# ---- motor_ramp_ctrl ----
motor_ramp_ctrl/metal_stack.png
Scale bar: 10 µm.
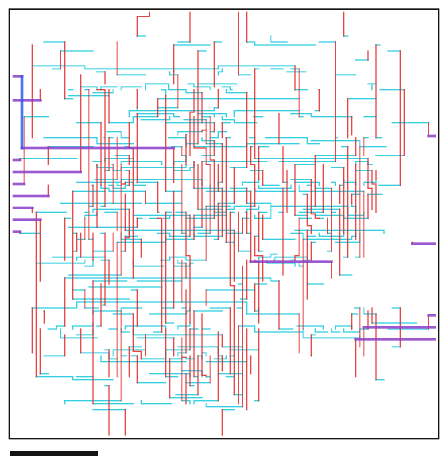
motor_ramp_ctrl/registers.png
Other sequential cells in the stronger gray, the rest of the logic in the fainter gray.
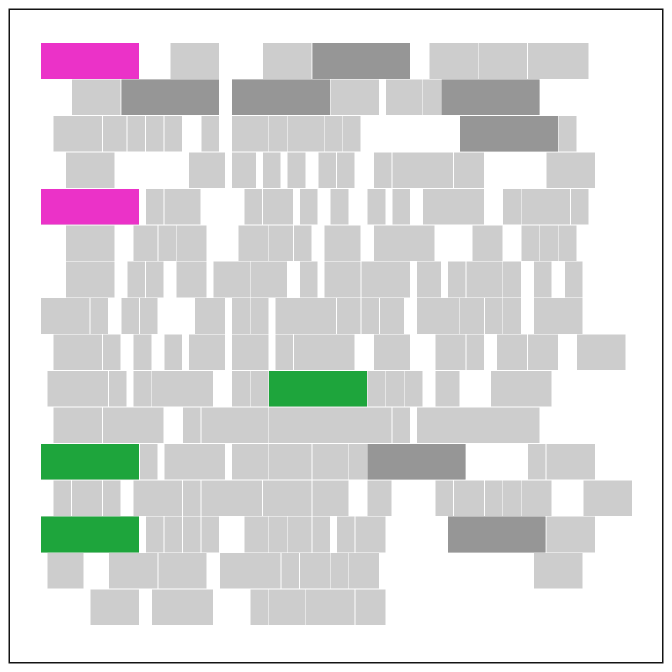
--- src/rtl/motor_pkg.sv ---
// Shared definitions for the motor PWM soft-start/soft-stop path:
// channel state encoding and the default duty-word width.
package motor_pkg;

    localparam int unsigned DEFAULT_WIDTH = 3;

    typedef enum logic [1:0] {
        IDLE = 2'd0,
        UP   = 2'd1,
        RUN  = 2'd2,
        DOWN = 2'd3
    } ch_state_t;

    function automatic logic is_ramping(input ch_state_t s);
        return (s == UP) || (s == DOWN);
    endfunction

endpackage

--- src/rtl/ramp_channel.sv ---
// One motor channel: duty register stepping one LSB per tick toward its goal,
// with the state classified each cycle from the stepped duty versus the goal.
module ramp_channel
    import motor_pkg::*;
#(
    parameter int unsigned WIDTH = DEFAULT_WIDTH
) (
    input  logic             clk,
    input  logic             rst,
    input  logic             tick,
    input  logic             req,
    input  logic             estop,
    input  logic [WIDTH-1:0] target,
    output logic [WIDTH-1:0] duty,
    output ch_state_t        state,
    output ch_state_t        state_nxt
);

    logic [WIDTH-1:0] goal;
    logic [WIDTH-1:0] duty_nxt;

    always_ff @(posedge clk) begin
        if (rst) begin
            duty  <= '0;
            state <= IDLE;
        end else begin
            duty  <= duty_nxt;
            state <= state_nxt;
        end
    end

    // estop forces goal and duty to zero, so classification falls to IDLE naturally
    always_comb begin
        goal     = (req && !estop) ? target : '0;
        duty_nxt = duty;
        if (estop) begin
            duty_nxt = '0;
        end else if (tick) begin
            if (duty < goal) begin
                duty_nxt = duty + 1'b1;
            end else if (duty > goal) begin
                duty_nxt = duty - 1'b1;
            end
        end

        if (duty_nxt < goal) begin
            state_nxt = UP;
        end else if (duty_nxt > goal) begin
            state_nxt = DOWN;
        end else if (goal == '0) begin
            state_nxt = IDLE;
        end else begin
            state_nxt = RUN;
        end
    end

endmodule

--- src/rtl/motor_ramp_ctrl.sv ---
// Two-channel soft-start/soft-stop sequencer: period-boundary detect and a shared
// step prescaler feeding two ramp_channel instances.
module motor_ramp_ctrl
    import motor_pkg::*;
#(
    parameter int unsigned WIDTH        = DEFAULT_WIDTH,
    parameter int unsigned RAMP_PERIODS = 2
) (
    input  logic             clk,
    input  logic             rst,
    input  logic [WIDTH-1:0] trigger,
    input  logic             req_left,
    input  logic             req_right,
    input  logic [WIDTH-1:0] target,
    input  logic             estop,
    output logic [WIDTH-1:0] lcontrol,
    output logic [WIDTH-1:0] rcontrol,
    output logic [1:0]       lstate,
    output logic [1:0]       rstate,
    output logic             busy
);

    localparam int unsigned PW = (RAMP_PERIODS > 1) ? $clog2(RAMP_PERIODS) : 1;
    localparam logic [PW-1:0] PRESC_LAST = PW'(RAMP_PERIODS - 1);

    logic          strobe;
    logic          tick;
    logic [PW-1:0] presc;
    ch_state_t     lst, rst_state;
    ch_state_t     lst_nxt, rst_nxt;

    // Tick on the last trigger count so the new duty lands as the counter wraps to 0
    assign strobe = (trigger == '1);
    assign tick   = strobe && (presc == PRESC_LAST);

    always_ff @(posedge clk) begin
        if (rst) begin
            presc <= '0;
            busy  <= 1'b0;
        end else begin
            if (strobe) begin
                presc <= tick ? '0 : presc + 1'b1;
            end
            busy <= is_ramping(lst_nxt) || is_ramping(rst_nxt);
        end
    end

    ramp_channel #(.WIDTH(WIDTH)) u_left (
        .clk       (clk),
        .rst       (rst),
        .tick      (tick),
        .req       (req_left),
        .estop     (estop),
        .target    (target),
        .duty      (lcontrol),
        .state     (lst),
        .state_nxt (lst_nxt)
    );

    ramp_channel #(.WIDTH(WIDTH)) u_right (
        .clk       (clk),
        .rst       (rst),
        .tick      (tick),
        .req       (req_right),
        .estop     (estop),
        .target    (target),
        .duty      (rcontrol),
        .state     (rst_state),
        .state_nxt (rst_nxt)
    );

    assign lstate = lst;
    assign rstate = rst_state;

endmodule

--- config.mk ---
export PLATFORM = sky130hd
export DESIGN_NAME = motor_ramp_ctrl
export DESIGN_NICKNAME = d
export VERILOG_FILES = /design/src/rtl/motor_pkg.sv /design/src/rtl/ramp_channel.sv /design/src/rtl/motor_ramp_ctrl.sv
export SDC_FILE = /design/constraint.sdc
export NUM_CORES = 1
export LEC_CHECK = 0
export ABC_AREA = 1
export CAP_MARGIN = 25
export CORE_MARGIN = 2
export CORE_UTILIZATION = 50
export CTS_CLUSTER_SIZE = 16
export DETAILED_ROUTE_END_ITERATION = 16
export PLACE_DENSITY = 0.79
export SLEW_MARGIN = 20
export SYNTH_ARGS = -nofsm -noshare
export SYNTH_HDL_FRONTEND = slang
export SYNTH_HIERARCHICAL = 1
export SYNTH_SLANG_ARGS = --single-unit
--- constraint.sdc ---
create_clock -name clk -period 3.22 [get_ports clk]
set_input_delay 0.644 -clock clk [delete_from_list [all_inputs] [get_ports clk]]
set_output_delay 0.644 -clock clk [all_outputs]
set_load 0.02 [all_outputs]
==> results.toml <==
# flow metrics
[critical_path]
r2r-start = "u_right/duty[2]"
cp-startpoint = "estop"
worst-setup-path-type = "input port to register"
cp_slowest_cell = "clkdlybuf4s50_1"
path_depth = 21
crit_arrival_ns = 3.16
crit_required_ns = 3.36
crit_end = "busy"
worst_setup_path_start_kind = "input port"
path_cells = "clkdlybuf4s50_1, buf_4, inv_1, and3_1, ha_1, nand3_1, clkinv_1, nand2_2, nand2_2, inv_2, nand2_1, nand3_2, inv_1, ha_1, nand2_1, nor2_1, nor2_1, nand2_1, nand2_1, nor2_1, nor2_1"
end_kind = "register"
ff2ff_setup_slack_ns = 1.00
ff2ff_path_depth = 17

[global_route]
use_met2_pct = 37.4
met3_usage_pct = 2.78
first_global_vias = 953
grtUsageMet1_pct = 23.3
antenna_found_initial = 0
grt_busiest_layer = "met2"

[floorplan]
die_area_um2 = 2370
dieHeight_um = 48.7
core_area_um2 = 1920
num_tap_cells = 27

[outcome]
status = "finished, final reports clean"

[pwr]
comb_power_share_pct = 28.0
maxPowerGroup = "sequential cells"
p_leak_nw = 0.736
finalPower_w = 0.000382
internal-power_w = 0.000274
seqPwrFrac_pct = 41.1
ir_drop_mv = 0.297

[drt]
drtAntennaViolNets = 0
topRoutingLayerUsed = "met4"
wl_met1_um = 1030
dr_wl_met2_um = 1080
drt_iter0_markers = 6

[cts]
htreeDepth = 1
cts_buffers = 3
ctsResizeCount = 0
clk_latency_ns = 0.27
hold_buffers = 0
cts_tree = "built"
clkSinkCount = 12

[sta]
tightest_slew_ns = 0.484
fin_crit_ns = 3.02
fin_tns_setup_ns = 0
slew_viol_final = 0
finalHoldViolCount = 0
rsz0062_at_grt = "false"

[hold_path]
hold_path_end = "presc"
holdPathStages = 4

[layout]
lay_top_count = "nand2_1"
syn2layout_area_growth_pct = 39.6
clkCellAreaFrac_pct = 2.60
lay_top_cells = "nand2_1, inv_1, clkdlybuf4s50_1"
fin_area_um2 = 1390
top_regs = "u_left/duty: 3 flops, u_right/duty: 3 flops"
n_antenna_cell = 0
layout.cells.non_filler = 208

[placed_design]
place_hpwl_um = 1750
io_buffers = 21
preCtsSetupSlack_ns = -0.0890

[yosys]
syn_area_um2 = 998
## Picture notes: motor_ramp_ctrl/metal_stack.png
legend:
  purple:
    layer: met3
    wire_length: 70.4 µm
  cyan:
    layer: met1
    wire_length: 1030 µm
  red:
    layer: met2
    wire_length: 1080 µm
  blue:
    layer: met4
    wire_length: 8.20 µm
gr usage total: 19.9%
DR vias: 980
routed len/inst: 10.5 µm
WL final: 2190 µm

## Picture notes: motor_ramp_ctrl/registers.png
legend:
  green:
    signal: u_left/duty
    flops: 3
  magenta:
    signal: u_left/state
    flops: 2
not colored: 7
Core Util, Final: 72.5%
flop share of the area: 17.2%


# ---- fifo_wr_arbiter ----
fifo_wr_arbiter/registers.png
Other sequential cells in the stronger gray, the rest of the logic in the fainter gray.
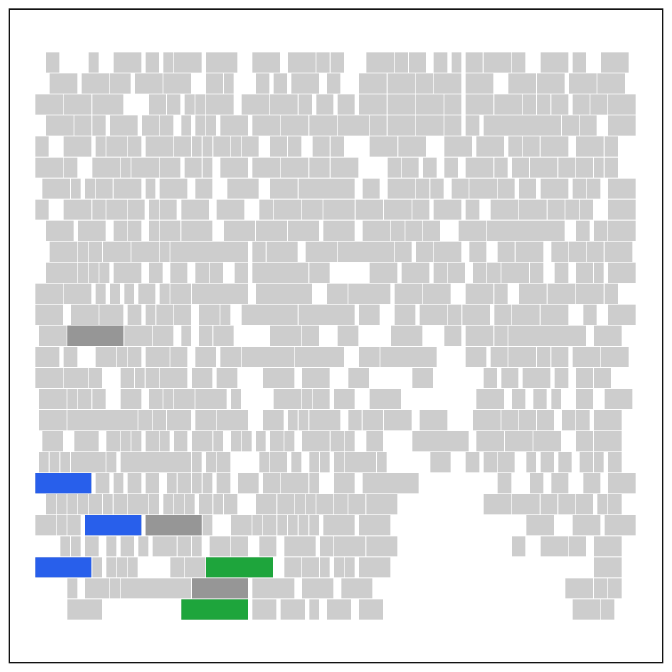
fifo_wr_arbiter/met4.png
Cells faint in the background.
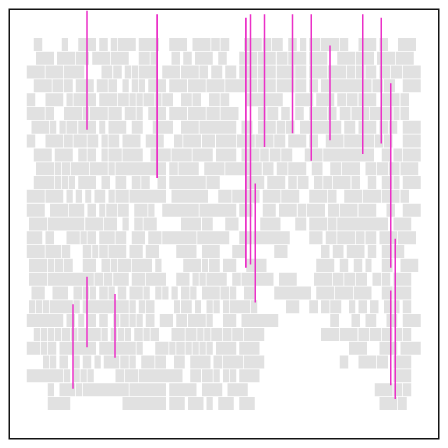
fifo_wr_arbiter/pins.png
Pins as bars across the die edge, other pins in gray.
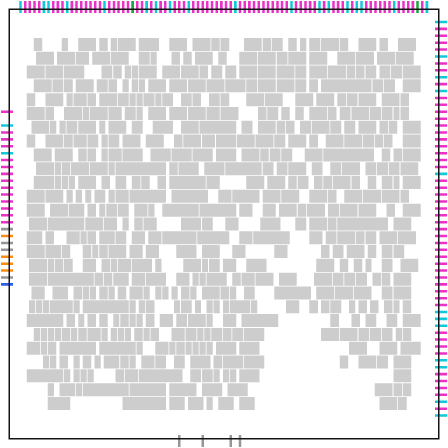
$ cat src/rtl/fifo_wr_arbiter.sv
// ---------------------------------------------------------------------------
// fifo_wr_arbiter
//
// Shares a single FIFO write port among NumReq producers. Arbitration is
// round-robin; after it wins, a requester keeps the port for up to BurstLen
// consecutive beats. Grants are zero-latency: in IDLE the winner is found
// combinationally, and its first beat transfers in the same cycle.
//
// Parameters
//   NumReq    : number of requesters (>= 2)
//   DataWidth : data word width (matches the FIFO)
//   BurstLen  : max consecutive beats per grant (>= 1)
//   IdWidth   : width of grantId (derived)
//
// Ports
//   clk           : clock; all state changes on the rising edge
//   rstN          : synchronous active-low reset
//   reqValid      : per-requester data valid
//   reqData       : packed data; requester i at [i*DataWidth +: DataWidth]
//   reqReady      : per-requester ready (at most one bit high)
//   fifoWriteEn   : FIFO write enable (one beat transferred this cycle)
//   fifoWriteData : FIFO write data (slice of the granted requester)
//   fifoFull      : FIFO full flag
//   grantId       : current owner, or IDLE candidate / last owner
//   busy          : high in OWN or when a transfer happens this cycle
// ---------------------------------------------------------------------------
module fifo_wr_arbiter #(
    parameter  int NumReq    = 4,
    parameter  int DataWidth = 32,
    parameter  int BurstLen  = 4,
    localparam int IdWidth   = $clog2(NumReq)
) (
    input  logic                        clk,
    input  logic                        rstN,
    input  logic [NumReq-1:0]           reqValid,
    input  logic [NumReq*DataWidth-1:0] reqData,
    output logic [NumReq-1:0]           reqReady,
    output logic                        fifoWriteEn,
    output logic [DataWidth-1:0]        fifoWriteData,
    input  logic                        fifoFull,
    output logic [IdWidth-1:0]          grantId,
    output logic                        busy
);

    localparam int CntWidth = $clog2(BurstLen + 1);

    typedef enum logic {
        IDLE = 1'b0,
        OWN  = 1'b1
    } state_t;

    state_t                state_q,     state_d;
    logic [IdWidth-1:0]    owner_q,     owner_d;
    logic [IdWidth-1:0]    lastOwner_q, lastOwner_d;
    logic [CntWidth-1:0]   beatCnt_q,   beatCnt_d;

    logic                  candFound;
    logic [IdWidth-1:0]    candIdx;
    logic [IdWidth-1:0]    grantSel;
    logic                  xfer;
    logic [CntWidth-1:0]   cntInc;

    // Round-robin search starting just after the last owner. When the last
    // owner is the only valid requester the search wraps back to it, which
    // gives back-to-back bursts with no bubble.
    always_comb begin
        int                 idx;
        logic [IdWidth-1:0] idxv;
        candFound = 1'b0;
        candIdx   = lastOwner_q;
        idx       = 0;
        idxv      = '0;
        for (int k = 1; k <= NumReq; k++) begin
            idx = int'(lastOwner_q) + k;
            if (idx >= NumReq) begin
                idx = idx - NumReq;
            end
            idxv = IdWidth'(idx);
            if (!candFound && reqValid[idxv]) begin
                candFound = 1'b1;
                candIdx   = idxv;
            end
        end
    end

    // Handshake outputs. Reset forces every output to its idle value even
    // though the registers only clear on the next edge.
    always_comb begin
        reqReady = '0;
        grantSel = '0;
        xfer     = 1'b0;
        busy     = 1'b0;
        if (rstN) begin
            if (state_q == OWN) begin
                grantSel          = owner_q;
                reqReady[owner_q] = !fifoFull;
                xfer              = reqValid[owner_q] && !fifoFull;
                busy              = 1'b1;
            end else begin
                grantSel = candFound ? candIdx : lastOwner_q;
                if (candFound) begin
                    reqReady[candIdx] = !fifoFull;
                    xfer              = !fifoFull;
                end
                busy = xfer;
            end
        end
    end

    assign grantId     = grantSel;
    assign fifoWriteEn = xfer;

    // Data mux; the value only matters when fifoWriteEn is high.
    always_comb begin
        fifoWriteData = '0;
        for (int i = 0; i < NumReq; i++) begin
            if (grantSel == IdWidth'(i)) begin
                fifoWriteData = reqData[i*DataWidth +: DataWidth];
            end
        end
    end

    assign cntInc = beatCnt_q + CntWidth'(1);

    // Next-state logic.
    always_comb begin
        state_d     = state_q;
        owner_d     = owner_q;
        lastOwner_d = lastOwner_q;
        beatCnt_d   = beatCnt_q;
        if (state_q == IDLE) begin
            if (xfer) begin
                owner_d     = candIdx;
                lastOwner_d = candIdx;
                beatCnt_d   = CntWidth'(1);
                state_d     = (BurstLen > 1) ? OWN : IDLE;
            end
        end else begin
            if (!reqValid[owner_q]) begin
                // Owner went quiet: give up the rest of the burst.
                state_d   = IDLE;
                beatCnt_d = '0;
            end else if (!fifoFull) begin
                beatCnt_d = cntInc;
                if (cntInc == CntWidth'(BurstLen)) begin
                    state_d = IDLE;
                end
            end
        end
    end

    // State registers; lastOwner resets to NumReq-1 so requester 0 is
    // searched first after reset.
    always_ff @(posedge clk) begin
        if (!rstN) begin
            state_q     <= IDLE;
            owner_q     <= '0;
            lastOwner_q <= IdWidth'(NumReq - 1);
            beatCnt_q   <= '0;
        end else begin
            state_q     <= state_d;
            owner_q     <= owner_d;
            lastOwner_q <= lastOwner_d;
            beatCnt_q   <= beatCnt_d;
        end
    end

endmodule
$ cat config.mk
export PLATFORM = sky130hd
export DESIGN_NAME = fifo_wr_arbiter
export DESIGN_NICKNAME = d
export VERILOG_FILES = /design/src/rtl/fifo_wr_arbiter.sv
export SDC_FILE = /design/constraint.sdc
export NUM_CORES = 1
export LEC_CHECK = 0
export ABC_AREA = 1
export CAP_MARGIN = 0
export CORE_MARGIN = 3
export CORE_UTILIZATION = 33
export CTS_BUF_LIST = sky130_fd_sc_hd__clkbuf_16
export DETAILED_ROUTE_END_ITERATION = 8
export PLACE_DENSITY = 0.85
export SETUP_SLACK_MARGIN = 0.15
export SYNTH_ARGS = -nofsm -noshare
export SYNTH_HDL_FRONTEND = slang
export SYNTH_SLANG_ARGS = --single-unit
$ cat constraint.sdc
create_clock -name clk -period 2.4 [get_ports clk]
set_input_delay 0.24 -clock clk [delete_from_list [all_inputs] [get_ports clk]]
set_output_delay 0.24 -clock clk [all_outputs]
set_load 0.005 [all_outputs]
==> results.toml <==
# flow metrics
[global_route]
grt_usage_pct = 28.6
met3_usage_pct = 5.99
grt_pass1_wl_um = 16800
use_met2_pct = 50.9

[yosys]
synth-simple-area-share_pct = 69.8
top_cell = "nand2_1"
common_cells = "nand2_1, nand3_1, nand4_1"
ys_sh_adder_pct = 1.24
ys_types = 29
xor_area_share_pct = 0.433
syn_avg_cell_area_um2 = 5.70
top_logic_kind = "simple AND/OR/NAND/NOR gates"
yosys-top-cells-area = "nand3_1, nand4_1, nand2_1"
top_area_share_pct = 17.1
top_area_cell = "nand3_1"

[critical_path]
path_delay_family = "simple AND/OR/NAND/NOR gates"
critPathMaxStageDelay_ns = 0.35
path_max_fanout = 6
worst-setup-path-type = "register to output port"
path_cells = "buf_8, nand2_4, nand2_4, nand2_4, nand2_4, inv_2, nand3_2, nand2_2, nand2_4, nand2_4, nand2_8, nor2_4, buf_6, buf_6, buf_12, nand2_4, nand4_1, buf_2"

[sta]
post-route-period-util_pct = 102
fin_crit_ns = 2.46
finalWorstSetupSlack_ns = -0.0576
finalHoldViolCount = 0
finalSetupViolCount = 14
fmax_mhz = 407
fin_hold_ws_ns = 0.519

[placed_design]
placed_area_um2 = 4070
dp_cells = 616
preCtsSetupSlack_ns = -0.402
gp_congestion = 0.996

[outcome]
status = "complete, but fails checks"
violations = "negative setup slack"

[pwr]
switching_share_pct = 46.9
clockPowerShare_pct = 7.6
maxPowerGroup = "combinational cells"
powerDensity_nw_per_um2 = 848
pg_comb_w = 0.00327
finalPower_w = 0.00377

[layout]
logic_gates = 296
clkbuf_count = 3
dominant_cells = "buffers"
nets = 706
top_register = "beatCnt_q"
clkCellAreaFrac_pct = 1.69
syn2layout_area_growth_pct = 120
non_clock_buffer_count = 236
flops = 8
fillers = 406

[hold_path]
hold_path_end = "owner_q[1]"

[cts]
post-cts-setup-buffer-count = 13
cts_buffer_depth = 2
clk_pin_slew_ns = 0.04

[drt]
dr.pass1.iters = 5
routed_via_density = 5.40
drtAntennaViolNets = 0

[floorplan]
row_count = 27
core_area_um2 = 5710
num_tap_cells = 72
Notes on fifo_wr_arbiter/registers.png above:
legend:
  green:
    signal: lastOwner_q
    flops: 2
  blue:
    signal: beatCnt_q
    flops: 3
not colored: 3
Core Util, Final: 78.0%
register area: 168 µm²
flop share of the area: 3.77%
seq pwr: 0.000216 W

Notes on fifo_wr_arbiter/met4.png above:
share of all routed wire: 4.2%
longest straight run: 49.0 µm
wire length on this layer: 452 µm
DR vias: 3452
WL final: 10800 µm

Notes on fifo_wr_arbiter/pins.png above:
legend:
  orange:
    port: reqReady
    pins: 4
    direction: output
    edge: left
  cyan:
    port: fifoWriteData
    pins: 32
    direction: output
    edge: 18 top, 12 right, 2 left
  green:
    port: grantId
    pins: 2
    direction: output
    edge: top
  blue:
    port: clk
    pins: 1
    direction: input
    edge: left
  magenta:
    port: reqData
    pins: 128
    direction: input
    edge: 68 top, 46 right, 14 left
number of port buffers: 174
Die Span Y: 84.3 µm
Die X: 84.3 µm


# ---- ppu_sequencer ----
--- src/rtl/ppu_pkg.sv ---
// Shared encodings for the PPU sequencer: mode values, CPU register map and bit positions.
package ppu_pkg;

  typedef enum logic [1:0] {
    MODE_HBLANK = 2'd0,
    MODE_VBLANK = 2'd1,
    MODE_OAM    = 2'd2,
    MODE_XFER   = 2'd3
  } mode_e;

  localparam logic [15:0] ADDR_LCDC = 16'hFF40;
  localparam logic [15:0] ADDR_STAT = 16'hFF41;
  localparam logic [15:0] ADDR_LY   = 16'hFF44;
  localparam logic [15:0] ADDR_LYC  = 16'hFF45;

  localparam int unsigned LCDC_ENABLE = 7;
  localparam int unsigned STAT_EN_LSB = 3;
  localparam int unsigned STAT_EN_MSB = 6;

  localparam logic [7:0] LCDC_RESET = 8'h91;

endpackage

--- src/rtl/ppu_stat_irq.sv ---
// STAT interrupt: masks the mode/coincidence sources, ORs them and pulses on the rising edge.
module ppu_stat_irq
  import ppu_pkg::*;
(
    input  logic       clockgb,
    input  logic       reset,
    input  logic       clear,
    input  logic [3:0] en,
    input  mode_e      mode,
    input  logic       coinc,
    output logic       irq_stat
);

    logic line;
    logic line_q;

    always_comb begin
        line = (en[0] & (mode == MODE_HBLANK)) |
               (en[1] & (mode == MODE_VBLANK)) |
               (en[2] & (mode == MODE_OAM))    |
               (en[3] & coinc);
        irq_stat = line & ~line_q & ~clear;
    end

    always_ff @(posedge clockgb) begin
        if (reset || clear) begin
            line_q <= 1'b0;
        end else begin
            line_q <= line;
        end
    end

endmodule

--- src/rtl/ppu_sequencer.sv ---
// Scanline/frame scheduler with LCDC/STAT/LY/LYC registers and VBLANK/STAT interrupts.
// Define PPU_ACCESS_LOCK_EN to block CPU VRAM/OAM access while the PPU owns them.
module ppu_sequencer
  import ppu_pkg::*;
#(
    parameter int unsigned WIDTH       = 160,
    parameter int unsigned HEIGHT      = 144,
    parameter int unsigned VBL_LINES   = 10,
    parameter int unsigned MODE2_COUNT = 80,
    parameter int unsigned MODE3_COUNT = 172,
    parameter int unsigned MODE0_COUNT = 204
) (
    input  logic        clockgb,
    input  logic        reset,
    input  logic [15:0] address,
    input  logic [7:0]  indata,
    output logic [7:0]  outdata,
    input  logic        load,
    input  logic        store,
    output logic [1:0]  mode,
    output logic [7:0]  ly,
    output logic [7:0]  x,
    output logic [7:0]  lcdc,
    output logic        irq_vblank,
    output logic        irq_stat,
    output logic        vram_cpu_ok,
    output logic        oam_cpu_ok
);

    localparam logic [8:0] OAM_END  = 9'(MODE2_COUNT - 1);
    localparam logic [8:0] XFER_END = 9'(MODE2_COUNT + MODE3_COUNT - 1);
    localparam logic [8:0] LINE_END = 9'(MODE2_COUNT + MODE3_COUNT + MODE0_COUNT - 1);
    localparam logic [7:0] LY_VBL   = 8'(HEIGHT);
    localparam logic [7:0] LY_LAST  = 8'(HEIGHT + VBL_LINES - 1);
    localparam logic [7:0] X_LAST   = 8'(WIDTH - 1);

    mode_e      mode_q, mode_d;
    logic [8:0] cnt_q, cnt_d;
    logic [7:0] ly_q, ly_d;
    logic [7:0] x_q, x_d;
    logic       vbl_q, vbl_d;
    logic [7:0] lcdc_q;
    logic [3:0] stat_en_q;
    logic [7:0] lyc_q;

    logic       lcd_on_q, lcd_on_d;
    logic       wr_lcdc;
    logic       coinc;

    assign lcd_on_q = lcdc_q[LCDC_ENABLE];
    assign wr_lcdc  = store && (address == ADDR_LCDC);
    // The sequencer reacts to the LCDC value being written, so it is off in the very next cycle.
    assign lcd_on_d = wr_lcdc ? indata[LCDC_ENABLE] : lcd_on_q;
    assign coinc    = (ly_q == lyc_q);

    // State register
    always_ff @(posedge clockgb) begin
        if (reset) begin
            mode_q <= MODE_OAM;
            cnt_q  <= '0;
            ly_q   <= '0;
            x_q    <= '0;
            vbl_q  <= 1'b0;
        end else begin
            mode_q <= mode_d;
            cnt_q  <= cnt_d;
            ly_q   <= ly_d;
            x_q    <= x_d;
            vbl_q  <= vbl_d;
        end
    end

    // Next-state
    always_comb begin
        mode_d = mode_q;
        cnt_d  = cnt_q + 9'd1;
        ly_d   = ly_q;
        vbl_d  = 1'b0;
        if (!lcd_on_d) begin
            mode_d = MODE_HBLANK;
            cnt_d  = '0;
            ly_d   = '0;
        end else if (!lcd_on_q) begin
            mode_d = MODE_OAM;
            cnt_d  = '0;
            ly_d   = '0;
        end else begin
            unique case (mode_q)
                MODE_OAM: begin
                    if (cnt_q == OAM_END) mode_d = MODE_XFER;
                end
                MODE_XFER: begin
                    if (cnt_q == XFER_END) mode_d = MODE_HBLANK;
                end
                MODE_HBLANK: begin
                    if (cnt_q == LINE_END) begin
                        cnt_d = '0;
                        ly_d  = ly_q + 8'd1;
                        if (ly_d == LY_VBL) begin
                            mode_d = MODE_VBLANK;
                            vbl_d  = 1'b1;
                        end else begin
                            mode_d = MODE_OAM;
                        end
                    end
                end
                MODE_VBLANK: begin
                    if (cnt_q == LINE_END) begin
                        cnt_d = '0;
                        if (ly_q == LY_LAST) begin
                            ly_d   = '0;
                            mode_d = MODE_OAM;
                        end else begin
                            ly_d = ly_q + 8'd1;
                        end
                    end
                end
            endcase
        end

        x_d = '0;
        if (mode_d == MODE_XFER && mode_q == MODE_XFER) begin
            x_d = (x_q == X_LAST) ? x_q : x_q + 8'd1;
        end
    end

    // Outputs
    always_comb begin
        mode       = mode_q;
        ly         = ly_q;
        x          = x_q;
        lcdc       = lcdc_q;
        irq_vblank = vbl_q;
`ifdef PPU_ACCESS_LOCK_EN
        vram_cpu_ok = !(lcd_on_q && (mode_q == MODE_XFER));
        oam_cpu_ok  = !(lcd_on_q && (mode_q == MODE_XFER || mode_q == MODE_OAM));
`else
        vram_cpu_ok = 1'b1;
        oam_cpu_ok  = 1'b1;
`endif
    end

    // CPU-visible registers; LY is read-only
    always_ff @(posedge clockgb) begin
        if (reset) begin
            lcdc_q    <= LCDC_RESET;
            stat_en_q <= '0;
            lyc_q     <= '0;
        end else if (store) begin
            case (address)
                ADDR_LCDC: lcdc_q    <= indata;
                ADDR_STAT: stat_en_q <= indata[STAT_EN_MSB:STAT_EN_LSB];
                ADDR_LYC:  lyc_q     <= indata;
                default: ;
            endcase
        end
    end

    always_comb begin
        outdata = '0;
        if (load) begin
            case (address)
                ADDR_LCDC: outdata = lcdc_q;
                ADDR_STAT: outdata = {1'b1, stat_en_q, coinc, mode_q};
                ADDR_LY:   outdata = ly_q;
                ADDR_LYC:  outdata = lyc_q;
                default:   outdata = '0;
            endcase
        end
    end

    ppu_stat_irq u_stat_irq (
        .clockgb  (clockgb),
        .reset    (reset),
        .clear    (!lcd_on_q),
        .en       (stat_en_q),
        .mode     (mode_q),
        .coinc    (coinc),
        .irq_stat (irq_stat)
    );

endmodule

--- config.mk ---
export PLATFORM = sky130hd
export DESIGN_NAME = ppu_sequencer
export DESIGN_NICKNAME = d
export VERILOG_FILES = /design/src/rtl/ppu_pkg.sv /design/src/rtl/ppu_stat_irq.sv /design/src/rtl/ppu_sequencer.sv
export SDC_FILE = /design/constraint.sdc
export NUM_CORES = 1
export LEC_CHECK = 0
export CORE_ASPECT_RATIO = 0.6
export CORE_MARGIN = 4
export CORE_UTILIZATION = 48
export DETAILED_ROUTE_END_ITERATION = 7
export GPL_ROUTABILITY_DRIVEN = 0
export GPL_TIMING_DRIVEN = 0
export PLACE_DENSITY = 0.75
export SYNTH_ARGS = -nofsm -noshare
export SYNTH_HDL_FRONTEND = slang
export SYNTH_SLANG_ARGS = --single-unit
export TNS_END_PERCENT = 30
--- constraint.sdc ---
create_clock -name clockgb -period 2.3 [get_ports clockgb]
set_input_delay 0.46 -clock clockgb [delete_from_list [all_inputs] [get_ports clockgb]]
set_output_delay 0.46 -clock clockgb [all_outputs]
set_load 0.01 [all_outputs]
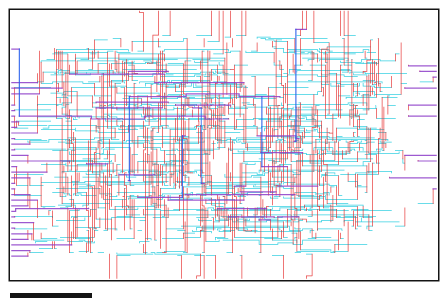
ppu_sequencer/metal_stack.png
Scale bar: 20 µm.
legend:
  blue:
    layer: met4
    wire_length: 114 µm
  red:
    layer: met2
    wire_length: 3130 µm
  cyan:
    layer: met1
    wire_length: 3600 µm
  purple:
    layer: met3
    wire_length: 552 µm
DR vias: 2609
gr usage total: 22.5%
WL final: 7390 µm

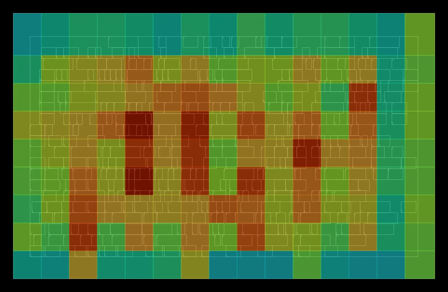
ppu_sequencer/final_congestion.png
routed len/inst: 15.7 µm
Core Util, Final: 69.5%

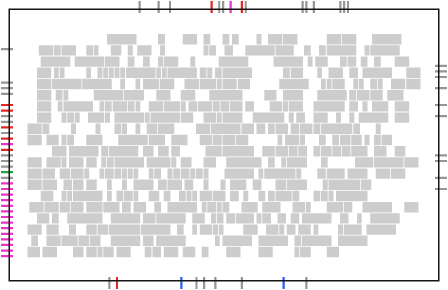
ppu_sequencer/pins.png
Pins as bars across the die edge, other pins in gray.
legend:
  red:
    port: lcdc
    pins: 8
    direction: output
    edge: 5 left, 2 top, 1 bottom
  blue:
    port: mode
    pins: 2
    direction: output
    edge: bottom
  green:
    port: reset
    pins: 1
    direction: input
    edge: left
  magenta:
    port: address
    pins: 16
    direction: input
    edge: 15 left, 1 top
Die X: 104 µm
number of port buffers: 62
Die Span Y: 65.6 µm

==> results.toml <==
# flow metrics
[layout]
comb_share_pct = 43.9
seq_area_um2 = 988
lay_top_cells = "nand2_1, dfxtp_1, clkdlybuf4s50_1"
flops = 49
nets = 435
buf_share_pct = 23.0
dominant_cells = "logic gates"
clkCellAreaFrac_pct = 2.66

[sta]
slew_viol_final = 0
finalSetupViolCount = 2
finalWorstSetupSlack_ns = -0.0701
rsz0062_at_grt = "true"
finalHoldViolCount = 0

[outcome]
violations = "negative setup slack"
status = "complete, but fails checks"

[pwr]
seq_power_w = 0.000857
seqPwrFrac_pct = 56.5
p_switching_w = 0.000355
comb_power_share_pct = 7.9
finalPower_w = 0.00152

[placed_design]
preCtsSetupSlack_ns = -1.09
placed_area_um2 = 3360

[critical_path]
critPathMaxStageDelay_ns = 0.35
path_max_fanout = 3
path_buffers = 4
path_delay_family = "buffers and inverters"
crit_arrival_ns = 1.91
path_cells = "dlygate4sd2_1, and4b_1, nand4b_1, buf_6, nor3_4, buf_6, a222oi_1, nor2_1, buf_2"
worst-setup-path-type = "input port to output port"
cp-startpoint = "address[15]"
path_depth = 9
r2r-start = "mode[0]"

[yosys]
synthCells = 318
yosys_warnings = 0
ys_sh_aoi_pct = 13.1
ys_sh_mux_pct = 5.24
edf_count = 0
yosys-top-cells-area = "dfxtp_1, nand2_1, xnor2_1"
syn_avg_cell_area_um2 = 8.34
top_area_share_pct = 37.0
yosysChipArea_um2 = 2650
common_cells = "dfxtp_1, nand2_1, nor2_1"
ys_types = 52
ys_sh_adder_pct = 1.89
ys_cells = 318

[floorplan]
ios = 66
row_count = 20
num_tap_cells = 66
core_area_um2 = 5200
die_area_um2 = 6820

[drt]
topRoutingLayerUsed = "met4"
drtAntennaViolNets = 0

[cts]
htreeDepth = 2
cts_tree = "built"
cts_buffer_depth = 2
post-cts-setup-buffer-count = 12
clk_latency_ns = 0.31
hold_buffers = 0
ctsResizeCount = 85

[hold_path]
holdPathStages = 1
hold_path.startpoint = "cnt_q[0]"
hold_path_end = "cnt_q[0]"

[global_route]
grtUsageMet1_pct = 31.7
grt_pass1_wl_um = 12400

# ---- uart_tx_scheduler ----
===== src/rtl/uart_pkg.sv =====
// uart_pkg: shared UART types and constants.
//   sched_state_t    : TX scheduler FSM states
//   DATA_BIT_DEFAULT : payload bits per frame
//   CLKDIV           : system clocks per bit, shared by the TX and RX engines
package uart_pkg;

    typedef enum logic [1:0] {IDLE, ISSUE, WAIT} sched_state_t;

    localparam int DATA_BIT_DEFAULT = 8;
    localparam int CLK_HZ           = 50_000_000;
    localparam int BAUD             = 115_200;
    localparam int CLKDIV           = CLK_HZ / BAUD;

endpackage


===== src/rtl/uart_tx_scheduler_rr_arbiter.sv =====
// rr_arbiter: combinational round-robin arbiter.
//   req        in  N          request vector
//   ptr        in  $clog2(N)  highest-priority index
//   gnt_onehot out N          one-hot grant (zero when no request)
//   gnt_idx    out $clog2(N)  index of the grant
//   any        out 1          at least one request pending
module rr_arbiter #(
    parameter int N = 4
) (
    input  logic [N-1:0]         req,
    input  logic [$clog2(N)-1:0] ptr,
    output logic [N-1:0]         gnt_onehot,
    output logic [$clog2(N)-1:0] gnt_idx,
    output logic                 any
);

    localparam int W = $clog2(N);

    logic [W-1:0] idx;

    // Scan offsets from farthest to nearest so the closest request at or
    // after ptr is the one left standing.
    always_comb begin
        gnt_onehot = '0;
        gnt_idx    = '0;
        idx        = '0;
        for (int k = N - 1; k >= 0; k--) begin
            idx = W'((int'(ptr) + k) % N);
            if (req[idx]) begin
                gnt_onehot      = '0;
                gnt_onehot[idx] = 1'b1;
                gnt_idx         = idx;
            end
        end
        any = |req;
    end

endmodule


===== src/rtl/uart_tx_scheduler.sv =====
// uart_tx_scheduler: round-robin sharing of one UART TX engine between requesters.
//   clk, rst_n   clock, asynchronous active-low reset
//   req_valid    in  NUM_REQ           requester has a byte pending
//   req_data     in  NUM_REQ*DATA_BIT  byte of requester i at [i*DATA_BIT +: DATA_BIT]
//   req_ready    out NUM_REQ           one-hot accept pulse
//   tx_start     out 1                 begin-frame pulse to the TX engine
//   tx_data      out DATA_BIT          frame byte, valid with tx_start and held after
//   tx_busy      in  1                 TX engine shifting
//   tx_done      in  1                 frame complete pulse
//   active_id    out $clog2(NUM_REQ)   current/last grant
//   busy         out 1                 scheduler not idle
//   err_timeout  out 1                 sticky watchdog expiry
module uart_tx_scheduler
    import uart_pkg::*;
#(
    parameter int DATA_BIT    = DATA_BIT_DEFAULT,
    parameter int NUM_REQ     = 4,
    parameter int BURST_MAX   = 4,
    parameter int TIMEOUT_CYC = 200000
) (
    input  logic                         clk,
    input  logic                         rst_n,
    input  logic [NUM_REQ-1:0]           req_valid,
    input  logic [NUM_REQ*DATA_BIT-1:0]  req_data,
    output logic [NUM_REQ-1:0]           req_ready,
    output logic                         tx_start,
    output logic [DATA_BIT-1:0]          tx_data,
    input  logic                         tx_busy,
    input  logic                         tx_done,
    output logic [$clog2(NUM_REQ)-1:0]   active_id,
    output logic                         busy,
    output logic                         err_timeout
);

    localparam int IW = $clog2(NUM_REQ);
    localparam int BW = $clog2(BURST_MAX + 1);
    localparam int WW = $clog2(TIMEOUT_CYC + 1);

    sched_state_t        state_q, state_d;
    logic [IW-1:0]       rr_ptr_q, rr_ptr_d;
    logic [IW-1:0]       grant_q, grant_d;
    logic [NUM_REQ-1:0]  grant_oh_q, grant_oh_d;
    logic [BW-1:0]       burst_q, burst_d;
    logic [WW-1:0]       wdog_q, wdog_d;
    logic [DATA_BIT-1:0] tx_data_q, tx_data_d;
    logic                err_q, err_d;

    logic [NUM_REQ-1:0]  arb_onehot;
    logic [IW-1:0]       arb_idx;
    logic                arb_any;
    logic                arb_go, cont, expired;
    logic [BW-1:0]       burst_inc;
    logic [IW-1:0]       next_ptr;

    rr_arbiter #(.N(NUM_REQ)) u_arb (
        .req        (req_valid),
        .ptr        (rr_ptr_q),
        .gnt_onehot (arb_onehot),
        .gnt_idx    (arb_idx),
        .any        (arb_any)
    );

    assign arb_go    = (state_q == IDLE) && !tx_busy && arb_any;
    assign burst_inc = burst_q + 1'b1;
    // Stay on the same requester only while it still has data and budget remains.
    assign cont      = req_valid[grant_q] && (burst_inc < BW'(BURST_MAX));
    assign expired   = wdog_q == WW'(TIMEOUT_CYC - 1);
    assign next_ptr  = (int'(grant_q) == NUM_REQ - 1) ? '0 : grant_q + 1'b1;

    always_ff @(posedge clk or negedge rst_n) begin
        if (!rst_n) state_q <= IDLE;
        else        state_q <= state_d;
    end

    always_comb begin
        state_d = state_q;
        case (state_q)
            IDLE:    state_d = arb_go ? ISSUE : IDLE;
            ISSUE:   state_d = WAIT;
            // tx_done is checked first so a coincident expiry is not an error.
            WAIT:    state_d = tx_done ? (cont ? ISSUE : IDLE) : (expired ? IDLE : WAIT);
            default: state_d = IDLE;
        endcase
    end

    always_comb begin
        tx_start  = state_q == ISSUE;
        req_ready = tx_start ? grant_oh_q : '0;
        tx_data_d = tx_start ? req_data[int'(grant_q)*DATA_BIT +: DATA_BIT] : tx_data_q;
        tx_data   = tx_data_d;
        active_id = grant_q;
        busy      = state_q != IDLE;
        err_timeout = err_q;
    end

    always_comb begin
        rr_ptr_d   = rr_ptr_q;
        grant_d    = grant_q;
        grant_oh_d = grant_oh_q;
        burst_d    = burst_q;
        wdog_d     = wdog_q;
        err_d      = err_q;
        if (arb_go) begin
            grant_d    = arb_idx;
            grant_oh_d = arb_onehot;
            burst_d    = '0;
        end
        if (state_q == ISSUE) wdog_d = '0;
        if (state_q == WAIT) begin
            wdog_d = wdog_q + 1'b1;
            if (tx_done) begin
                burst_d = burst_inc;
                if (!cont) rr_ptr_d = next_ptr;
            end else if (expired) begin
                // The hung byte is dropped; rotate so others are not starved.
                err_d    = 1'b1;
                rr_ptr_d = next_ptr;
            end
        end
    end

    always_ff @(posedge clk or negedge rst_n) begin
        if (!rst_n) begin
            rr_ptr_q   <= '0;
            grant_q    <= '0;
            grant_oh_q <= '0;
            burst_q    <= '0;
            wdog_q     <= '0;
            tx_data_q  <= '0;
            err_q      <= 1'b0;
        end else begin
            rr_ptr_q   <= rr_ptr_d;
            grant_q    <= grant_d;
            grant_oh_q <= grant_oh_d;
            burst_q    <= burst_d;
            wdog_q     <= wdog_d;
            tx_data_q  <= tx_data_d;
            err_q      <= err_d;
        end
    end

endmodule


===== config.mk =====
export PLATFORM = sky130hd
export DESIGN_NAME = uart_tx_scheduler
export DESIGN_NICKNAME = d
export VERILOG_FILES = /design/src/rtl/uart_pkg.sv /design/src/rtl/uart_tx_scheduler_rr_arbiter.sv /design/src/rtl/uart_tx_scheduler.sv
export SDC_FILE = /design/constraint.sdc
export NUM_CORES = 1
export LEC_CHECK = 0
export ABC_AREA = 0
export ABC_CLOCK_PERIOD_IN_PS = 7020
export CAP_MARGIN = 20
export CORE_MARGIN = 2
export CORE_UTILIZATION = 28
export CTS_CLUSTER_SIZE = 40
export DETAILED_ROUTE_END_ITERATION = 16
export GPL_TIMING_DRIVEN = 0
export HOLD_SLACK_MARGIN = 0.03
export PLACE_DENSITY = 0.48
export REMOVE_ABC_BUFFERS = 1
export SYNTH_ARGS = -nofsm -noshare
export SYNTH_HDL_FRONTEND = slang
export SYNTH_SLANG_ARGS = --single-unit

===== constraint.sdc =====
create_clock -name clk -period 7.02 [get_ports clk]
set_input_delay 1.404 -clock clk [delete_from_list [all_inputs] [get_ports clk]]
set_output_delay 1.404 -clock clk [all_outputs]
set_load 0.005 [all_outputs]

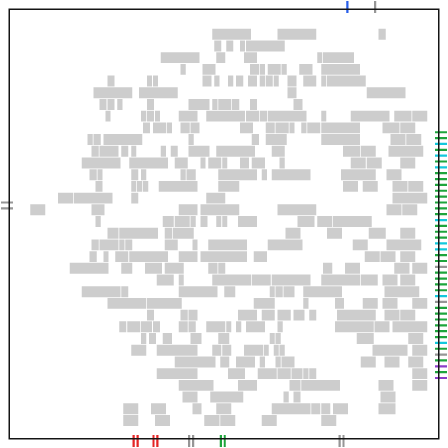
uart_tx_scheduler/pins.png
Pins as bars across the die edge, other pins in gray.
legend:
  purple:
    port: active_id
    pins: 2
    direction: output
    edge: right
  blue:
    port: clk
    pins: 1
    direction: input
    edge: top
  red:
    port: req_valid
    pins: 4
    direction: input
    edge: bottom
  cyan:
    port: tx_data
    pins: 8
    direction: output
    edge: right
  green:
    port: req_data
    pins: 32
    direction: input
    edge: 30 right, 2 bottom
all pins by edge: 43 right, 10 bottom, 2 top, 2 left
number of port buffers: 56
Die Span Y: 99.5 µm
Die X: 99.5 µm

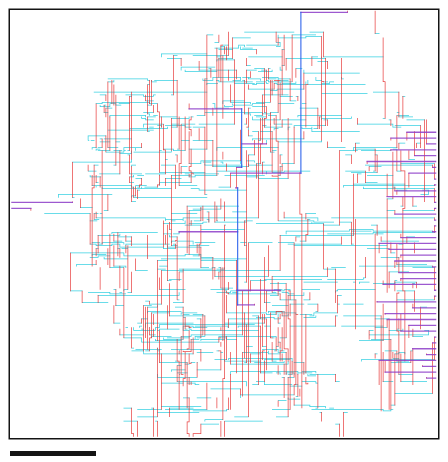
uart_tx_scheduler/metal_stack.png
Scale bar: 20 µm.
legend:
  cyan:
    layer: met1
    wire_length: 2840 µm
  purple:
    layer: met3
    wire_length: 355 µm
  blue:
    layer: met4
    wire_length: 78.2 µm
  red:
    layer: met2
    wire_length: 2610 µm
DR vias: 2057
routed len/inst: 14.3 µm

==> results.toml <==
# flow metrics
[yosys]
yosys-top-cells-area = "dfrtp_1, mux4_2, ha_1"
ys_sh_mux_pct = 16.7
ys_async_sr_fraction_pct = 100
synth-simple-area-share_pct = 20.3
edf_count = 0

[outcome]
status = "finished, final reports clean"

[cts]
cts_tree = "built"
clkSinkCount = 40
ctsResizeCount = 0

[layout]
seq_area_um2 = 1000
comb_share_pct = 43.7
top_register = "wdog_q"

[placed_design]
dp_cells = 404

[drt]
totalWireLength_um = 5880
topRoutingLayerUsed = "met4"

[critical_path]
crit_required_ns = 5.62
path_buffers = 2
ff2ff_setup_slack_ns = 4.32

[sta]
finalSetupViolCount = 0
fin_hold_ws_ns = 0.489

[pwr]
comb_power_share_pct = 49.5
switching_share_pct = 37.0

[floorplan]
num_tap_cells = 108

# ---- mem_wb_stage ----
--- src/rtl/mem_wb_pkg.sv ---
// Shared encodings for the execute/writeback stage: RV32I opcodes, load/store
// func3 values and the memory-access FSM state type.
package mem_wb_pkg;

    // Opcode field is instruction[6:2]; the constant low bits 2'b11 are dropped.
    localparam logic [4:0] OPC_LOAD   = 5'b00000;
    localparam logic [4:0] OPC_STORE  = 5'b01000;
    localparam logic [4:0] OPC_OP_IMM = 5'b00100;
    localparam logic [4:0] OPC_OP     = 5'b01100;
    localparam logic [4:0] OPC_JAL    = 5'b11011;
    localparam logic [4:0] OPC_JALR   = 5'b11001;
    localparam logic [4:0] OPC_LUI    = 5'b01101;
    localparam logic [4:0] OPC_AUIPC  = 5'b00101;
    localparam logic [4:0] OPC_BRANCH = 5'b11000;

    localparam logic [2:0] F3_LB  = 3'b000;
    localparam logic [2:0] F3_LH  = 3'b001;
    localparam logic [2:0] F3_LW  = 3'b010;
    localparam logic [2:0] F3_LBU = 3'b100;
    localparam logic [2:0] F3_LHU = 3'b101;

    localparam logic [2:0] F3_SB  = 3'b000;
    localparam logic [2:0] F3_SH  = 3'b001;
    localparam logic [2:0] F3_SW  = 3'b010;

    typedef enum logic [1:0] {
        IDLE = 2'd0,
        REQ  = 2'd1,
        DONE = 2'd2,
        ERR  = 2'd3
    } state_e;

    // Instructions whose writeback value is the ALU result.
    function automatic logic writes_alu(input logic [4:0] opc);
        return (opc == OPC_LUI) || (opc == OPC_AUIPC) ||
               (opc == OPC_OP_IMM) || (opc == OPC_OP);
    endfunction

endpackage

--- src/rtl/mem_wb_stage_lsu_align.sv ---
// Byte-lane steering for stores, extraction/extension for loads, and the
// misaligned / illegal-func3 fault flag. Purely combinational.
module lsu_align
    import mem_wb_pkg::*;
(
    input  logic [2:0]  func3,
    input  logic        is_store,
    input  logic [1:0]  addr,
    input  logic [31:0] store_data,
    input  logic [31:0] read_data,
    output logic [3:0]  be,
    output logic [31:0] wdata,
    output logic [31:0] load_data,
    output logic        fault
);

    logic [7:0]  byte_sel;
    logic [15:0] half_sel;

    assign byte_sel = read_data[{addr, 3'b000} +: 8];
    assign half_sel = addr[1] ? read_data[31:16] : read_data[15:0];

    // NOTE: every output gets a default before the case so no latch is inferred.
    always_comb begin
        be        = 4'b1111;
        wdata     = store_data;
        load_data = read_data;
        fault     = 1'b0;
        if (is_store) begin
            case (func3)
                F3_SB: begin
                    be    = 4'b0001 << addr;
                    wdata = {4{store_data[7:0]}};
                end
                F3_SH: begin
                    be    = addr[1] ? 4'b1100 : 4'b0011;
                    wdata = {2{store_data[15:0]}};
                    fault = addr[0];
                end
                F3_SW:   fault = (addr != 2'b00);
                default: fault = 1'b1;
            endcase
        end else begin
            case (func3)
                F3_LB:  load_data = {{24{byte_sel[7]}}, byte_sel};
                F3_LBU: load_data = {24'd0, byte_sel};
                F3_LH: begin
                    load_data = {{16{half_sel[15]}}, half_sel};
                    fault     = addr[0];
                end
                F3_LHU: begin
                    load_data = {16'd0, half_sel};
                    fault     = addr[0];
                end
                F3_LW:   fault = (addr != 2'b00);
                default: fault = 1'b1;
            endcase
        end
    end

endmodule

--- src/rtl/mem_wb_stage.sv ---
// Execute/writeback stage: data-memory req/ack FSM with timeout, registered
// bus outputs and the register-file writeback mux.
module mem_wb_stage
    import mem_wb_pkg::*;
#(
    parameter int TIMEOUT = 16,
    parameter int CNT_W   = $clog2(TIMEOUT)
) (
    input  logic        clk,
    input  logic        rst,
    input  logic [31:0] instruction_ppl,
    input  logic [31:0] PC_ppl,
    input  logic [31:0] ALU_ppl,
    input  logic [31:0] rdata2_forwarded_ppl,
    input  logic [31:0] dbus_rdata,
    input  logic        dbus_ack,
    output logic        dbus_req,
    output logic        dbus_we,
    output logic [31:0] dbus_addr,
    output logic [31:0] dbus_wdata,
    output logic [3:0]  dbus_be,
    output logic [31:0] wdata,
    output logic        reg_wr,
    output logic        stall_mem,
    output logic        mem_exc,
    output logic        bus_err
);

    logic [4:0] opcode;
    logic [4:0] rd;
    logic [2:0] func3;
    logic       is_load;
    logic       is_store;
    logic       unused_bits;

    assign opcode      = instruction_ppl[6:2];
    assign rd          = instruction_ppl[11:7];
    assign func3       = instruction_ppl[14:12];
    assign is_load     = (opcode == OPC_LOAD);
    assign is_store    = (opcode == OPC_STORE);
    assign unused_bits = ^{instruction_ppl[31:15], instruction_ppl[1:0]};

    state_e             state;
    logic [CNT_W-1:0]   cnt;
    logic [31:0]        load_q;

    logic [3:0]  al_be;
    logic [31:0] al_wdata;
    logic [31:0] al_load;
    logic        al_fault;

    // Upstream holds the instruction and address until DONE, so the captured
    // word is extracted with the live func3/addr bits.
    lsu_align u_align (
        .func3      (func3),
        .is_store   (is_store),
        .addr       (ALU_ppl[1:0]),
        .store_data (rdata2_forwarded_ppl),
        .read_data  (load_q),
        .be         (al_be),
        .wdata      (al_wdata),
        .load_data  (al_load),
        .fault      (al_fault)
    );

    // NOTE: sequential state uses non-blocking assignments only.
    always_ff @(posedge clk) begin
        if (rst) begin
            state      <= IDLE;
            cnt        <= '0;
            dbus_req   <= 1'b0;
            dbus_we    <= 1'b0;
            dbus_addr  <= '0;
            dbus_wdata <= '0;
            dbus_be    <= '0;
            load_q     <= '0;
        end else begin
            case (state)
                IDLE: begin
                    if ((is_load || is_store) && !al_fault) begin
                        state      <= REQ;
                        cnt        <= '0;
                        dbus_req   <= 1'b1;
                        dbus_we    <= is_store;
                        dbus_addr  <= {ALU_ppl[31:2], 2'b00};
                        dbus_wdata <= al_wdata;
                        dbus_be    <= al_be;
                    end
                end
                REQ: begin
                    // A same-cycle ack takes priority over the timeout.
                    if (dbus_ack) begin
                        load_q   <= dbus_rdata;
                        dbus_req <= 1'b0;
                        cnt      <= '0;
                        state    <= DONE;
                    end else if (cnt == CNT_W'(TIMEOUT - 1)) begin
                        dbus_req <= 1'b0;
                        cnt      <= '0;
                        state    <= ERR;
                    end else begin
                        cnt <= cnt + 1'b1;
                    end
                end
                DONE:    state <= IDLE;
                ERR:     state <= IDLE;
                default: state <= IDLE;
            endcase
        end
    end

    always_comb begin
        stall_mem = 1'b0;
        reg_wr    = 1'b0;
        wdata     = ALU_ppl;
        mem_exc   = 1'b0;
        bus_err   = 1'b0;
        case (state)
            IDLE: begin
                if (is_load || is_store) begin
                    if (al_fault) mem_exc   = 1'b1;
                    else          stall_mem = 1'b1;
                end else if (opcode == OPC_JAL || opcode == OPC_JALR) begin
                    reg_wr = 1'b1;
                    wdata  = PC_ppl + 32'd4;
                end else if (writes_alu(opcode)) begin
                    reg_wr = 1'b1;
                end
            end
            REQ:  stall_mem = 1'b1;
            DONE: begin
                if (is_load) begin
                    reg_wr = 1'b1;
                    wdata  = al_load;
                end
            end
            ERR:     bus_err = 1'b1;
            default: ;
        endcase
        if (rd == 5'd0) reg_wr = 1'b0;
    end

endmodule

--- config.mk ---
export PLATFORM = sky130hd
export DESIGN_NAME = mem_wb_stage
export DESIGN_NICKNAME = d
export VERILOG_FILES = /design/src/rtl/mem_wb_pkg.sv /design/src/rtl/mem_wb_stage_lsu_align.sv /design/src/rtl/mem_wb_stage.sv
export SDC_FILE = /design/constraint.sdc
export NUM_CORES = 1
export LEC_CHECK = 0
export CELL_PAD_IN_SITES_DETAIL_PLACEMENT = 1
export CELL_PAD_IN_SITES_GLOBAL_PLACEMENT = 2
export CORE_MARGIN = 3
export CORE_UTILIZATION = 24
export DETAILED_ROUTE_END_ITERATION = 10
export HOLD_SLACK_MARGIN = 0.08
export MAX_ROUTING_LAYER = met4
export PLACE_DENSITY = 0.92
export REMOVE_ABC_BUFFERS = 1
export SETUP_SLACK_MARGIN = 0.1
export SYNTH_ARGS = -nofsm -noshare
export SYNTH_HDL_FRONTEND = slang
export SYNTH_SLANG_ARGS = --single-unit
--- constraint.sdc ---
create_clock -name clk -period 4.9 [get_ports clk]
set_input_delay 0.49 -clock clk [delete_from_list [all_inputs] [get_ports clk]]
set_output_delay 0.49 -clock clk [all_outputs]
set_load 0.005 [all_outputs]
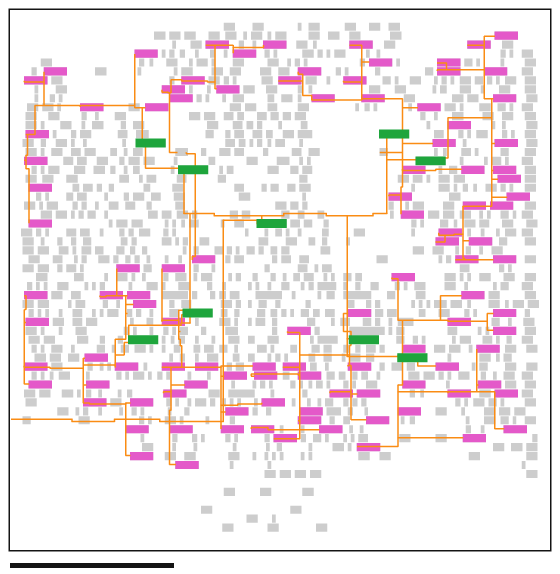
mem_wb_stage/clock_map.png
Scale bar: 50 µm.
legend:
  green:
    item: cells driving clock nets
    count: 9
  orange:
    item: clock wires
    length: 1650 µm
  magenta:
    item: flip-flops
    count: 106
routed clock nets: 10
clk latency of the worst-skew pair: 0.36 ns
Clk power: 0.000784 W
Clk pwr share: 38.9%

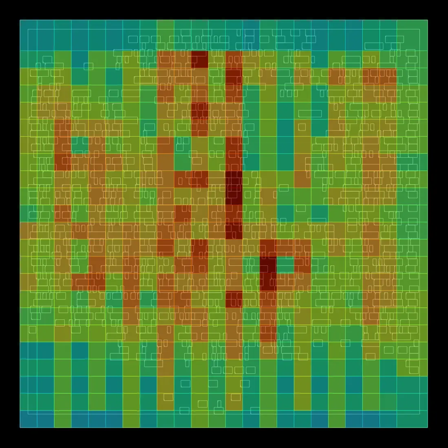
mem_wb_stage/final_congestion.png
met2 Use GR: 32.2%
routed len/inst: 19.7 µm
grt met1 use: 24.2%

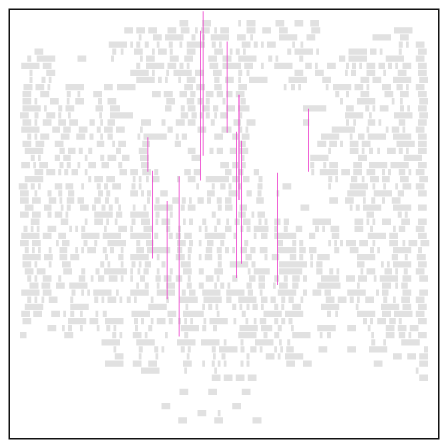
mem_wb_stage/met4.png
Cells faint in the background.
longest straight run: 61.2 µm
main direction: vertical
WL final: 26900 µm
DR vias: 6764

==> results.toml <==
# flow metrics
[cts]
clkSinkCount = 106
hold_buffers = 0
cts_tree = "built"

[sta]
fin_hold_ws_ns = 0.455
fmax_mhz = 230
finalWorstSetupSlack_ns = 0.556

[run]
maxCapViolCount = 0

[drt]
wl_met1_um = 11100

[floorplan]
fp_util_pct = 24.6
ios = 269

[yosys]
xor_area_share_pct = 4.08
ys_sh_aoi_pct = 23.6
ys_sh_mux_pct = 5.14
synth-seq-area-share_pct = 35.3
top_area_share_pct = 35.3

[layout]
dominant_cells = "logic gates"
buf_share_pct = 28.7
seq_area_um2 = 2120
top_regs = "dbus_wdata: 32 flops, load_q: 32 flops, dbus_addr: 30 flops"
layout.cells.non_filler = 1366
comb_share_pct = 39.5
n_antenna_cell = 0

[hold_path]
hold_path_end = "dbus_addr[15]"
holdPathStages = 2

[critical_path]
worst-setup-path-type = "input port to output port"
critPathMostFrequentCell = "clkdlybuf4s50_1"
r2r-start = "state[0]"

[outcome]
status = "finished, final reports clean"

[global_route]
grt-ovfl-total = 0
grt_pass1_wl_um = 40200
antenna_found_initial = 0

[pwr]
p_switching_w = 0.000534
comb_power_share_pct = 17.7
pg_comb_w = 0.000358
seq_power_w = 0.000875

[placed_design]
gp_congestion = 0.866

# ---- lcd_spi_write ----
lcd_spi_write/metal_stack.png
Scale bar: 20 µm.
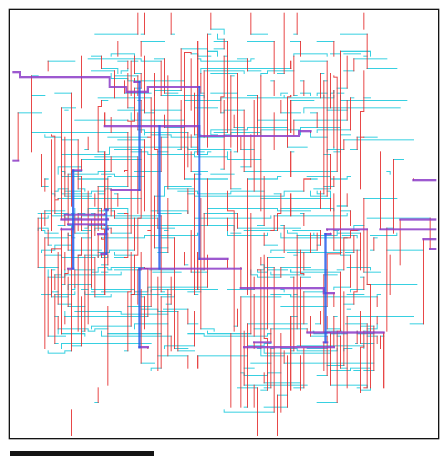
lcd_spi_write/final_congestion.png
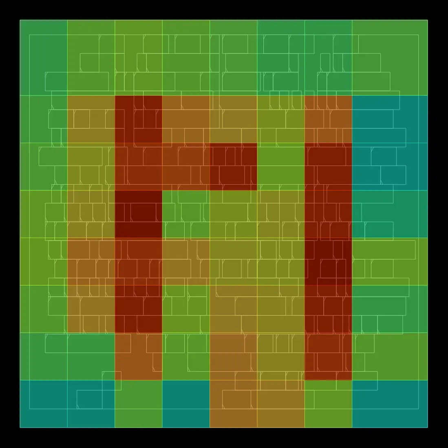
lcd_spi_write/clock_map.png
Scale bar: 20 µm.
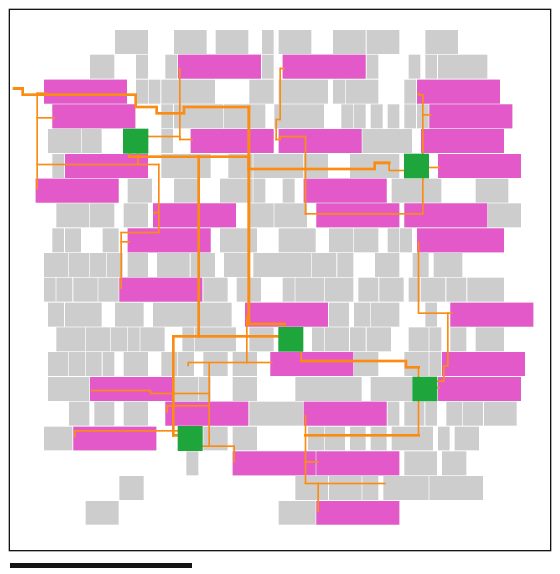
$ cat src/rtl/lcd_spi_write.sv
// lcd_spi_write
//   4-wire SPI byte writer for the LCD command/pixel path. A 9-bit word
//   {D/C, byte} is loaded when en_write is seen high in IDLE. The byte is
//   shifted out MSB-first in SPI mode 0 (SCLK idles low, data changes on the
//   falling edge, the LCD samples on the rising edge). wr_done pulses for
//   one cycle per byte. A fixed GAP then lets the caller's registered
//   wr_done -> data update settle before en_write is sampled again.
//
// Parameters
//   CLK_DIV     sys_clk cycles per SCLK half-period (1..255)
//   GAP_CYCLES  idle cycles after wr_done before re-sampling (1..15)
//
// Ports
//   sys_clk    in   system clock, rising edge
//   sys_rst_n  in   asynchronous active-low reset
//   data[8:0]  in   {D/C, payload}, sampled only in LOAD
//   en_write   in   level request, starts a byte when high in IDLE
//   wr_done    out  one-cycle pulse when the byte has been fully shifted
//   busy       out  high whenever the FSM is not in IDLE
//   lcd_sclk   out  SPI clock, idles low
//   lcd_mosi   out  SPI data
//   lcd_cs_n   out  chip select, active low
//   lcd_dc     out  data/command select, holds between bytes
//
// Build option
//   LCD_SPI_WRITE_CS_HOLD_EN  when defined, lcd_cs_n is kept low across
//   back-to-back bytes and only released in IDLE once en_write is low.

module lcd_spi_write #(
  parameter int CLK_DIV    = 1,
  parameter int GAP_CYCLES = 3
) (
  input  logic       sys_clk,
  input  logic       sys_rst_n,
  input  logic [8:0] data,
  input  logic       en_write,
  output logic       wr_done,
  output logic       busy,
  output logic       lcd_sclk,
  output logic       lcd_mosi,
  output logic       lcd_cs_n,
  output logic       lcd_dc
);

  localparam logic [2:0] ST_IDLE  = 3'd0;
  localparam logic [2:0] ST_LOAD  = 3'd1;
  localparam logic [2:0] ST_SHIFT = 3'd2;
  localparam logic [2:0] ST_DONE  = 3'd3;
  localparam logic [2:0] ST_GAP   = 3'd4;

  localparam logic [7:0] DIV_LAST = 8'(CLK_DIV - 1);
  localparam logic [3:0] GAP_LAST = 4'(GAP_CYCLES - 1);

  logic [2:0] state;
  logic [7:0] div_cnt;
  logic [2:0] bit_cnt;
  logic [3:0] gap_cnt;
  // Only the bits still to be sent are kept; bit 7 goes straight to
  // lcd_mosi in LOAD, so shift_reg[6] is always the next bit out.
  logic [6:0] shift_reg;

  always_ff @(posedge sys_clk or negedge sys_rst_n) begin
    if (!sys_rst_n) begin
      state     <= ST_IDLE;
      div_cnt   <= 8'd0;
      bit_cnt   <= 3'd0;
      gap_cnt   <= 4'd0;
      shift_reg <= 7'd0;
      wr_done   <= 1'b0;
      busy      <= 1'b0;
      lcd_sclk  <= 1'b0;
      lcd_mosi  <= 1'b0;
      lcd_cs_n  <= 1'b1;
      lcd_dc    <= 1'b0;
    end else begin
      wr_done <= 1'b0;
      case (state)
        ST_IDLE: begin
`ifdef LCD_SPI_WRITE_CS_HOLD_EN
          // The CS frame only closes once the caller stops requesting.
          if (!en_write) begin
            lcd_cs_n <= 1'b1;
          end
`endif
          if (en_write) begin
            state <= ST_LOAD;
            busy  <= 1'b1;
          end
        end

        ST_LOAD: begin
          shift_reg <= data[6:0];
          lcd_mosi  <= data[7];
          lcd_dc    <= data[8];
          lcd_cs_n  <= 1'b0;
          bit_cnt   <= 3'd0;
          div_cnt   <= 8'd0;
          state     <= ST_SHIFT;
        end

        ST_SHIFT: begin
          if (div_cnt == DIV_LAST) begin
            div_cnt  <= 8'd0;
            lcd_sclk <= ~lcd_sclk;
            // Only the high->low toggle moves data; the rising edge is
            // where the LCD samples, so MOSI must be stable across it.
            if (lcd_sclk) begin
              if (bit_cnt == 3'd7) begin
                state   <= ST_DONE;
                wr_done <= 1'b1;
`ifndef LCD_SPI_WRITE_CS_HOLD_EN
                lcd_cs_n <= 1'b1;
`endif
              end else begin
                bit_cnt   <= bit_cnt + 3'd1;
                lcd_mosi  <= shift_reg[6];
                shift_reg <= {shift_reg[5:0], 1'b0};
              end
            end
          end else begin
            div_cnt <= div_cnt + 8'd1;
          end
        end

        ST_DONE: begin
          gap_cnt <= 4'd0;
          state   <= ST_GAP;
        end

        ST_GAP: begin
          if (gap_cnt == GAP_LAST) begin
            state <= ST_IDLE;
            busy  <= 1'b0;
          end else begin
            gap_cnt <= gap_cnt + 4'd1;
          end
        end

        default: begin
          state <= ST_IDLE;
          busy  <= 1'b0;
        end
      endcase
    end
  end

endmodule

$ cat config.mk
export PLATFORM = sky130hd
export DESIGN_NAME = lcd_spi_write
export DESIGN_NICKNAME = d
export VERILOG_FILES = /design/src/rtl/lcd_spi_write.sv
export SDC_FILE = /design/constraint.sdc
export NUM_CORES = 1
export LEC_CHECK = 0
export CAP_MARGIN = 20
export CORE_UTILIZATION = 50
export DETAILED_ROUTE_END_ITERATION = 7
export HOLD_SLACK_MARGIN = 0.08
export PLACE_DENSITY = 0.8
export REMOVE_ABC_BUFFERS = 1
export SYNTH_ARGS = -nofsm -noshare
export SYNTH_HDL_FRONTEND = slang
export SYNTH_SLANG_ARGS = --single-unit
$ cat constraint.sdc
create_clock -name sys_clk -period 1.6 [get_ports sys_clk]
set_input_delay 0.24 -clock sys_clk [delete_from_list [all_inputs] [get_ports sys_clk]]
set_output_delay 0.24 -clock sys_clk [all_outputs]
set_load 0.02 [all_outputs]
==> results.toml <==
# flow metrics
[floorplan]
die_area_um2 = 3510
ios = 18
dieHeight_um = 59.3
fp_util_pct = 53.3

[sta]
post-route-period-util_pct = 108
finalSetupViolCount = 13
rsz0062_at_grt = "true"
finalWorstSetupSlack_ns = -0.130
fin_crit_ns = 1.73
finalHoldViolCount = 0

[layout]
logic_area_um2 = 808
dominant_cells = "logic gates"
seq_area_um2 = 777
logic_gates = 111
n_antenna_cell = 0
non_clock_buffer_count = 48

[placed_design]
io_buffers = 17
place_hpwl_um = 2410
dp_cells = 234
placed_area_um2 = 1990

[drt]
dr.pass1.iters = 4
dr_wl_met2_um = 1810
topRoutingLayerUsed = "met4"

[yosys]
numSynthFlops = 31
common_cells = "dfrtp_1, nand2_1, mux2_4"
synth-simple-area-share_pct = 19.7
ys_sh_mux_pct = 8.39
edf_count = 0

[critical_path]
path_buffers = 2
end_kind = "register"
reg2reg_to = "shift_reg[6]"
critPathMaxStageDelay_ns = 0.39
cp-startpoint = "div_cnt[1]"

[cts]
clk_pin_slew_ns = 0.09
htreeDepth = 2
clockRootBuffer = "clkbuf_4"
cts_buffer_depth = 2

[run]
warnings = 29
maxCapViolCount = 0

[hold_path]
hold_class = "input port to asynchronous set/reset pin"

[pwr]
pg_comb_w = 0.00192
powerDensity_nw_per_um2 = 1640
comb_power_share_pct = 54.2

[global_route]
antenna_found_initial = 0
grtUsageMet1_pct = 27.1

[outcome]
status = "complete, but fails checks"
violations = "negative setup slack"
About lcd_spi_write/metal_stack.png:
legend:
  cyan:
    layer: met1
    wire_length: 1500 µm
  red:
    layer: met2
    wire_length: 1810 µm
  blue:
    layer: met4
    wire_length: 104 µm
  purple:
    layer: met3
    wire_length: 171 µm
routed len/inst: 14.5 µm
DR vias: 1335
gr usage total: 23.7%
WL final: 3590 µm

About lcd_spi_write/final_congestion.png:
met2 Use GR: 38.4%
Core Util, Final: 70.0%
met3 Usage GRT: 5.90%

About lcd_spi_write/clock_map.png:
legend:
  green:
    item: cells driving clock nets
    count: 5
  orange:
    item: clock wires
    length: 389 µm
  magenta:
    item: flip-flops
    count: 31
routed clock nets: 6
flops lie: all over the die
Clk pwr share: 13.2%
Clk power: 0.000465 W
clk latency of the worst-skew pair: 0.34 ns
Clock Skews: 0.00737 ns


# ---- aes_round_controller_flat ----
aes_round_controller_flat/met4.png
Cells faint in the background.
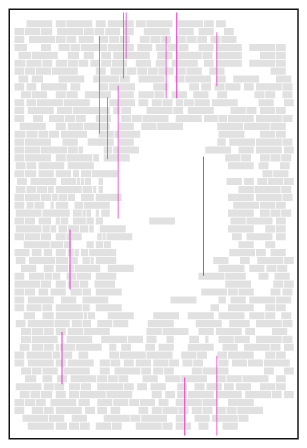
aes_round_controller_flat/registers.png
Other cells in gray.
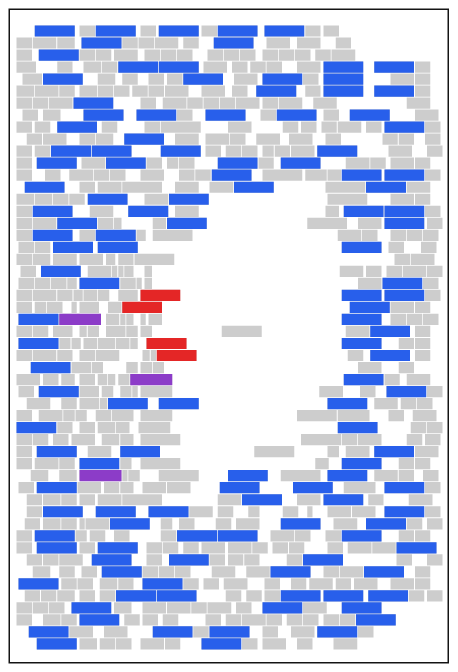
### config.mk
export PLATFORM = sky130hd
export DESIGN_NAME = aes_round_controller_flat
export DESIGN_NICKNAME = d
export VERILOG_FILES = /design/src/rtl/aes_round_controller_if.sv /design/src/rtl/aes_round_controller.sv /design/src/flat_wrapper.sv
export SDC_FILE = /design/constraint.sdc
export NUM_CORES = 1
export LEC_CHECK = 0
export CORE_ASPECT_RATIO = 1.5
export CORE_UTILIZATION = 41
export DETAILED_ROUTE_END_ITERATION = 12
export PLACE_DENSITY = 0.88
export SYNTH_ARGS = -nofsm -noshare
export SYNTH_HDL_FRONTEND = slang
export SYNTH_SLANG_ARGS = --single-unit
### constraint.sdc
create_clock -name clk -period 2.2 [get_ports clk]
set_input_delay 0.44 -clock clk [delete_from_list [all_inputs] [get_ports clk]]
set_output_delay 0.44 -clock clk [all_outputs]
set_load 0.01 [all_outputs]
### src/rtl/aes_round_controller_if.sv
// Block-side handshake bundle of the AES round controller.
// Ports: start/abort/out_ready toward the controller;
//   in_ready/out_valid/result (128b) back to the bus wrapper.
interface aes_round_controller_if;
   logic         start;
   logic         in_ready;
   logic         abort;
   logic [127:0] result;
   logic         out_valid;
   logic         out_ready;

   // Bus wrapper side
   modport master (
      output start,
      output abort,
      output out_ready,
      input  in_ready,
      input  result,
      input  out_valid
   );

   // Controller side
   modport slave (
      input  start,
      input  abort,
      input  out_ready,
      output in_ready,
      output result,
      output out_valid
   );
endinterface

### src/rtl/aes_round_controller.sv
// Sequencer for the iterative AES encryption datapath.
// Ports: clk, rst_n (async, active low); bus (handshake bundle);
//   select_line, state_load, round_num, key_step, last_round,
//   busy to the datapath; round_state (128b) from the datapath.
module aes_round_controller #(
   parameter int NUM_ROUNDS = 10,
   parameter int ROUND_W    = 4
) (
   input  logic               clk,
   input  logic               rst_n,
   aes_round_controller_if.slave bus,
   output logic               select_line,
   output logic               state_load,
   output logic [ROUND_W-1:0] round_num,
   output logic               key_step,
   output logic               last_round,
   output logic               busy,
   input  logic [127:0]       round_state
);

   typedef enum logic [2:0] {
      IDLE,
      LOAD,
      ROUND,
      FINAL,
      HOLD
   } state_e;

   localparam logic [ROUND_W-1:0] CNT_PRE_FINAL =
      ROUND_W'(NUM_ROUNDS - 1);
   localparam logic [ROUND_W-1:0] CNT_FINAL =
      ROUND_W'(NUM_ROUNDS);

   state_e               state_q, state_d;
   logic [ROUND_W-1:0]   cnt_q, cnt_d;
   logic [127:0]         result_q, result_d;

   logic                 in_ready_c;
   logic                 out_valid_c;
   logic                 select_c;
   logic                 load_c;
   logic                 key_c;
   logic                 last_c;
   logic                 busy_c;
   logic [ROUND_W-1:0]   round_c;

   always_ff @(posedge clk or negedge rst_n) begin
      if (!rst_n) begin
         state_q  <= IDLE;
         cnt_q    <= '0;
         result_q <= '0;
      end else begin
         state_q  <= state_d;
         cnt_q    <= cnt_d;
         result_q <= result_d;
      end
   end

   // Outputs depend only on state_q/cnt_q; inputs
   // only steer the next-state terms.
   always_comb begin
      state_d     = state_q;
      cnt_d       = cnt_q;
      result_d    = result_q;
      in_ready_c  = 1'b0;
      out_valid_c = 1'b0;
      select_c    = 1'b0;
      load_c      = 1'b0;
      key_c       = 1'b0;
      last_c      = 1'b0;
      busy_c      = 1'b0;
      round_c     = '0;

      unique case (state_q)
         IDLE: begin
            in_ready_c = 1'b1;
            cnt_d      = '0;
            // abort in IDLE swallows a same-cycle start
            if (bus.start && !bus.abort) begin
               state_d = LOAD;
            end
         end
         LOAD: begin
            load_c  = 1'b1;
            key_c   = 1'b1;
            busy_c  = 1'b1;
            round_c = cnt_q;
            cnt_d   = ROUND_W'(1);
            state_d = ROUND;
         end
         ROUND: begin
            select_c = 1'b1;
            load_c   = 1'b1;
            key_c    = 1'b1;
            busy_c   = 1'b1;
            round_c  = cnt_q;
            cnt_d    = cnt_q + ROUND_W'(1);
            if (cnt_q == CNT_PRE_FINAL) begin
               state_d = FINAL;
            end
         end
         FINAL: begin
            select_c = 1'b1;
            load_c   = 1'b1;
            last_c   = 1'b1;
            busy_c   = 1'b1;
            round_c  = cnt_q;
            result_d = round_state;
            cnt_d    = '0;
            state_d  = HOLD;
         end
         HOLD: begin
            out_valid_c = 1'b1;
            if (bus.out_ready) begin
               state_d = IDLE;
            end
         end
         default: begin
            cnt_d   = '0;
            state_d = IDLE;
         end
      endcase

      // abort wins over every transition and never
      // lets a partial block reach result
      if (bus.abort && state_q != IDLE) begin
         state_d  = IDLE;
         cnt_d    = '0;
         result_d = result_q;
      end
   end

   assign bus.in_ready  = in_ready_c;
   assign bus.out_valid = out_valid_c;
   assign bus.result    = result_q;
   assign select_line   = select_c;
   assign state_load    = load_c;
   assign key_step      = key_c;
   assign last_round    = last_c;
   assign busy          = busy_c;
   assign round_num     = round_c;

   a_round_range: assert property (
      @(posedge clk) disable iff (!rst_n)
      round_num <= CNT_FINAL
   );

   a_last_at_final: assert property (
      @(posedge clk) disable iff (!rst_n)
      last_round |-> (round_num == CNT_FINAL)
   );

   a_valid_not_busy: assert property (
      @(posedge clk) disable iff (!rst_n)
      !(out_valid_c && busy_c)
   );

endmodule

### src/flat_wrapper.sv
// flat-port wrapper written by rule: the top's interface ports become plain ports
module aes_round_controller_flat 
#(
   parameter int NUM_ROUNDS = 10,
   parameter int ROUND_W    = 4
)
  (clk, rst_n, select_line, state_load, round_num, key_step, last_round, busy, round_state, bus_start, bus_abort, bus_out_ready, bus_in_ready, bus_result, bus_out_valid);
  aes_round_controller_if bus_i ();
  input  logic clk;
  input  logic rst_n;
  output logic select_line;
  output logic state_load;
  output logic [ROUND_W-1:0] round_num;
  output logic key_step;
  output logic last_round;
  output logic busy;
  input  logic [127:0] round_state;
  input wire logic [$bits(bus_i.start)-1:0] bus_start;
  input wire logic [$bits(bus_i.abort)-1:0] bus_abort;
  input wire logic [$bits(bus_i.out_ready)-1:0] bus_out_ready;
  output wire logic [$bits(bus_i.in_ready)-1:0] bus_in_ready;
  output wire logic [$bits(bus_i.result)-1:0] bus_result;
  output wire logic [$bits(bus_i.out_valid)-1:0] bus_out_valid;
  assign bus_i.start = bus_start;
  assign bus_i.abort = bus_abort;
  assign bus_i.out_ready = bus_out_ready;
  assign bus_in_ready = bus_i.in_ready;
  assign bus_result = bus_i.result;
  assign bus_out_valid = bus_i.out_valid;
  aes_round_controller #(.NUM_ROUNDS(NUM_ROUNDS), .ROUND_W(ROUND_W)) u_core (.clk(clk), .rst_n(rst_n), .bus(bus_i), .select_line(select_line), .state_load(state_load), .round_num(round_num), .key_step(key_step), .last_round(last_round), .busy(busy), .round_state(round_state));
endmodule
==> results.toml <==
# flow metrics
[sta]
fin_hold_ws_ns = 0.0182
finalWorstSetupSlack_ns = 0.0560
finalHoldViolCount = 0

[critical_path]
crit_end = "select_line"
r2r-start = "u_core.state_q[1]"
path_buffers = 2
path_depth = 3
critPathMaxStageDelay_ns = 0.54
crit_arrival_ns = 1.70
crit_required_ns = 1.76
worst-setup-path-type = "register to output port"

[floorplan]
die_area_um2 = 14600
dieHeight_um = 148
core_area_um2 = 13700
row_count = 52
ios = 272

[pwr]
seqPwrFrac_pct = 35.2
p_leak_nw = 4.13
ir_drop_mv = 0.713
internal-power_w = 0.00894
finalPower_w = 0.0126

[cts]
clk_pin_slew_ns = 0.06
clockRootBuffer = "clkbuf_16"
cts_tree = "built"
htreeDepth = 4

[global_route]
grt_usage_pct = 20.9
grt_pass1_wl_um = 23400
grt_busiest_layer = "met2"
antenna_found_initial = 0
use_met2_pct = 38.5

[run]
warnings = 27
maxCapViolCount = 0

[yosys]
yosys-top-cells-area = "dfrtp_1, mux2_4, buf_12"
edf_count = 0
ys_sh_mux_pct = 32.0
ys_sh_adder_pct = 0.432
syn_nets = 459

[placed_design]
gp_congestion = 0.736
io_buffers = 271
dp_cells = 749
placed_area_um2 = 8570

[layout]
largest_register_ffs = 128
buf_share_pct = 31.8
flops = 135
dominant_cells = "sequential cells"
lay_top_count = "clkdlybuf4s50_1"
clkbuf_count = 20
n_antenna_cell = 0

[outcome]
status = "finished, final reports clean"

[hold_path]
hold_class = "input port to asynchronous set/reset pin"
About aes_round_controller_flat/met4.png:
main direction: vertical
share of all routed wire: 2.2%
DR vias: 3908
WL final: 15200 µm

About aes_round_controller_flat/registers.png:
legend:
  red:
    signal: u_core.cnt_q
    flops: 4
  blue:
    signal: u_core.bus.result
    flops: 128
    where: all over the die
  purple:
    signal: u_core.state_q
    flops: 3
flop share of the area: 36.8%
register area: 3380 µm²
Core Util, Final: 67.3%
seq pwr: 0.00444 W


# ---- pipe_ctrl ----
pipe_ctrl/clock_map.png
Scale bar: 20 µm.
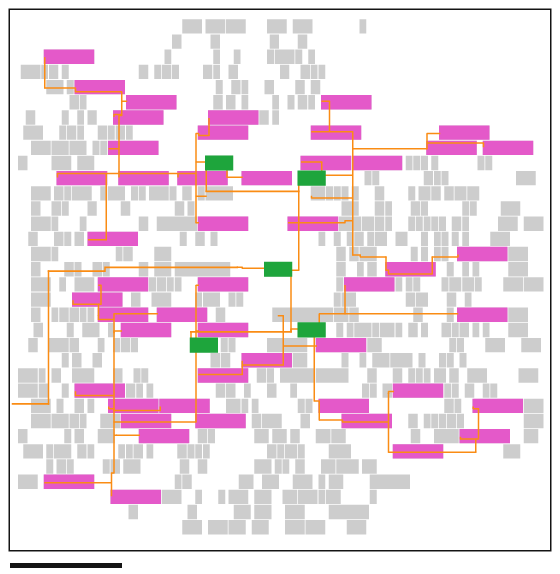
pipe_ctrl/metal_stack.png
Scale bar: 20 µm.
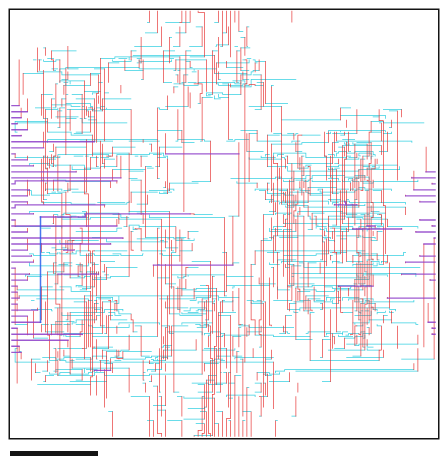
pipe_ctrl/final_congestion.png
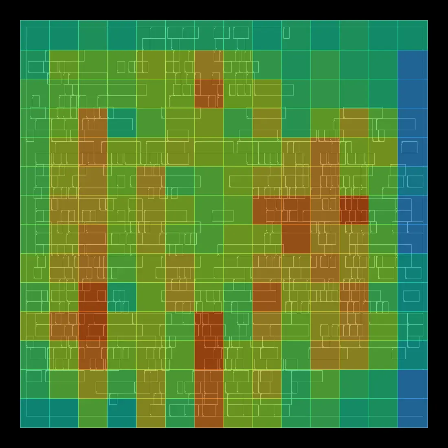
File: src/rtl/pipe_ctrl_pkg.sv
`default_nettype none
// ============================================================================
//  Module      : pipe_ctrl_pkg
//  Description : Shared stage indices and controller state type for pipe_ctrl.
//  Revision    : 1.0  initial release
// ============================================================================
package pipe_ctrl_pkg;

    localparam int STG_PC  = 0;
    localparam int STG_IF  = 1;
    localparam int STG_ID  = 2;
    localparam int STG_EX  = 3;
    localparam int STG_MEM = 4;
    localparam int STG_WB  = 5;

    typedef enum logic [0:0] {
        ST_IDLE = 1'b0,
        ST_PEND = 1'b1
    } ctrl_state_t;

endpackage
`default_nettype wire

File: src/rtl/pipe_ctrl_stall_encode.sv
`default_nettype none
// ============================================================================
//  Module      : pipe_ctrl_stall_encode
//  Description : Priority encoder from per-stage stall requests to stall bus.
//  Revision    : 1.0  initial release
// ============================================================================
module pipe_ctrl_stall_encode
    import pipe_ctrl_pkg::*;
#(
    parameter int STALL_W = 6
) (
    input  logic               i_req_if,
    input  logic               i_req_id,
    input  logic               i_req_mem,
    output logic [STALL_W-1:0] o_stall
);

    // Each request freezes its own stage and everything upstream; WB never stalls.
    always_comb begin
        o_stall = '0;
        if (i_req_mem) begin
            o_stall[STG_MEM:STG_PC] = '1;
        end else if (i_req_id) begin
            o_stall[STG_ID:STG_PC] = '1;
        end else if (i_req_if) begin
            o_stall[STG_IF:STG_PC] = '1;
        end
    end

endmodule
`default_nettype wire

File: src/rtl/pipe_ctrl.sv
`default_nettype none
// ============================================================================
//  Module      : pipe_ctrl
//  Description : Pipeline hazard controller: stall bus, branch redirect/flush
//                sequencing and saturating stall-cycle counter.
//  Revision    : 1.0  initial release
// ============================================================================
module pipe_ctrl
    import pipe_ctrl_pkg::*;
#(
    parameter int STALL_W = 6,
    parameter int ADDR_W  = 32,
    parameter int CNT_W   = 16
) (
    input  logic               clk,
    input  logic               rst,
    input  logic               i_req_if,
    input  logic               i_req_id,
    input  logic               i_req_mem,
    input  logic               i_br_taken_ex,
    input  logic [ADDR_W-1:0]  i_br_target_ex,
    input  logic               i_clr_cnt,
    output logic [STALL_W-1:0] o_stall_out,
    output logic [1:0]         o_flush_out,
    output logic               o_redir_valid,
    output logic [ADDR_W-1:0]  o_redir_addr,
    output logic [CNT_W-1:0]   o_stall_cycles
);

    ctrl_state_t       r_state;
    ctrl_state_t       w_state_nxt;
    logic [ADDR_W-1:0] r_tgt;
    logic              w_load_tgt;
    logic              w_accept;
    logic              w_frozen;
    logic [STALL_W-1:0] w_stall;
    logic [CNT_W-1:0]  r_cnt;

    pipe_ctrl_stall_encode #(
        .STALL_W (STALL_W)
    ) u_stall_encode (
        .i_req_if  (i_req_if),
        .i_req_id  (i_req_id),
        .i_req_mem (i_req_mem),
        .o_stall   (w_stall)
    );

    assign o_stall_out    = w_stall;
    assign w_frozen       = w_stall[STG_PC];
    assign w_accept       = i_br_taken_ex && !w_stall[STG_EX];
    assign o_stall_cycles = r_cnt;

    always_ff @(posedge clk or posedge rst) begin
        if (rst) begin
            r_state <= ST_IDLE;
            r_tgt   <= '0;
        end else begin
            r_state <= w_state_nxt;
            if (w_load_tgt) begin
                r_tgt <= i_br_target_ex;
            end
        end
    end

    always_comb begin
        w_state_nxt   = r_state;
        w_load_tgt    = 1'b0;
        o_flush_out   = 2'b00;
        o_redir_valid = 1'b0;
        o_redir_addr  = '0;
        case (r_state)
            ST_IDLE: begin
                if (w_accept) begin
                    if (!w_frozen) begin
                        o_redir_valid = 1'b1;
                        o_redir_addr  = i_br_target_ex;
                        o_flush_out   = 2'b11;
                    end else begin
                        // Front end frozen: kill the ID instr now, redirect later.
                        w_load_tgt  = 1'b1;
                        o_flush_out = 2'b10;
                        w_state_nxt = ST_PEND;
                    end
                end
            end
            ST_PEND: begin
                o_redir_addr = r_tgt;
                if (!w_frozen) begin
                    o_redir_valid = 1'b1;
                    o_flush_out   = 2'b11;
                    w_state_nxt   = ST_IDLE;
                end
            end
            default: w_state_nxt = ST_IDLE;
        endcase
    end

    always_ff @(posedge clk or posedge rst) begin
        if (rst) begin
            r_cnt <= '0;
        end else if (i_clr_cnt) begin
            r_cnt <= '0;
        end else if (w_frozen && (r_cnt != {CNT_W{1'b1}})) begin
            r_cnt <= r_cnt + 1'b1;
        end
    end

endmodule
`default_nettype wire

File: config.mk
export PLATFORM = sky130hd
export DESIGN_NAME = pipe_ctrl
export DESIGN_NICKNAME = d
export VERILOG_FILES = /design/src/rtl/pipe_ctrl_pkg.sv /design/src/rtl/pipe_ctrl_stall_encode.sv /design/src/rtl/pipe_ctrl.sv
export SDC_FILE = /design/constraint.sdc
export NUM_CORES = 1
export LEC_CHECK = 0
export ABC_AREA = 1
export CORE_UTILIZATION = 30
export DETAILED_ROUTE_END_ITERATION = 8
export PLACE_DENSITY = 0.6
export SETUP_SLACK_MARGIN = 0.02
export SYNTH_ARGS = -nofsm -noshare
export SYNTH_HDL_FRONTEND = slang
export SYNTH_SLANG_ARGS = --single-unit
File: constraint.sdc
create_clock -name clk -period 2.18 [get_ports clk]
set_input_delay 0.436 -clock clk [delete_from_list [all_inputs] [get_ports clk]]
set_output_delay 0.436 -clock clk [all_outputs]
set_load 0.005 [all_outputs]
==> results.toml <==
# flow metrics
[pwr]
powerDensity_nw_per_um2 = 637
pg_comb_w = 0.000653

[floorplan]
die_w_um = 96.8
dieHeight_um = 96.8

[layout]
fin_area_um2 = 3930
inverters = 50
buf_share_pct = 26.0
layout.cells.non_filler = 587
flops = 49

[cts]
post-cts-setup-buffer-count = 7
hold_buffers = 0
ctsResizeCount = 114

[outcome]
status = "finished, final reports clean"

[critical_path]
crit_arrival_ns = 1.64
path_buffers = 4
reg2reg_to = "o_stall_cycles[3]"

[yosys]
common_cells = "nand2_1, o21ai_0, dfrtp_1, inv_1, nor2_1"
syn_avg_cell_area_um2 = 7.21
synth-seq-area-share_pct = 45.5
yosys_warnings = 0

[drt]
dr.pass1.iters = 4

[sta]
rsz0062_at_grt = "false"

[hold_path]
hold_class = "input port to asynchronous set/reset pin"
About pipe_ctrl/clock_map.png:
legend:
  green:
    item: cells driving clock nets
    count: 5
  orange:
    item: clock wires
    length: 654 µm
  magenta:
    item: flip-flops
    count: 49
routed clock nets: 6
Clk pwr share: 27.4%
Clk power: 0.000686 W
Clock Skews: 0.00332 ns
clk latency of the worst-skew pair: 0.30 ns

About pipe_ctrl/metal_stack.png:
legend:
  red:
    layer: met2
    wire_length: 3440 µm
  blue:
    layer: met4
    wire_length: 23.8 µm
  purple:
    layer: met3
    wire_length: 477 µm
  cyan:
    layer: met1
    wire_length: 3220 µm
WL final: 7160 µm
DR vias: 2708
routed len/inst: 12.2 µm
gr usage total: 15.7%

About pipe_ctrl/final_congestion.png:
met3 Usage GRT: 4.62%
Core Util, Final: 45.1%
grt met1 use: 19.8%
met2 Use GR: 26.7%


# ---- dsky_relay_decoder_flat ----
dsky_relay_decoder_flat/clock_map.png
Scale bar: 50 µm.
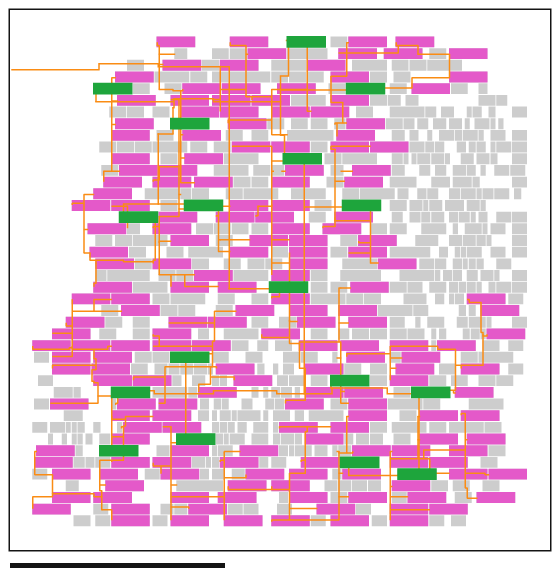
dsky_relay_decoder_flat/registers.png
Other sequential cells in the stronger gray, the rest of the logic in the fainter gray.
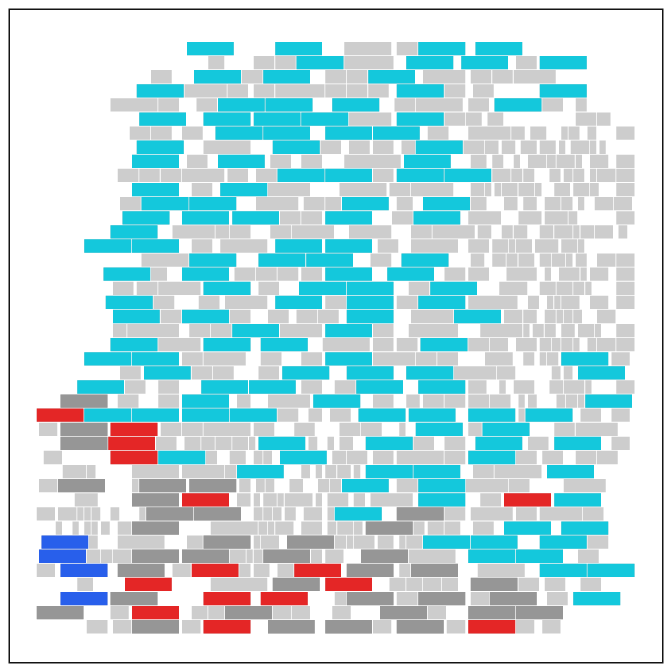
--- config.mk ---
export PLATFORM = sky130hd
export DESIGN_NAME = dsky_relay_decoder_flat
export DESIGN_NICKNAME = d
export VERILOG_FILES = /design/src/rtl/dsky_relay_decoder_pkg.sv /design/src/rtl/dsky_relay_decoder_if.sv /design/src/rtl/dsky_relay_decoder_digit.sv /design/src/rtl/dsky_relay_decoder.sv /design/src/flat_wrapper.sv
export SDC_FILE = /design/constraint.sdc
export NUM_CORES = 1
export LEC_CHECK = 0
export ABC_CLOCK_PERIOD_IN_PS = 11600
export CAP_MARGIN = 20
export CORE_MARGIN = 5
export CORE_UTILIZATION = 64
export CTS_CLUSTER_DIAMETER = 50
export DETAILED_ROUTE_END_ITERATION = 10
export HOLD_SLACK_MARGIN = 0.1
export PLACE_DENSITY = 0.85
export SLEW_MARGIN = 15
export SYNTH_ARGS = -nofsm -noshare
export SYNTH_HDL_FRONTEND = slang
export SYNTH_SLANG_ARGS = --single-unit
--- constraint.sdc ---
create_clock -name SIM_CLK -period 11.6 [get_ports SIM_CLK]
set_clock_uncertainty 0.15 [all_clocks]
set_input_delay 2.9 -clock SIM_CLK [delete_from_list [all_inputs] [get_ports SIM_CLK]]
set_output_delay 2.9 -clock SIM_CLK [all_outputs]
set_load 0.02 [all_outputs]
--- src/rtl/dsky_relay_decoder_pkg.sv ---
`timescale 1ns/1ps
// Shared constants for the DSKY relay decoder: relay digit codes, table geometry and field widths.
package dsky_relay_decoder_pkg;

   localparam int NUM_ROWS = 12;
   localparam int ROW_W    = 4;
   localparam int WORD_W   = 11;
   localparam int CODE_W   = 5;
   localparam int RELAY_W  = ROW_W + WORD_W;

   localparam logic [CODE_W-1:0] CODE_BLANK = 5'd0;
   localparam logic [CODE_W-1:0] CODE_D0    = 5'd21;
   localparam logic [CODE_W-1:0] CODE_D1    = 5'd3;
   localparam logic [CODE_W-1:0] CODE_D2    = 5'd25;
   localparam logic [CODE_W-1:0] CODE_D3    = 5'd27;
   localparam logic [CODE_W-1:0] CODE_D4    = 5'd15;
   localparam logic [CODE_W-1:0] CODE_D5    = 5'd30;
   localparam logic [CODE_W-1:0] CODE_D6    = 5'd28;
   localparam logic [CODE_W-1:0] CODE_D7    = 5'd19;
   localparam logic [CODE_W-1:0] CODE_D8    = 5'd29;
   localparam logic [CODE_W-1:0] CODE_D9    = 5'd31;

   function automatic logic row_valid(input logic [ROW_W-1:0] row);
      return (row >= 4'd1) && (row <= 4'(NUM_ROWS));
   endfunction

endpackage

--- src/rtl/dsky_relay_decoder_if.sv ---
`timescale 1ns/1ps
// Relay input, read port and commit status bundle of the DSKY relay decoder.
interface dsky_relay_decoder_if;
   import dsky_relay_decoder_pkg::*;

   logic [WORD_W-1:0] RLYB;
   logic [ROW_W-1:0]  RYWD;
   logic [ROW_W-1:0]  RD_ROW;
   logic [WORD_W-1:0] RD_DATA;
   logic              RD_SIGN;
   logic [3:0]        RD_DIGL;
   logic [3:0]        RD_DIGR;
   logic              RD_BLKL;
   logic              RD_BLKR;
   logic              UPD;
   logic [ROW_W-1:0]  UPD_ROW;
   logic              BAD_CODE;

   modport master (
      output RLYB, RYWD, RD_ROW,
      input  RD_DATA, RD_SIGN, RD_DIGL, RD_DIGR, RD_BLKL, RD_BLKR, UPD, UPD_ROW, BAD_CODE
   );

   modport slave (
      input  RLYB, RYWD, RD_ROW,
      output RD_DATA, RD_SIGN, RD_DIGL, RD_DIGR, RD_BLKL, RD_BLKR, UPD, UPD_ROW, BAD_CODE
   );

endinterface

--- src/rtl/dsky_relay_decoder_digit.sv ---
`timescale 1ns/1ps
// Relay digit decoder: 5-bit relay code to BCD digit, blank flag and illegal flag.
// Purely combinational; illegal codes read as 4'hF so they stand out on the display path.
module relay_digit_decode
   import dsky_relay_decoder_pkg::*;
(
   input  logic [CODE_W-1:0] code_i,
   output logic [3:0]        digit_o,
   output logic              blank_o,
   output logic              illegal_o
);

   always_comb begin
      digit_o   = 4'hF;
      blank_o   = 1'b0;
      illegal_o = 1'b0;
      case (code_i)
         CODE_BLANK: begin digit_o = 4'd0; blank_o = 1'b1; end
         CODE_D0:    digit_o = 4'd0;
         CODE_D1:    digit_o = 4'd1;
         CODE_D2:    digit_o = 4'd2;
         CODE_D3:    digit_o = 4'd3;
         CODE_D4:    digit_o = 4'd4;
         CODE_D5:    digit_o = 4'd5;
         CODE_D6:    digit_o = 4'd6;
         CODE_D7:    digit_o = 4'd7;
         CODE_D8:    digit_o = 4'd8;
         CODE_D9:    digit_o = 4'd9;
         default:    illegal_o = 1'b1;
      endcase
   end

endmodule

--- src/rtl/dsky_relay_decoder.sv ---
`timescale 1ns/1ps
// DSKY relay decoder: synchronizes the asynchronous relay word, debounces it over STABLE_CYCLES
// and commits it once per stable episode into a 12-row table with a combinational read port.
module dsky_relay_decoder
   import dsky_relay_decoder_pkg::*;
#(
   parameter int STABLE_CYCLES = 4
) (
   input  logic                 SIM_CLK,
   input  logic                 SIM_RST_n,
   dsky_relay_decoder_if.slave  bus
);

   localparam logic [3:0] STB = 4'(STABLE_CYCLES);

   logic [RELAY_W-1:0] sync1_q, w_q, wprev_q;
   logic [3:0]         cnt_q, cnt_d;
   logic [WORD_W-1:0]  tbl_q [NUM_ROWS];
   logic               upd_q, bad_q;
   logic [ROW_W-1:0]   upd_row_q;
   logic               commit_d;

   logic [ROW_W-1:0]   w_row;
   logic               cl_ill, cr_ill;
   logic [3:0]         cl_dig_unused, cr_dig_unused;
   logic               cl_blk_unused, cr_blk_unused;

   assign w_row = w_q[RELAY_W-1:WORD_W];

   // The commit fires on the transition into saturation, so a held word commits only once.
   always_comb begin
      cnt_d    = cnt_q;
      commit_d = 1'b0;
      if (w_q != wprev_q) begin
         cnt_d = 4'd0;
      end else if (cnt_q != STB) begin
         cnt_d    = cnt_q + 4'd1;
         commit_d = (cnt_q == STB - 4'd1) && row_valid(w_row);
      end
   end

   relay_digit_decode u_commit_l (
      .code_i(w_q[9:5]), .digit_o(cl_dig_unused), .blank_o(cl_blk_unused), .illegal_o(cl_ill)
   );
   relay_digit_decode u_commit_r (
      .code_i(w_q[4:0]), .digit_o(cr_dig_unused), .blank_o(cr_blk_unused), .illegal_o(cr_ill)
   );

   always_ff @(posedge SIM_CLK or negedge SIM_RST_n) begin
      if (!SIM_RST_n) begin
         sync1_q   <= '0;
         w_q       <= '0;
         wprev_q   <= '0;
         cnt_q     <= '0;
         upd_q     <= 1'b0;
         bad_q     <= 1'b0;
         upd_row_q <= '0;
         for (int i = 0; i < NUM_ROWS; i++) tbl_q[i] <= '0;
      end else begin
         sync1_q <= {bus.RYWD, bus.RLYB};
         w_q     <= sync1_q;
         wprev_q <= w_q;
         cnt_q   <= cnt_d;
         upd_q   <= commit_d;
         bad_q   <= commit_d && (cl_ill || cr_ill);
         if (commit_d) begin
            upd_row_q           <= w_row;
            tbl_q[w_row - 4'd1] <= w_q[WORD_W-1:0];
         end
      end
   end

   logic [WORD_W-1:0] rd_data;
   logic              rl_ill_unused, rr_ill_unused;
   logic [3:0]        rd_digl, rd_digr;
   logic              rd_blkl, rd_blkr;

   always_comb begin
      rd_data = '0;
      if (row_valid(bus.RD_ROW)) rd_data = tbl_q[bus.RD_ROW - 4'd1];
   end

   relay_digit_decode u_read_l (
      .code_i(rd_data[9:5]), .digit_o(rd_digl), .blank_o(rd_blkl), .illegal_o(rl_ill_unused)
   );
   relay_digit_decode u_read_r (
      .code_i(rd_data[4:0]), .digit_o(rd_digr), .blank_o(rd_blkr), .illegal_o(rr_ill_unused)
   );

   assign bus.RD_DATA  = rd_data;
   assign bus.RD_SIGN  = rd_data[10];
   assign bus.RD_DIGL  = rd_digl;
   assign bus.RD_DIGR  = rd_digr;
   assign bus.RD_BLKL  = rd_blkl;
   assign bus.RD_BLKR  = rd_blkr;
   assign bus.UPD      = upd_q;
   assign bus.UPD_ROW  = upd_row_q;
   assign bus.BAD_CODE = bad_q;

endmodule

--- src/flat_wrapper.sv ---
// flat-port wrapper written by rule: the top's interface ports become plain ports
module dsky_relay_decoder_flat import dsky_relay_decoder_pkg::*;
#(
   parameter int STABLE_CYCLES = 4
)
  (SIM_CLK, SIM_RST_n, bus_RLYB, bus_RYWD, bus_RD_ROW, bus_RD_DATA, bus_RD_SIGN, bus_RD_DIGL, bus_RD_DIGR, bus_RD_BLKL, bus_RD_BLKR, bus_UPD, bus_UPD_ROW, bus_BAD_CODE);
  dsky_relay_decoder_if bus_i ();
  input  logic SIM_CLK;
  input  logic SIM_RST_n;
  input wire logic [$bits(bus_i.RLYB)-1:0] bus_RLYB;
  input wire logic [$bits(bus_i.RYWD)-1:0] bus_RYWD;
  input wire logic [$bits(bus_i.RD_ROW)-1:0] bus_RD_ROW;
  output wire logic [$bits(bus_i.RD_DATA)-1:0] bus_RD_DATA;
  output wire logic [$bits(bus_i.RD_SIGN)-1:0] bus_RD_SIGN;
  output wire logic [$bits(bus_i.RD_DIGL)-1:0] bus_RD_DIGL;
  output wire logic [$bits(bus_i.RD_DIGR)-1:0] bus_RD_DIGR;
  output wire logic [$bits(bus_i.RD_BLKL)-1:0] bus_RD_BLKL;
  output wire logic [$bits(bus_i.RD_BLKR)-1:0] bus_RD_BLKR;
  output wire logic [$bits(bus_i.UPD)-1:0] bus_UPD;
  output wire logic [$bits(bus_i.UPD_ROW)-1:0] bus_UPD_ROW;
  output wire logic [$bits(bus_i.BAD_CODE)-1:0] bus_BAD_CODE;
  assign bus_i.RLYB = bus_RLYB;
  assign bus_i.RYWD = bus_RYWD;
  assign bus_i.RD_ROW = bus_RD_ROW;
  assign bus_RD_DATA = bus_i.RD_DATA;
  assign bus_RD_SIGN = bus_i.RD_SIGN;
  assign bus_RD_DIGL = bus_i.RD_DIGL;
  assign bus_RD_DIGR = bus_i.RD_DIGR;
  assign bus_RD_BLKL = bus_i.RD_BLKL;
  assign bus_RD_BLKR = bus_i.RD_BLKR;
  assign bus_UPD = bus_i.UPD;
  assign bus_UPD_ROW = bus_i.UPD_ROW;
  assign bus_BAD_CODE = bus_i.BAD_CODE;
  dsky_relay_decoder #(.STABLE_CYCLES(STABLE_CYCLES)) u_core (.SIM_CLK(SIM_CLK), .SIM_RST_n(SIM_RST_n), .bus(bus_i));
endmodule
==> results.toml <==
# flow metrics
[critical_path]
critPathMaxStageDelay_ns = 0.71
worst_setup_path_start_kind = "input port"
crit_end = "bus_RD_DIGR[1]"
reg2reg_to = "u_core.tbl_q[46]"
path_depth = 11
path_max_fanout = 10
cp-startpoint = "bus_RD_ROW[1]"
critPathMostFrequentCell = "clkdlybuf4s50_1"
r2r-start = "u_core.w_q[4]"
ff2ff_setup_slack_ns = 7.66

[layout]
lay_top_count = "dfrtp_1"
logic_area_um2 = 3660
dominant_cells = "sequential cells"
nets = 664
comb_share_pct = 37.6
clkbuf_count = 21
drive_above_1_share_pct = 34.9
clkCellAreaFrac_pct = 5.91
inverters = 10
buf_share_pct = 5.95

[run]
warnings = 31
maxCapViolCount = 0

[floorplan]
num_tap_cells = 176
ios = 49
die_area_um2 = 15800
die_w_um = 126
core_area_um2 = 13200

[placed_design]
dp_cells = 793
place_hpwl_um = 12000
placed_area_um2 = 9150
io_buffers = 48

[cts]
clockRootBuffer = "clkbuf_16"
htreeDepth = 4
cts_tree = "built"
hold_buffers = 0
cts_buffers = 17
cts_buffer_depth = 2
clkSinkCount = 187

[global_route]
first_global_vias = 5661
met3_usage_pct = 5.80
antenna_found_initial = 0
grt_busiest_layer = "met2"

[pwr]
pg_comb_w = 0.0000572
switching_share_pct = 22.7
finalPower_w = 0.00130
clockPowerShare_pct = 43.6

[yosys]
syn_avg_cell_area_um2 = 14.2
ys_sh_aoi_pct = 4.84
top_area_share_pct = 54.6
ys_sh_mux_pct = 27.9
synth-simple-area-share_pct = 6.94
synthCells = 602
synth-seq-area-share_pct = 54.6
top_cell = "dfrtp_1"
yosys-top-cells-area = "dfrtp_1, mux2_2, mux4_2"
ys_types = 64

[sta]
fmax_mhz = 103
finalSetupViolCount = 0
fin_crit_ns = 9.70
slew_viol_final = 0
tightest_slew_ns = 0.877
finalHoldViolCount = 0

[drt]
dr_wl_met2_um = 9180
dr.pass1.iters = 5
num_vias = 5194
topRoutingLayerUsed = "met4"

[outcome]
status = "finished, final reports clean"
About dsky_relay_decoder_flat/clock_map.png:
legend:
  green:
    item: cells driving clock nets
    count: 17
  orange:
    item: clock wires
    length: 1850 µm
  magenta:
    item: flip-flops
    count: 187
routed clock nets: 18
clk latency of the worst-skew pair: 0.43 ns
Clk power: 0.000565 W

About dsky_relay_decoder_flat/registers.png:
legend:
  blue:
    signal: u_core.cnt_q
    flops: 4
    where: bottom left
  red:
    signal: u_core.w_q
    flops: 15
  cyan:
    signal: u_core.tbl_q
    flops: 132
    where: all over the die
flop share of the area: 47.9%
seq pwr: 0.000675 W
register area: 4680 µm²
Core Util, Final: 74.0%


# ---- i2c_byte_engine ----
i2c_byte_engine/pins.png
Pins as bars across the die edge, other pins in gray.
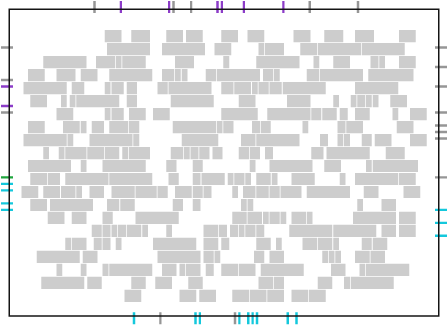
i2c_byte_engine/final_congestion.png
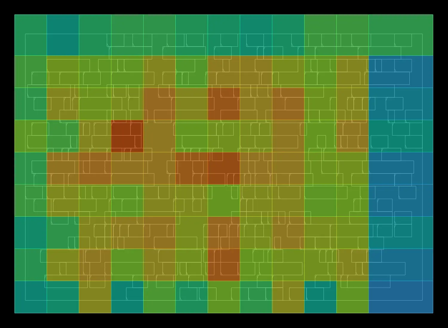
--- src/rtl/i2c_byte_engine_pkg.sv ---
// Shared encodings for the I2C byte engine: 4-bit engine states and ACK/NACK bus levels.
package i2c_byte_engine_pkg;

   typedef enum logic [3:0] {
      ENG_IDLE    = 4'd0,
      ENG_DATA_LO = 4'd1,
      ENG_DATA_HI = 4'd2,
      ENG_ACK_LO  = 4'd3,
      ENG_ACK_HI  = 4'd4
   } eng_state_t;

   localparam logic I2C_ACK  = 1'b0;
   localparam logic I2C_NACK = 1'b1;

endpackage

--- src/rtl/i2c_phase_timer.sv ---
// SCL phase timer: counts clocks within one SCL half-period, flags the last one (ctr == D).
module i2c_phase_timer #(
   parameter int DVSR_W = 16
) (
   input  logic              clk,
   input  logic              reset,
   input  logic [DVSR_W-1:0] dvsr,
   input  logic              clr,
   input  logic              hold,
   output logic              phase_end
);

   logic [DVSR_W-1:0] ctr;

   // A held counter never ends its phase, so a stretched SCL high simply extends it.
   assign phase_end = (ctr == dvsr) && !hold;

   always_ff @(posedge clk or posedge reset) begin
      if (reset)      ctr <= '0;
      else if (clr)   ctr <= '0;
      else if (!hold) ctr <= ctr + 1'b1;
   end

endmodule

--- src/rtl/i2c_byte_engine.sv ---
// I2C master data phase: shifts one byte MSB-first (write or read) plus the ACK bit.
// Optional feature: I2C_CLOCK_STRETCH_EN adds scl_in and holds SCL-high phases while it is low.
module i2c_byte_engine
   import i2c_byte_engine_pkg::*;
#(
   parameter int DVSR_W = 16
) (
   input  logic              clk,
   input  logic              reset,
   input  logic [DVSR_W-1:0] dbl_clock_divisor,
   input  logic              start,
   input  logic              cmd_read,
   input  logic [7:0]        din,
   input  logic              ack_in,
   input  logic              sda_in,
`ifdef I2C_CLOCK_STRETCH_EN
   input  logic              scl_in,
`endif
   output logic              ready,
   output logic              done,
   output logic [7:0]        dout,
   output logic              ack_out,
   output logic              sda_out,
   output logic              scl_out
);

   eng_state_t state, state_n;
   logic [2:0] bit_cnt;
   logic [7:0] shreg;
   logic       rd, ack, driven;
   logic       accept, shift, bit_inc, fin;
   logic       phase_end, stretch, hold;
   logic       data_bit, ack_bit;

`ifdef I2C_CLOCK_STRETCH_EN
   assign stretch = ((state == ENG_DATA_HI) || (state == ENG_ACK_HI)) && !scl_in;
`else
   assign stretch = 1'b0;
`endif

   assign hold = (state == ENG_IDLE) || stretch;

   i2c_phase_timer #(.DVSR_W(DVSR_W)) u_timer (
      .clk       (clk),
      .reset     (reset),
      .dvsr      (dbl_clock_divisor),
      .clr       (accept || phase_end),
      .hold      (hold),
      .phase_end (phase_end)
   );

   always_comb begin
      state_n = state;
      accept  = 1'b0;
      shift   = 1'b0;
      bit_inc = 1'b0;
      fin     = 1'b0;
      case (state)
         ENG_IDLE:
            if (start) begin
               accept  = 1'b1;
               state_n = ENG_DATA_LO;
            end
         ENG_DATA_LO:
            if (phase_end) state_n = ENG_DATA_HI;
         ENG_DATA_HI:
            if (phase_end) begin
               shift = 1'b1;
               if (bit_cnt == 3'd7) state_n = ENG_ACK_LO;
               else begin
                  bit_inc = 1'b1;
                  state_n = ENG_DATA_LO;
               end
            end
         ENG_ACK_LO:
            if (phase_end) state_n = ENG_ACK_HI;
         ENG_ACK_HI:
            if (phase_end) begin
               fin     = 1'b1;
               state_n = ENG_IDLE;
            end
         default: state_n = ENG_IDLE;
      endcase
   end

   // Bus drive is a pure function of state; after a byte, IDLE parks SCL low and
   // keeps the ACK-slot SDA level until the next byte starts.
   assign data_bit = rd ? 1'b1 : shreg[7];
   assign ack_bit  = rd ? ack : I2C_NACK;
   assign ready    = (state == ENG_IDLE);

   always_comb begin
      scl_out = 1'b1;
      sda_out = 1'b1;
      case (state)
         ENG_IDLE: begin
            scl_out = !driven;
            sda_out = driven ? ack_bit : 1'b1;
         end
         ENG_DATA_LO: begin
            scl_out = 1'b0;
            sda_out = data_bit;
         end
         ENG_DATA_HI: sda_out = data_bit;
         ENG_ACK_LO: begin
            scl_out = 1'b0;
            sda_out = ack_bit;
         end
         ENG_ACK_HI: sda_out = ack_bit;
         default: ;
      endcase
   end

   always_ff @(posedge clk or posedge reset) begin
      if (reset) begin
         state   <= ENG_IDLE;
         bit_cnt <= '0;
         shreg   <= '0;
         rd      <= 1'b0;
         ack     <= I2C_NACK;
         driven  <= 1'b0;
         done    <= 1'b0;
         dout    <= 8'h00;
         ack_out <= 1'b1;
      end else begin
         state <= state_n;
         done  <= fin;
         if (accept) begin
            rd      <= cmd_read;
            ack     <= ack_in;
            shreg   <= din;
            bit_cnt <= '0;
            driven  <= 1'b1;
         end
         if (shift)   shreg   <= {shreg[6:0], rd & sda_in};
         if (bit_inc) bit_cnt <= bit_cnt + 1'b1;
         if (fin) begin
            ack_out <= sda_in;
            if (rd) dout <= shreg;
         end
      end
   end

endmodule

--- config.mk ---
export PLATFORM = sky130hd
export DESIGN_NAME = i2c_byte_engine
export DESIGN_NICKNAME = d
export VERILOG_FILES = /design/src/rtl/i2c_byte_engine_pkg.sv /design/src/rtl/i2c_phase_timer.sv /design/src/rtl/i2c_byte_engine.sv
export SDC_FILE = /design/constraint.sdc
export NUM_CORES = 1
export LEC_CHECK = 0
export CAP_MARGIN = 20
export CELL_PAD_IN_SITES_DETAIL_PLACEMENT = 0
export CELL_PAD_IN_SITES_GLOBAL_PLACEMENT = 1
export CORE_ASPECT_RATIO = 0.7
export CORE_MARGIN = 2
export CORE_UTILIZATION = 45
export CTS_BUF_LIST = sky130_fd_sc_hd__clkbuf_2 sky130_fd_sc_hd__clkbuf_4 sky130_fd_sc_hd__clkbuf_8
export CTS_CLUSTER_SIZE = 28
export DETAILED_ROUTE_END_ITERATION = 8
export GPL_ROUTABILITY_DRIVEN = 0
export HOLD_SLACK_MARGIN = 0.08
export PLACE_DENSITY_LB_ADDON = 0.12
export SETUP_SLACK_MARGIN = 0.15
export SYNTH_ARGS = -nofsm -noshare
export SYNTH_HDL_FRONTEND = slang
export SYNTH_SLANG_ARGS = --single-unit
--- constraint.sdc ---
create_clock -name clk -period 5.75 [get_ports clk]
set_clock_uncertainty 0.2 [all_clocks]
set_input_delay 0.8625 -clock clk [delete_from_list [all_inputs] [get_ports clk]]
set_output_delay 0.8625 -clock clk [all_outputs]
set_load 0.01 [all_outputs]
==> results.toml <==
# flow metrics
[outcome]
status = "finished, final reports clean"

[floorplan]
core_area_um2 = 4860
row_count = 21

[placed_design]
dp_cells = 337

[yosys]
top_area_cell = "dfrtp_1"
syn_nets = 268
common_cells = "dfrtp_1, nand2_1, nor2_1"
ys_cells = 235
ys.flop_type = "dfrtp_1"
synth-simple-area-share_pct = 24.1
ys_async_sr_fraction_pct = 100

[cts]
ctsResizeCount = 0
cts_buffers = 5
post-cts-setup-buffer-count = 0
cts_buffer_depth = 2

[sta]
slew_headroom_pct = 29.6
fmax_mhz = 317

[global_route]
grt_busiest_layer = "met1"
grt_usage_pct = 19.7

[critical_path]
cp-startpoint = "dbl_clock_divisor[15]"
reg2reg_to = "u_timer.ctr[13]"
path_delay_family = "AND-OR/OR-AND gates"
end_kind = "register"

[pwr]
comb_power_share_pct = 22.7
clockPowerShare_pct = 25.1
ir_drop_mv = 0.155
switching_share_pct = 31.9
seq_power_w = 0.000403

[drt]
drc = 0
totalWireLength_um = 5210
drt_iter0_markers = 107

[layout]
top_regs = "u_timer.ctr: 16 flops, dout: 8 flops, shreg: 8 flops"
nets = 308
comb_share_pct = 40.5
logic_gates = 174
inverters = 8
seq_area_um2 = 1080
n_antenna_cell = 0
flops = 43
clkbuf_count = 7
lay_top_count = "clkdlybuf4s50_1"

[hold_path]
hold_class = "register to register"

[run]
warnings = 26
## Picture notes: i2c_byte_engine/pins.png
legend:
  green:
    port: reset
    pins: 1
    direction: input
    edge: left
  cyan:
    port: dbl_clock_divisor
    pins: 16
    direction: input
    edge: 9 bottom, 4 left, 3 right
  purple:
    port: din
    pins: 8
    direction: input
    edge: 6 top, 2 left
all pins by edge: 11 right, 11 bottom, 11 top, 10 left
number of port buffers: 42
Die X: 89.7 µm
Die Span Y: 64.0 µm

## Picture notes: i2c_byte_engine/final_congestion.png
Core Util, Final: 59.0%
met2 Use GR: 24.4%


# ---- ddr_ctl2_cmd ----
ddr_ctl2_cmd/clock_map.png
Scale bar: 50 µm.
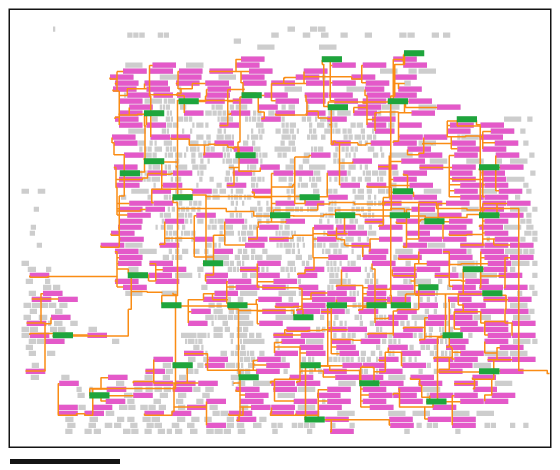
ddr_ctl2_cmd/registers.png
Other sequential cells in the stronger gray, the rest of the logic in the fainter gray.
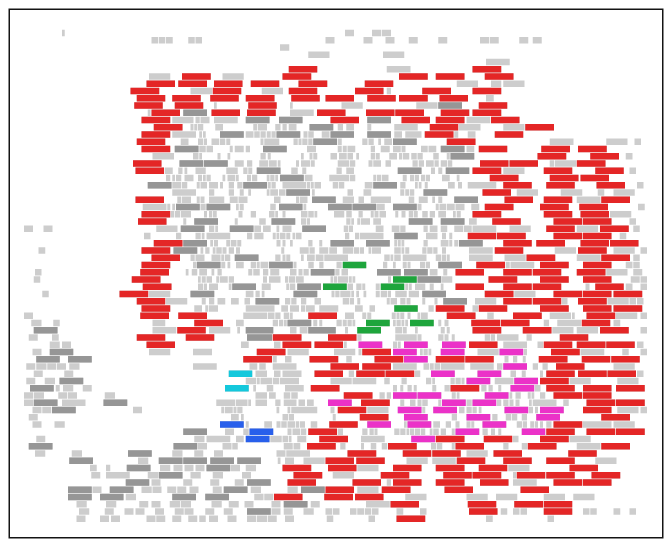
## src/rtl/ddr_ctl2_cmd.sv

```systemverilog
// ddr_ctl2_cmd: instruction front-end that stages address/data bytes and queues read/write commands to a valid/ready memory backend.
// Optional sticky error reporting under `DDRCTL2_ERR_EN; commands reach mem_req one cycle after acceptance, ready drops while bursting or full.

module ddr_ctl2_cmd_fifo #(
   parameter int W     = 8,
   parameter int DEPTH = 4
) (
   input  logic                   i_clock,
   input  logic                   i_reset_n,
   input  logic                   i_push,
   input  logic [W-1:0]           i_dat,
   input  logic                   i_pop,
   output logic [W-1:0]           o_dat,
   output logic [$clog2(DEPTH):0] o_count
);
   localparam int PTR_W = $clog2(DEPTH);

   logic [W-1:0]     r_mem [DEPTH];
   logic [PTR_W-1:0] r_wr_ptr;
   logic [PTR_W-1:0] r_rd_ptr;
   logic [PTR_W:0]   r_count;

   always_ff @(posedge i_clock or negedge i_reset_n) begin
      if (!i_reset_n) begin
         r_wr_ptr <= '0;
         r_rd_ptr <= '0;
         r_count  <= '0;
      end else begin
         if (i_push) r_wr_ptr <= r_wr_ptr + PTR_W'(1);
         if (i_pop)  r_rd_ptr <= r_rd_ptr + PTR_W'(1);
         case ({i_push, i_pop})
            2'b10:   r_count <= r_count + (PTR_W+1)'(1);
            2'b01:   r_count <= r_count - (PTR_W+1)'(1);
            default: ;
         endcase
      end
   end

   // Storage needs no reset: the count alone decides what is visible.
   always_ff @(posedge i_clock) begin
      if (i_push) r_mem[r_wr_ptr] <= i_dat;
   end

   assign o_dat   = r_mem[r_rd_ptr];
   assign o_count = r_count;
endmodule

module ddr_ctl2_cmd #(
   parameter int ADDR_BYTES = 4,
   parameter int DATA_BYTES = 4,
   parameter int CMD_DEPTH  = 4
) (
   input  logic                    i_clock,
   input  logic                    i_reset_n,
   input  logic [11:0]             i_inst,
   input  logic                    i_inst_en,
   output logic                    o_ready,
   output logic [8*DATA_BYTES-1:0] o_page,
   output logic                    o_page_valid,
   output logic                    o_error,
   output logic                    o_mem_req_valid,
   input  logic                    i_mem_req_ready,
   output logic                    o_mem_req_we,
   output logic [8*ADDR_BYTES-1:0] o_mem_req_addr,
   output logic [8*DATA_BYTES-1:0] o_mem_req_data,
   input  logic                    i_mem_rsp_valid,
   input  logic [8*DATA_BYTES-1:0] i_mem_rsp_data
);
   localparam int ADDR_W = 8*ADDR_BYTES;
   localparam int DATA_W = 8*DATA_BYTES;
   localparam int CNT_W  = $clog2(CMD_DEPTH) + 1;

   localparam logic [3:0] OP_LA  = 4'h1;
   localparam logic [3:0] OP_LD  = 4'h2;
   localparam logic [3:0] OP_WRP = 4'h3;
   localparam logic [3:0] OP_RDP = 4'h4;
   localparam logic [3:0] OP_RDB = 4'h5;
   localparam logic [3:0] OP_CLR = 4'h6;

   typedef struct packed {
      logic              we;
      logic [ADDR_W-1:0] addr;
      logic [DATA_W-1:0] data;
   } cmd_t;

   typedef enum logic {S_IDLE, S_BURST} state_t;

   state_t            r_state;
   logic [ADDR_W-1:0] r_addr_q;
   logic [DATA_W-1:0] r_data_q;
   logic [ADDR_W-1:0] r_burst_addr;
   logic [7:0]        r_burst_cnt;
   logic [DATA_W-1:0] r_page;
   logic              r_page_valid;

   logic [3:0]        w_op;
   logic [7:0]        w_imm;
   logic              w_exec;
   logic              w_full;
   logic              w_enq;
   logic              w_deq;
   cmd_t              w_enq_cmd;
   cmd_t              w_head;
   logic [CNT_W-1:0]  w_count;
   logic [ADDR_W-1:0] w_burst_next;

   assign w_op         = i_inst[11:8];
   assign w_imm        = i_inst[7:0];
   assign w_full       = (w_count == CNT_W'(CMD_DEPTH));
   assign o_ready      = (r_state == S_IDLE) && !w_full;
   assign w_exec       = i_inst_en && o_ready;
   assign w_burst_next = r_burst_addr + ADDR_W'(1);

   // Burst enqueues take priority; o_ready is low then, so no instruction competes.
   always_comb begin
      w_enq     = 1'b0;
      w_enq_cmd = '0;
      if (r_state == S_BURST) begin
         w_enq          = !w_full;
         w_enq_cmd.addr = r_burst_addr;
      end else if (w_exec && (w_op == OP_WRP || w_op == OP_RDP)) begin
         w_enq          = 1'b1;
         w_enq_cmd.we   = (w_op == OP_WRP);
         w_enq_cmd.addr = r_addr_q;
         w_enq_cmd.data = (w_op == OP_WRP) ? r_data_q : '0;
      end
   end

   assign w_deq = o_mem_req_valid && i_mem_req_ready;

   ddr_ctl2_cmd_fifo #(
      .W     ($bits(cmd_t)),
      .DEPTH (CMD_DEPTH)
   ) u_fifo (
      .i_clock   (i_clock),
      .i_reset_n (i_reset_n),
      .i_push    (w_enq),
      .i_dat     (w_enq_cmd),
      .i_pop     (w_deq),
      .o_dat     (w_head),
      .o_count   (w_count)
   );

   assign o_mem_req_valid = (w_count != '0);
   assign o_mem_req_we    = w_head.we;
   assign o_mem_req_addr  = w_head.addr;
   assign o_mem_req_data  = w_head.data;

   always_ff @(posedge i_clock or negedge i_reset_n) begin
      if (!i_reset_n) begin
         r_state      <= S_IDLE;
         r_addr_q     <= '0;
         r_data_q     <= '0;
         r_burst_addr <= '0;
         r_burst_cnt  <= '0;
      end else begin
         case (r_state)
            S_IDLE: begin
               if (w_exec) begin
                  case (w_op)
                     OP_LA:  r_addr_q <= ADDR_W'({r_addr_q, w_imm});
                     OP_LD:  r_data_q <= DATA_W'({r_data_q, w_imm});
                     OP_RDB: begin
                        r_burst_cnt  <= w_imm;
                        r_burst_addr <= r_addr_q;
                        r_state      <= S_BURST;
                     end
                     OP_CLR: begin
                        r_addr_q <= '0;
                        r_data_q <= '0;
                     end
                     default: ;
                  endcase
               end
            end
            S_BURST: begin
               if (!w_full) begin
                  r_burst_addr <= w_burst_next;
                  if (r_burst_cnt == 8'd0) begin
                     r_addr_q <= w_burst_next;
                     r_state  <= S_IDLE;
                  end else begin
                     r_burst_cnt <= r_burst_cnt - 8'd1;
                  end
               end
            end
            default: r_state <= S_IDLE;
         endcase
      end
   end

   always_ff @(posedge i_clock or negedge i_reset_n) begin
      if (!i_reset_n) begin
         r_page       <= '0;
         r_page_valid <= 1'b0;
      end else begin
         r_page_valid <= i_mem_rsp_valid;
         if (i_mem_rsp_valid) r_page <= i_mem_rsp_data;
      end
   end

   assign o_page       = r_page;
   assign o_page_valid = r_page_valid;

`ifdef DDRCTL2_ERR_EN
   logic r_error;

   always_ff @(posedge i_clock or negedge i_reset_n) begin
      if (!i_reset_n) begin
         r_error <= 1'b0;
      end else if (w_exec && w_op == OP_CLR) begin
         r_error <= 1'b0;
      end else if ((w_exec && w_op > OP_CLR) || (i_inst_en && !o_ready)) begin
         r_error <= 1'b1;
      end
   end

   assign o_error = r_error;
`else
   assign o_error = 1'b0;
`endif
endmodule

```

## config.mk

```make
export PLATFORM = sky130hd
export DESIGN_NAME = ddr_ctl2_cmd
export DESIGN_NICKNAME = d
export VERILOG_FILES = /design/src/rtl/ddr_ctl2_cmd.sv
export SDC_FILE = /design/constraint.sdc
export NUM_CORES = 1
export LEC_CHECK = 0
export CORE_ASPECT_RATIO = 0.8
export CORE_MARGIN = 5
export CORE_UTILIZATION = 40
export DETAILED_ROUTE_END_ITERATION = 10
export PLACE_DENSITY = 0.67
export SLEW_MARGIN = 20
export SYNTH_ARGS = -nofsm -noshare
export SYNTH_HDL_FRONTEND = slang
export SYNTH_SLANG_ARGS = --single-unit
```

## constraint.sdc

```tcl
create_clock -name i_clock -period 4.25 [get_ports i_clock]
set_input_delay 0.85 -clock i_clock [delete_from_list [all_inputs] [get_ports i_clock]]
set_output_delay 0.85 -clock i_clock [all_outputs]
set_load 0.1 [all_outputs]
```

==> results.toml <==
# flow metrics
[outcome]
status = "finished, final reports clean"

[floorplan]
ios = 150
dieHeight_um = 198
num_tap_cells = 560

[critical_path]
path_cells = "mux4_2, clkdlybuf4s50_1"
path_delay_family = "buffers and inverters"
crit_arrival_ns = 2.71
worst_setup_path_start_kind = "register"

[yosys]
numSynthFlops = 405
common_cells = "edfxtp_1, dfrtp_1, nand2_1"
xor_area_share_pct = 0.945
syn_nets = 1297

[global_route]
grtUsageMet1_pct = 23.9

[drt]
routed_via_density = 5.57

[cts]
cts_buffer_depth = 3

[sta]
fin_crit_ns = 3.56
post-route-period-util_pct = 83.8
Notes on ddr_ctl2_cmd/clock_map.png above:
legend:
  orange:
    item: clock wires
    length: 4810 µm
  magenta:
    item: flip-flops
    count: 405
  green:
    item: cells driving clock nets
    count: 41
flops lie: all over the die
routed clock nets: 42
Clock Skews: 0.0163 ns
clk latency of the worst-skew pair: 0.55 ns

Notes on ddr_ctl2_cmd/registers.png above:
legend:
  blue:
    signal: u_fifo.o_count
    flops: 3
  red:
    signal: u_fifo.r_mem
    flops: 260
    where: all over the die
  cyan:
    signal: u_fifo.r_wr_ptr
    flops: 2
  green:
    signal: r_burst_cnt
    flops: 8
    where: middle
  magenta:
    signal: r_data_q
    flops: 32
not colored: 100
register area: 11400 µm²
flop share of the area: 55.1%
Core Util, Final: 48.0%



==> notes/layouts.md <==
Pictures saved along the way, in no particular order.

I/O pins on the die edge.
Pins as bars across the die edge, other pins in gray.
image #1
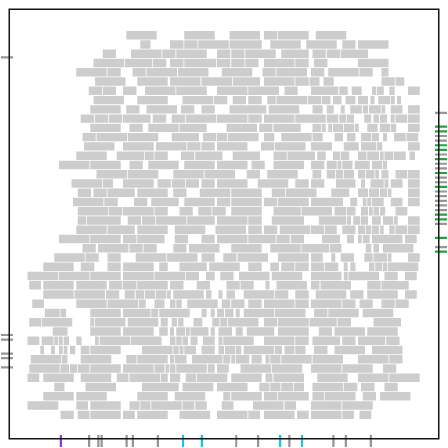
image #2
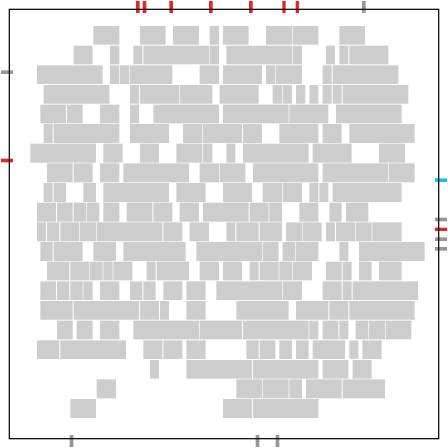
image #3
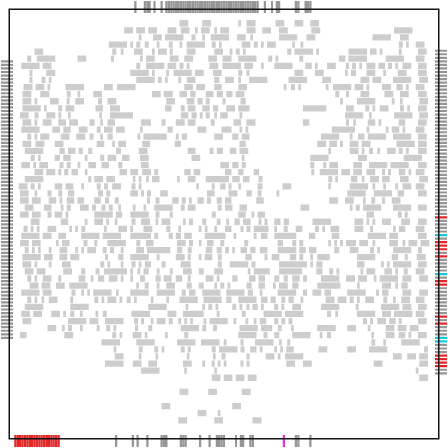
image #4
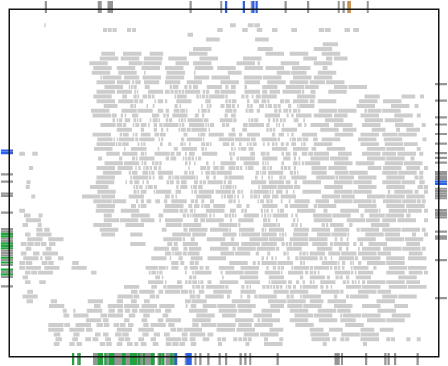
image #5
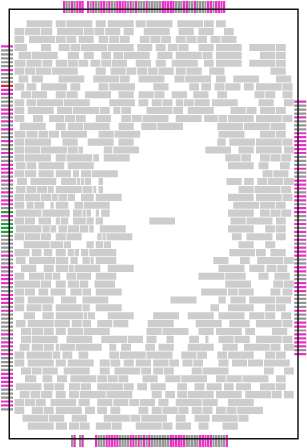
image #6
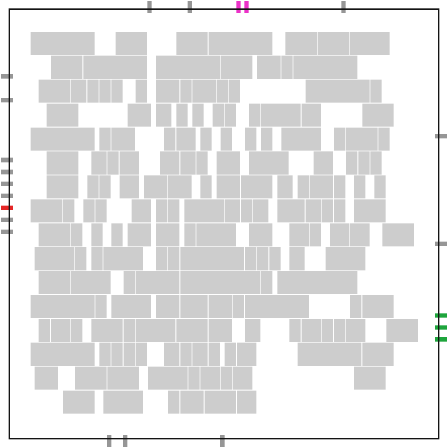
image #2 -> lcd_spi_write
image #5 -> aes_round_controller_flat
image #4 -> ddr_ctl2_cmd
image #3 -> mem_wb_stage
image #1 -> dsky_relay_decoder_flat
image #6 -> motor_ramp_ctrl


==> gallery <==
Sequential cells grouped by signal name.
Other sequential cells in the stronger gray, the rest of the logic in the fainter gray.
(a)
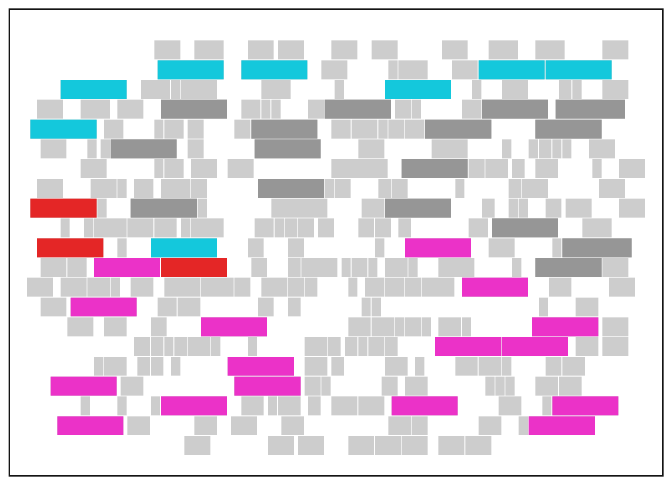
(b)
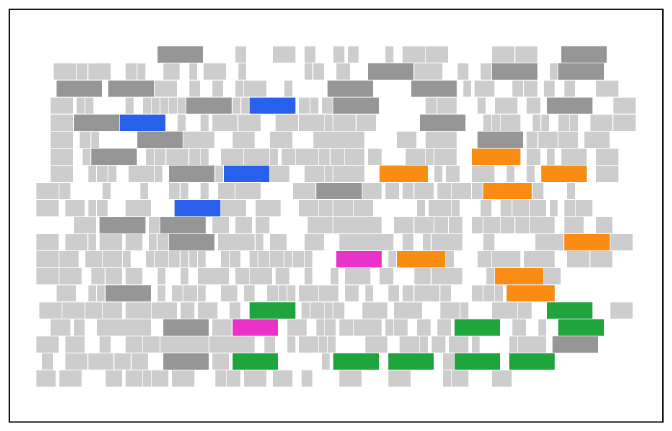
(c)
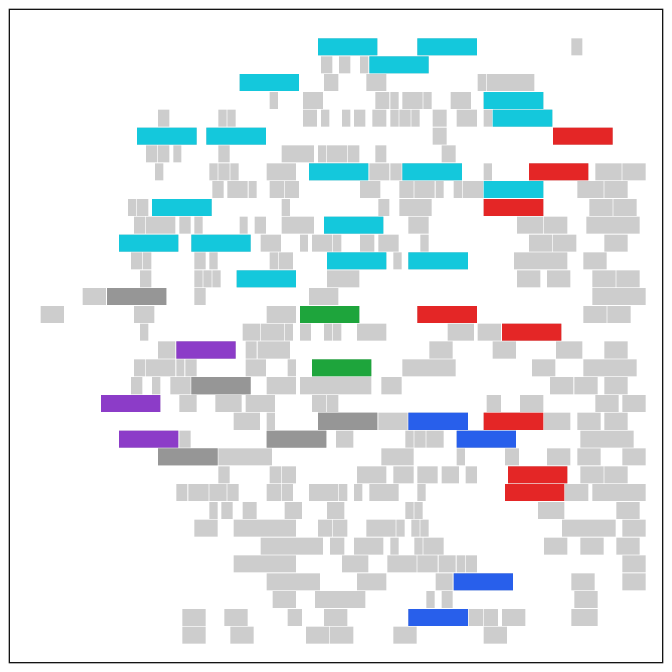
(d)
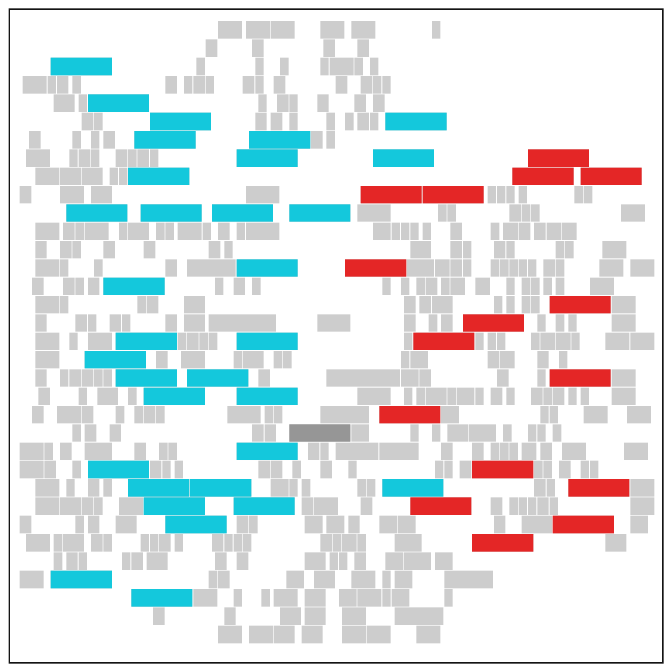
(e)
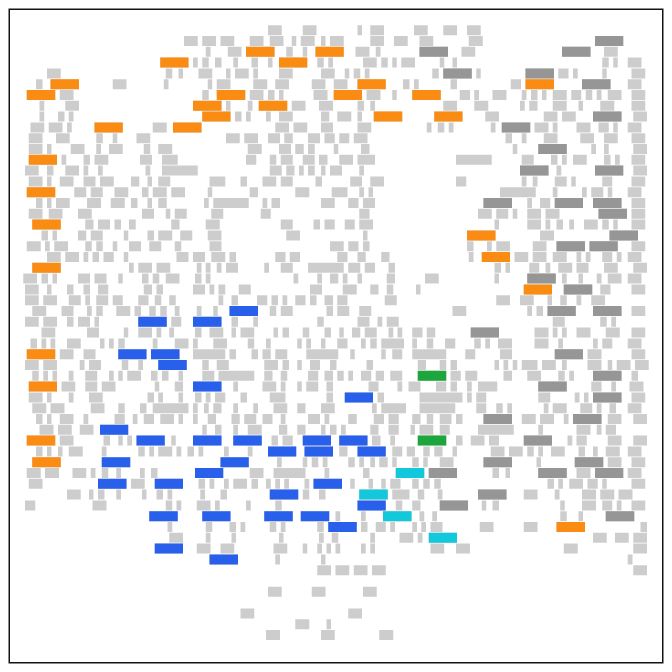
(f)
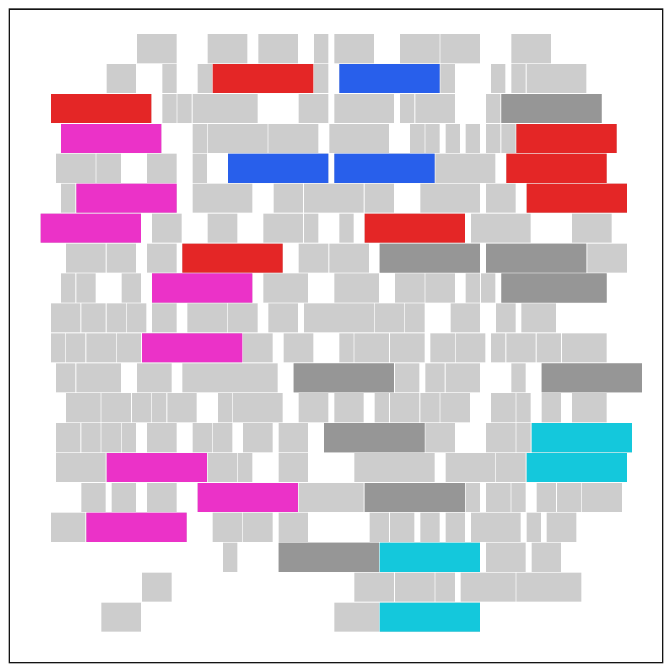
The one with the most cells is (e).
The one with the fewest cells is (f).
For lcd_spi_write, see (f).
For i2c_byte_engine, see (a).
For uart_tx_scheduler, see (c).
For mem_wb_stage, see (e).
For ppu_sequencer, see (b).
For pipe_ctrl, see (d).

Power figures rest on the tool's default switching activity, not on a simulated workload.
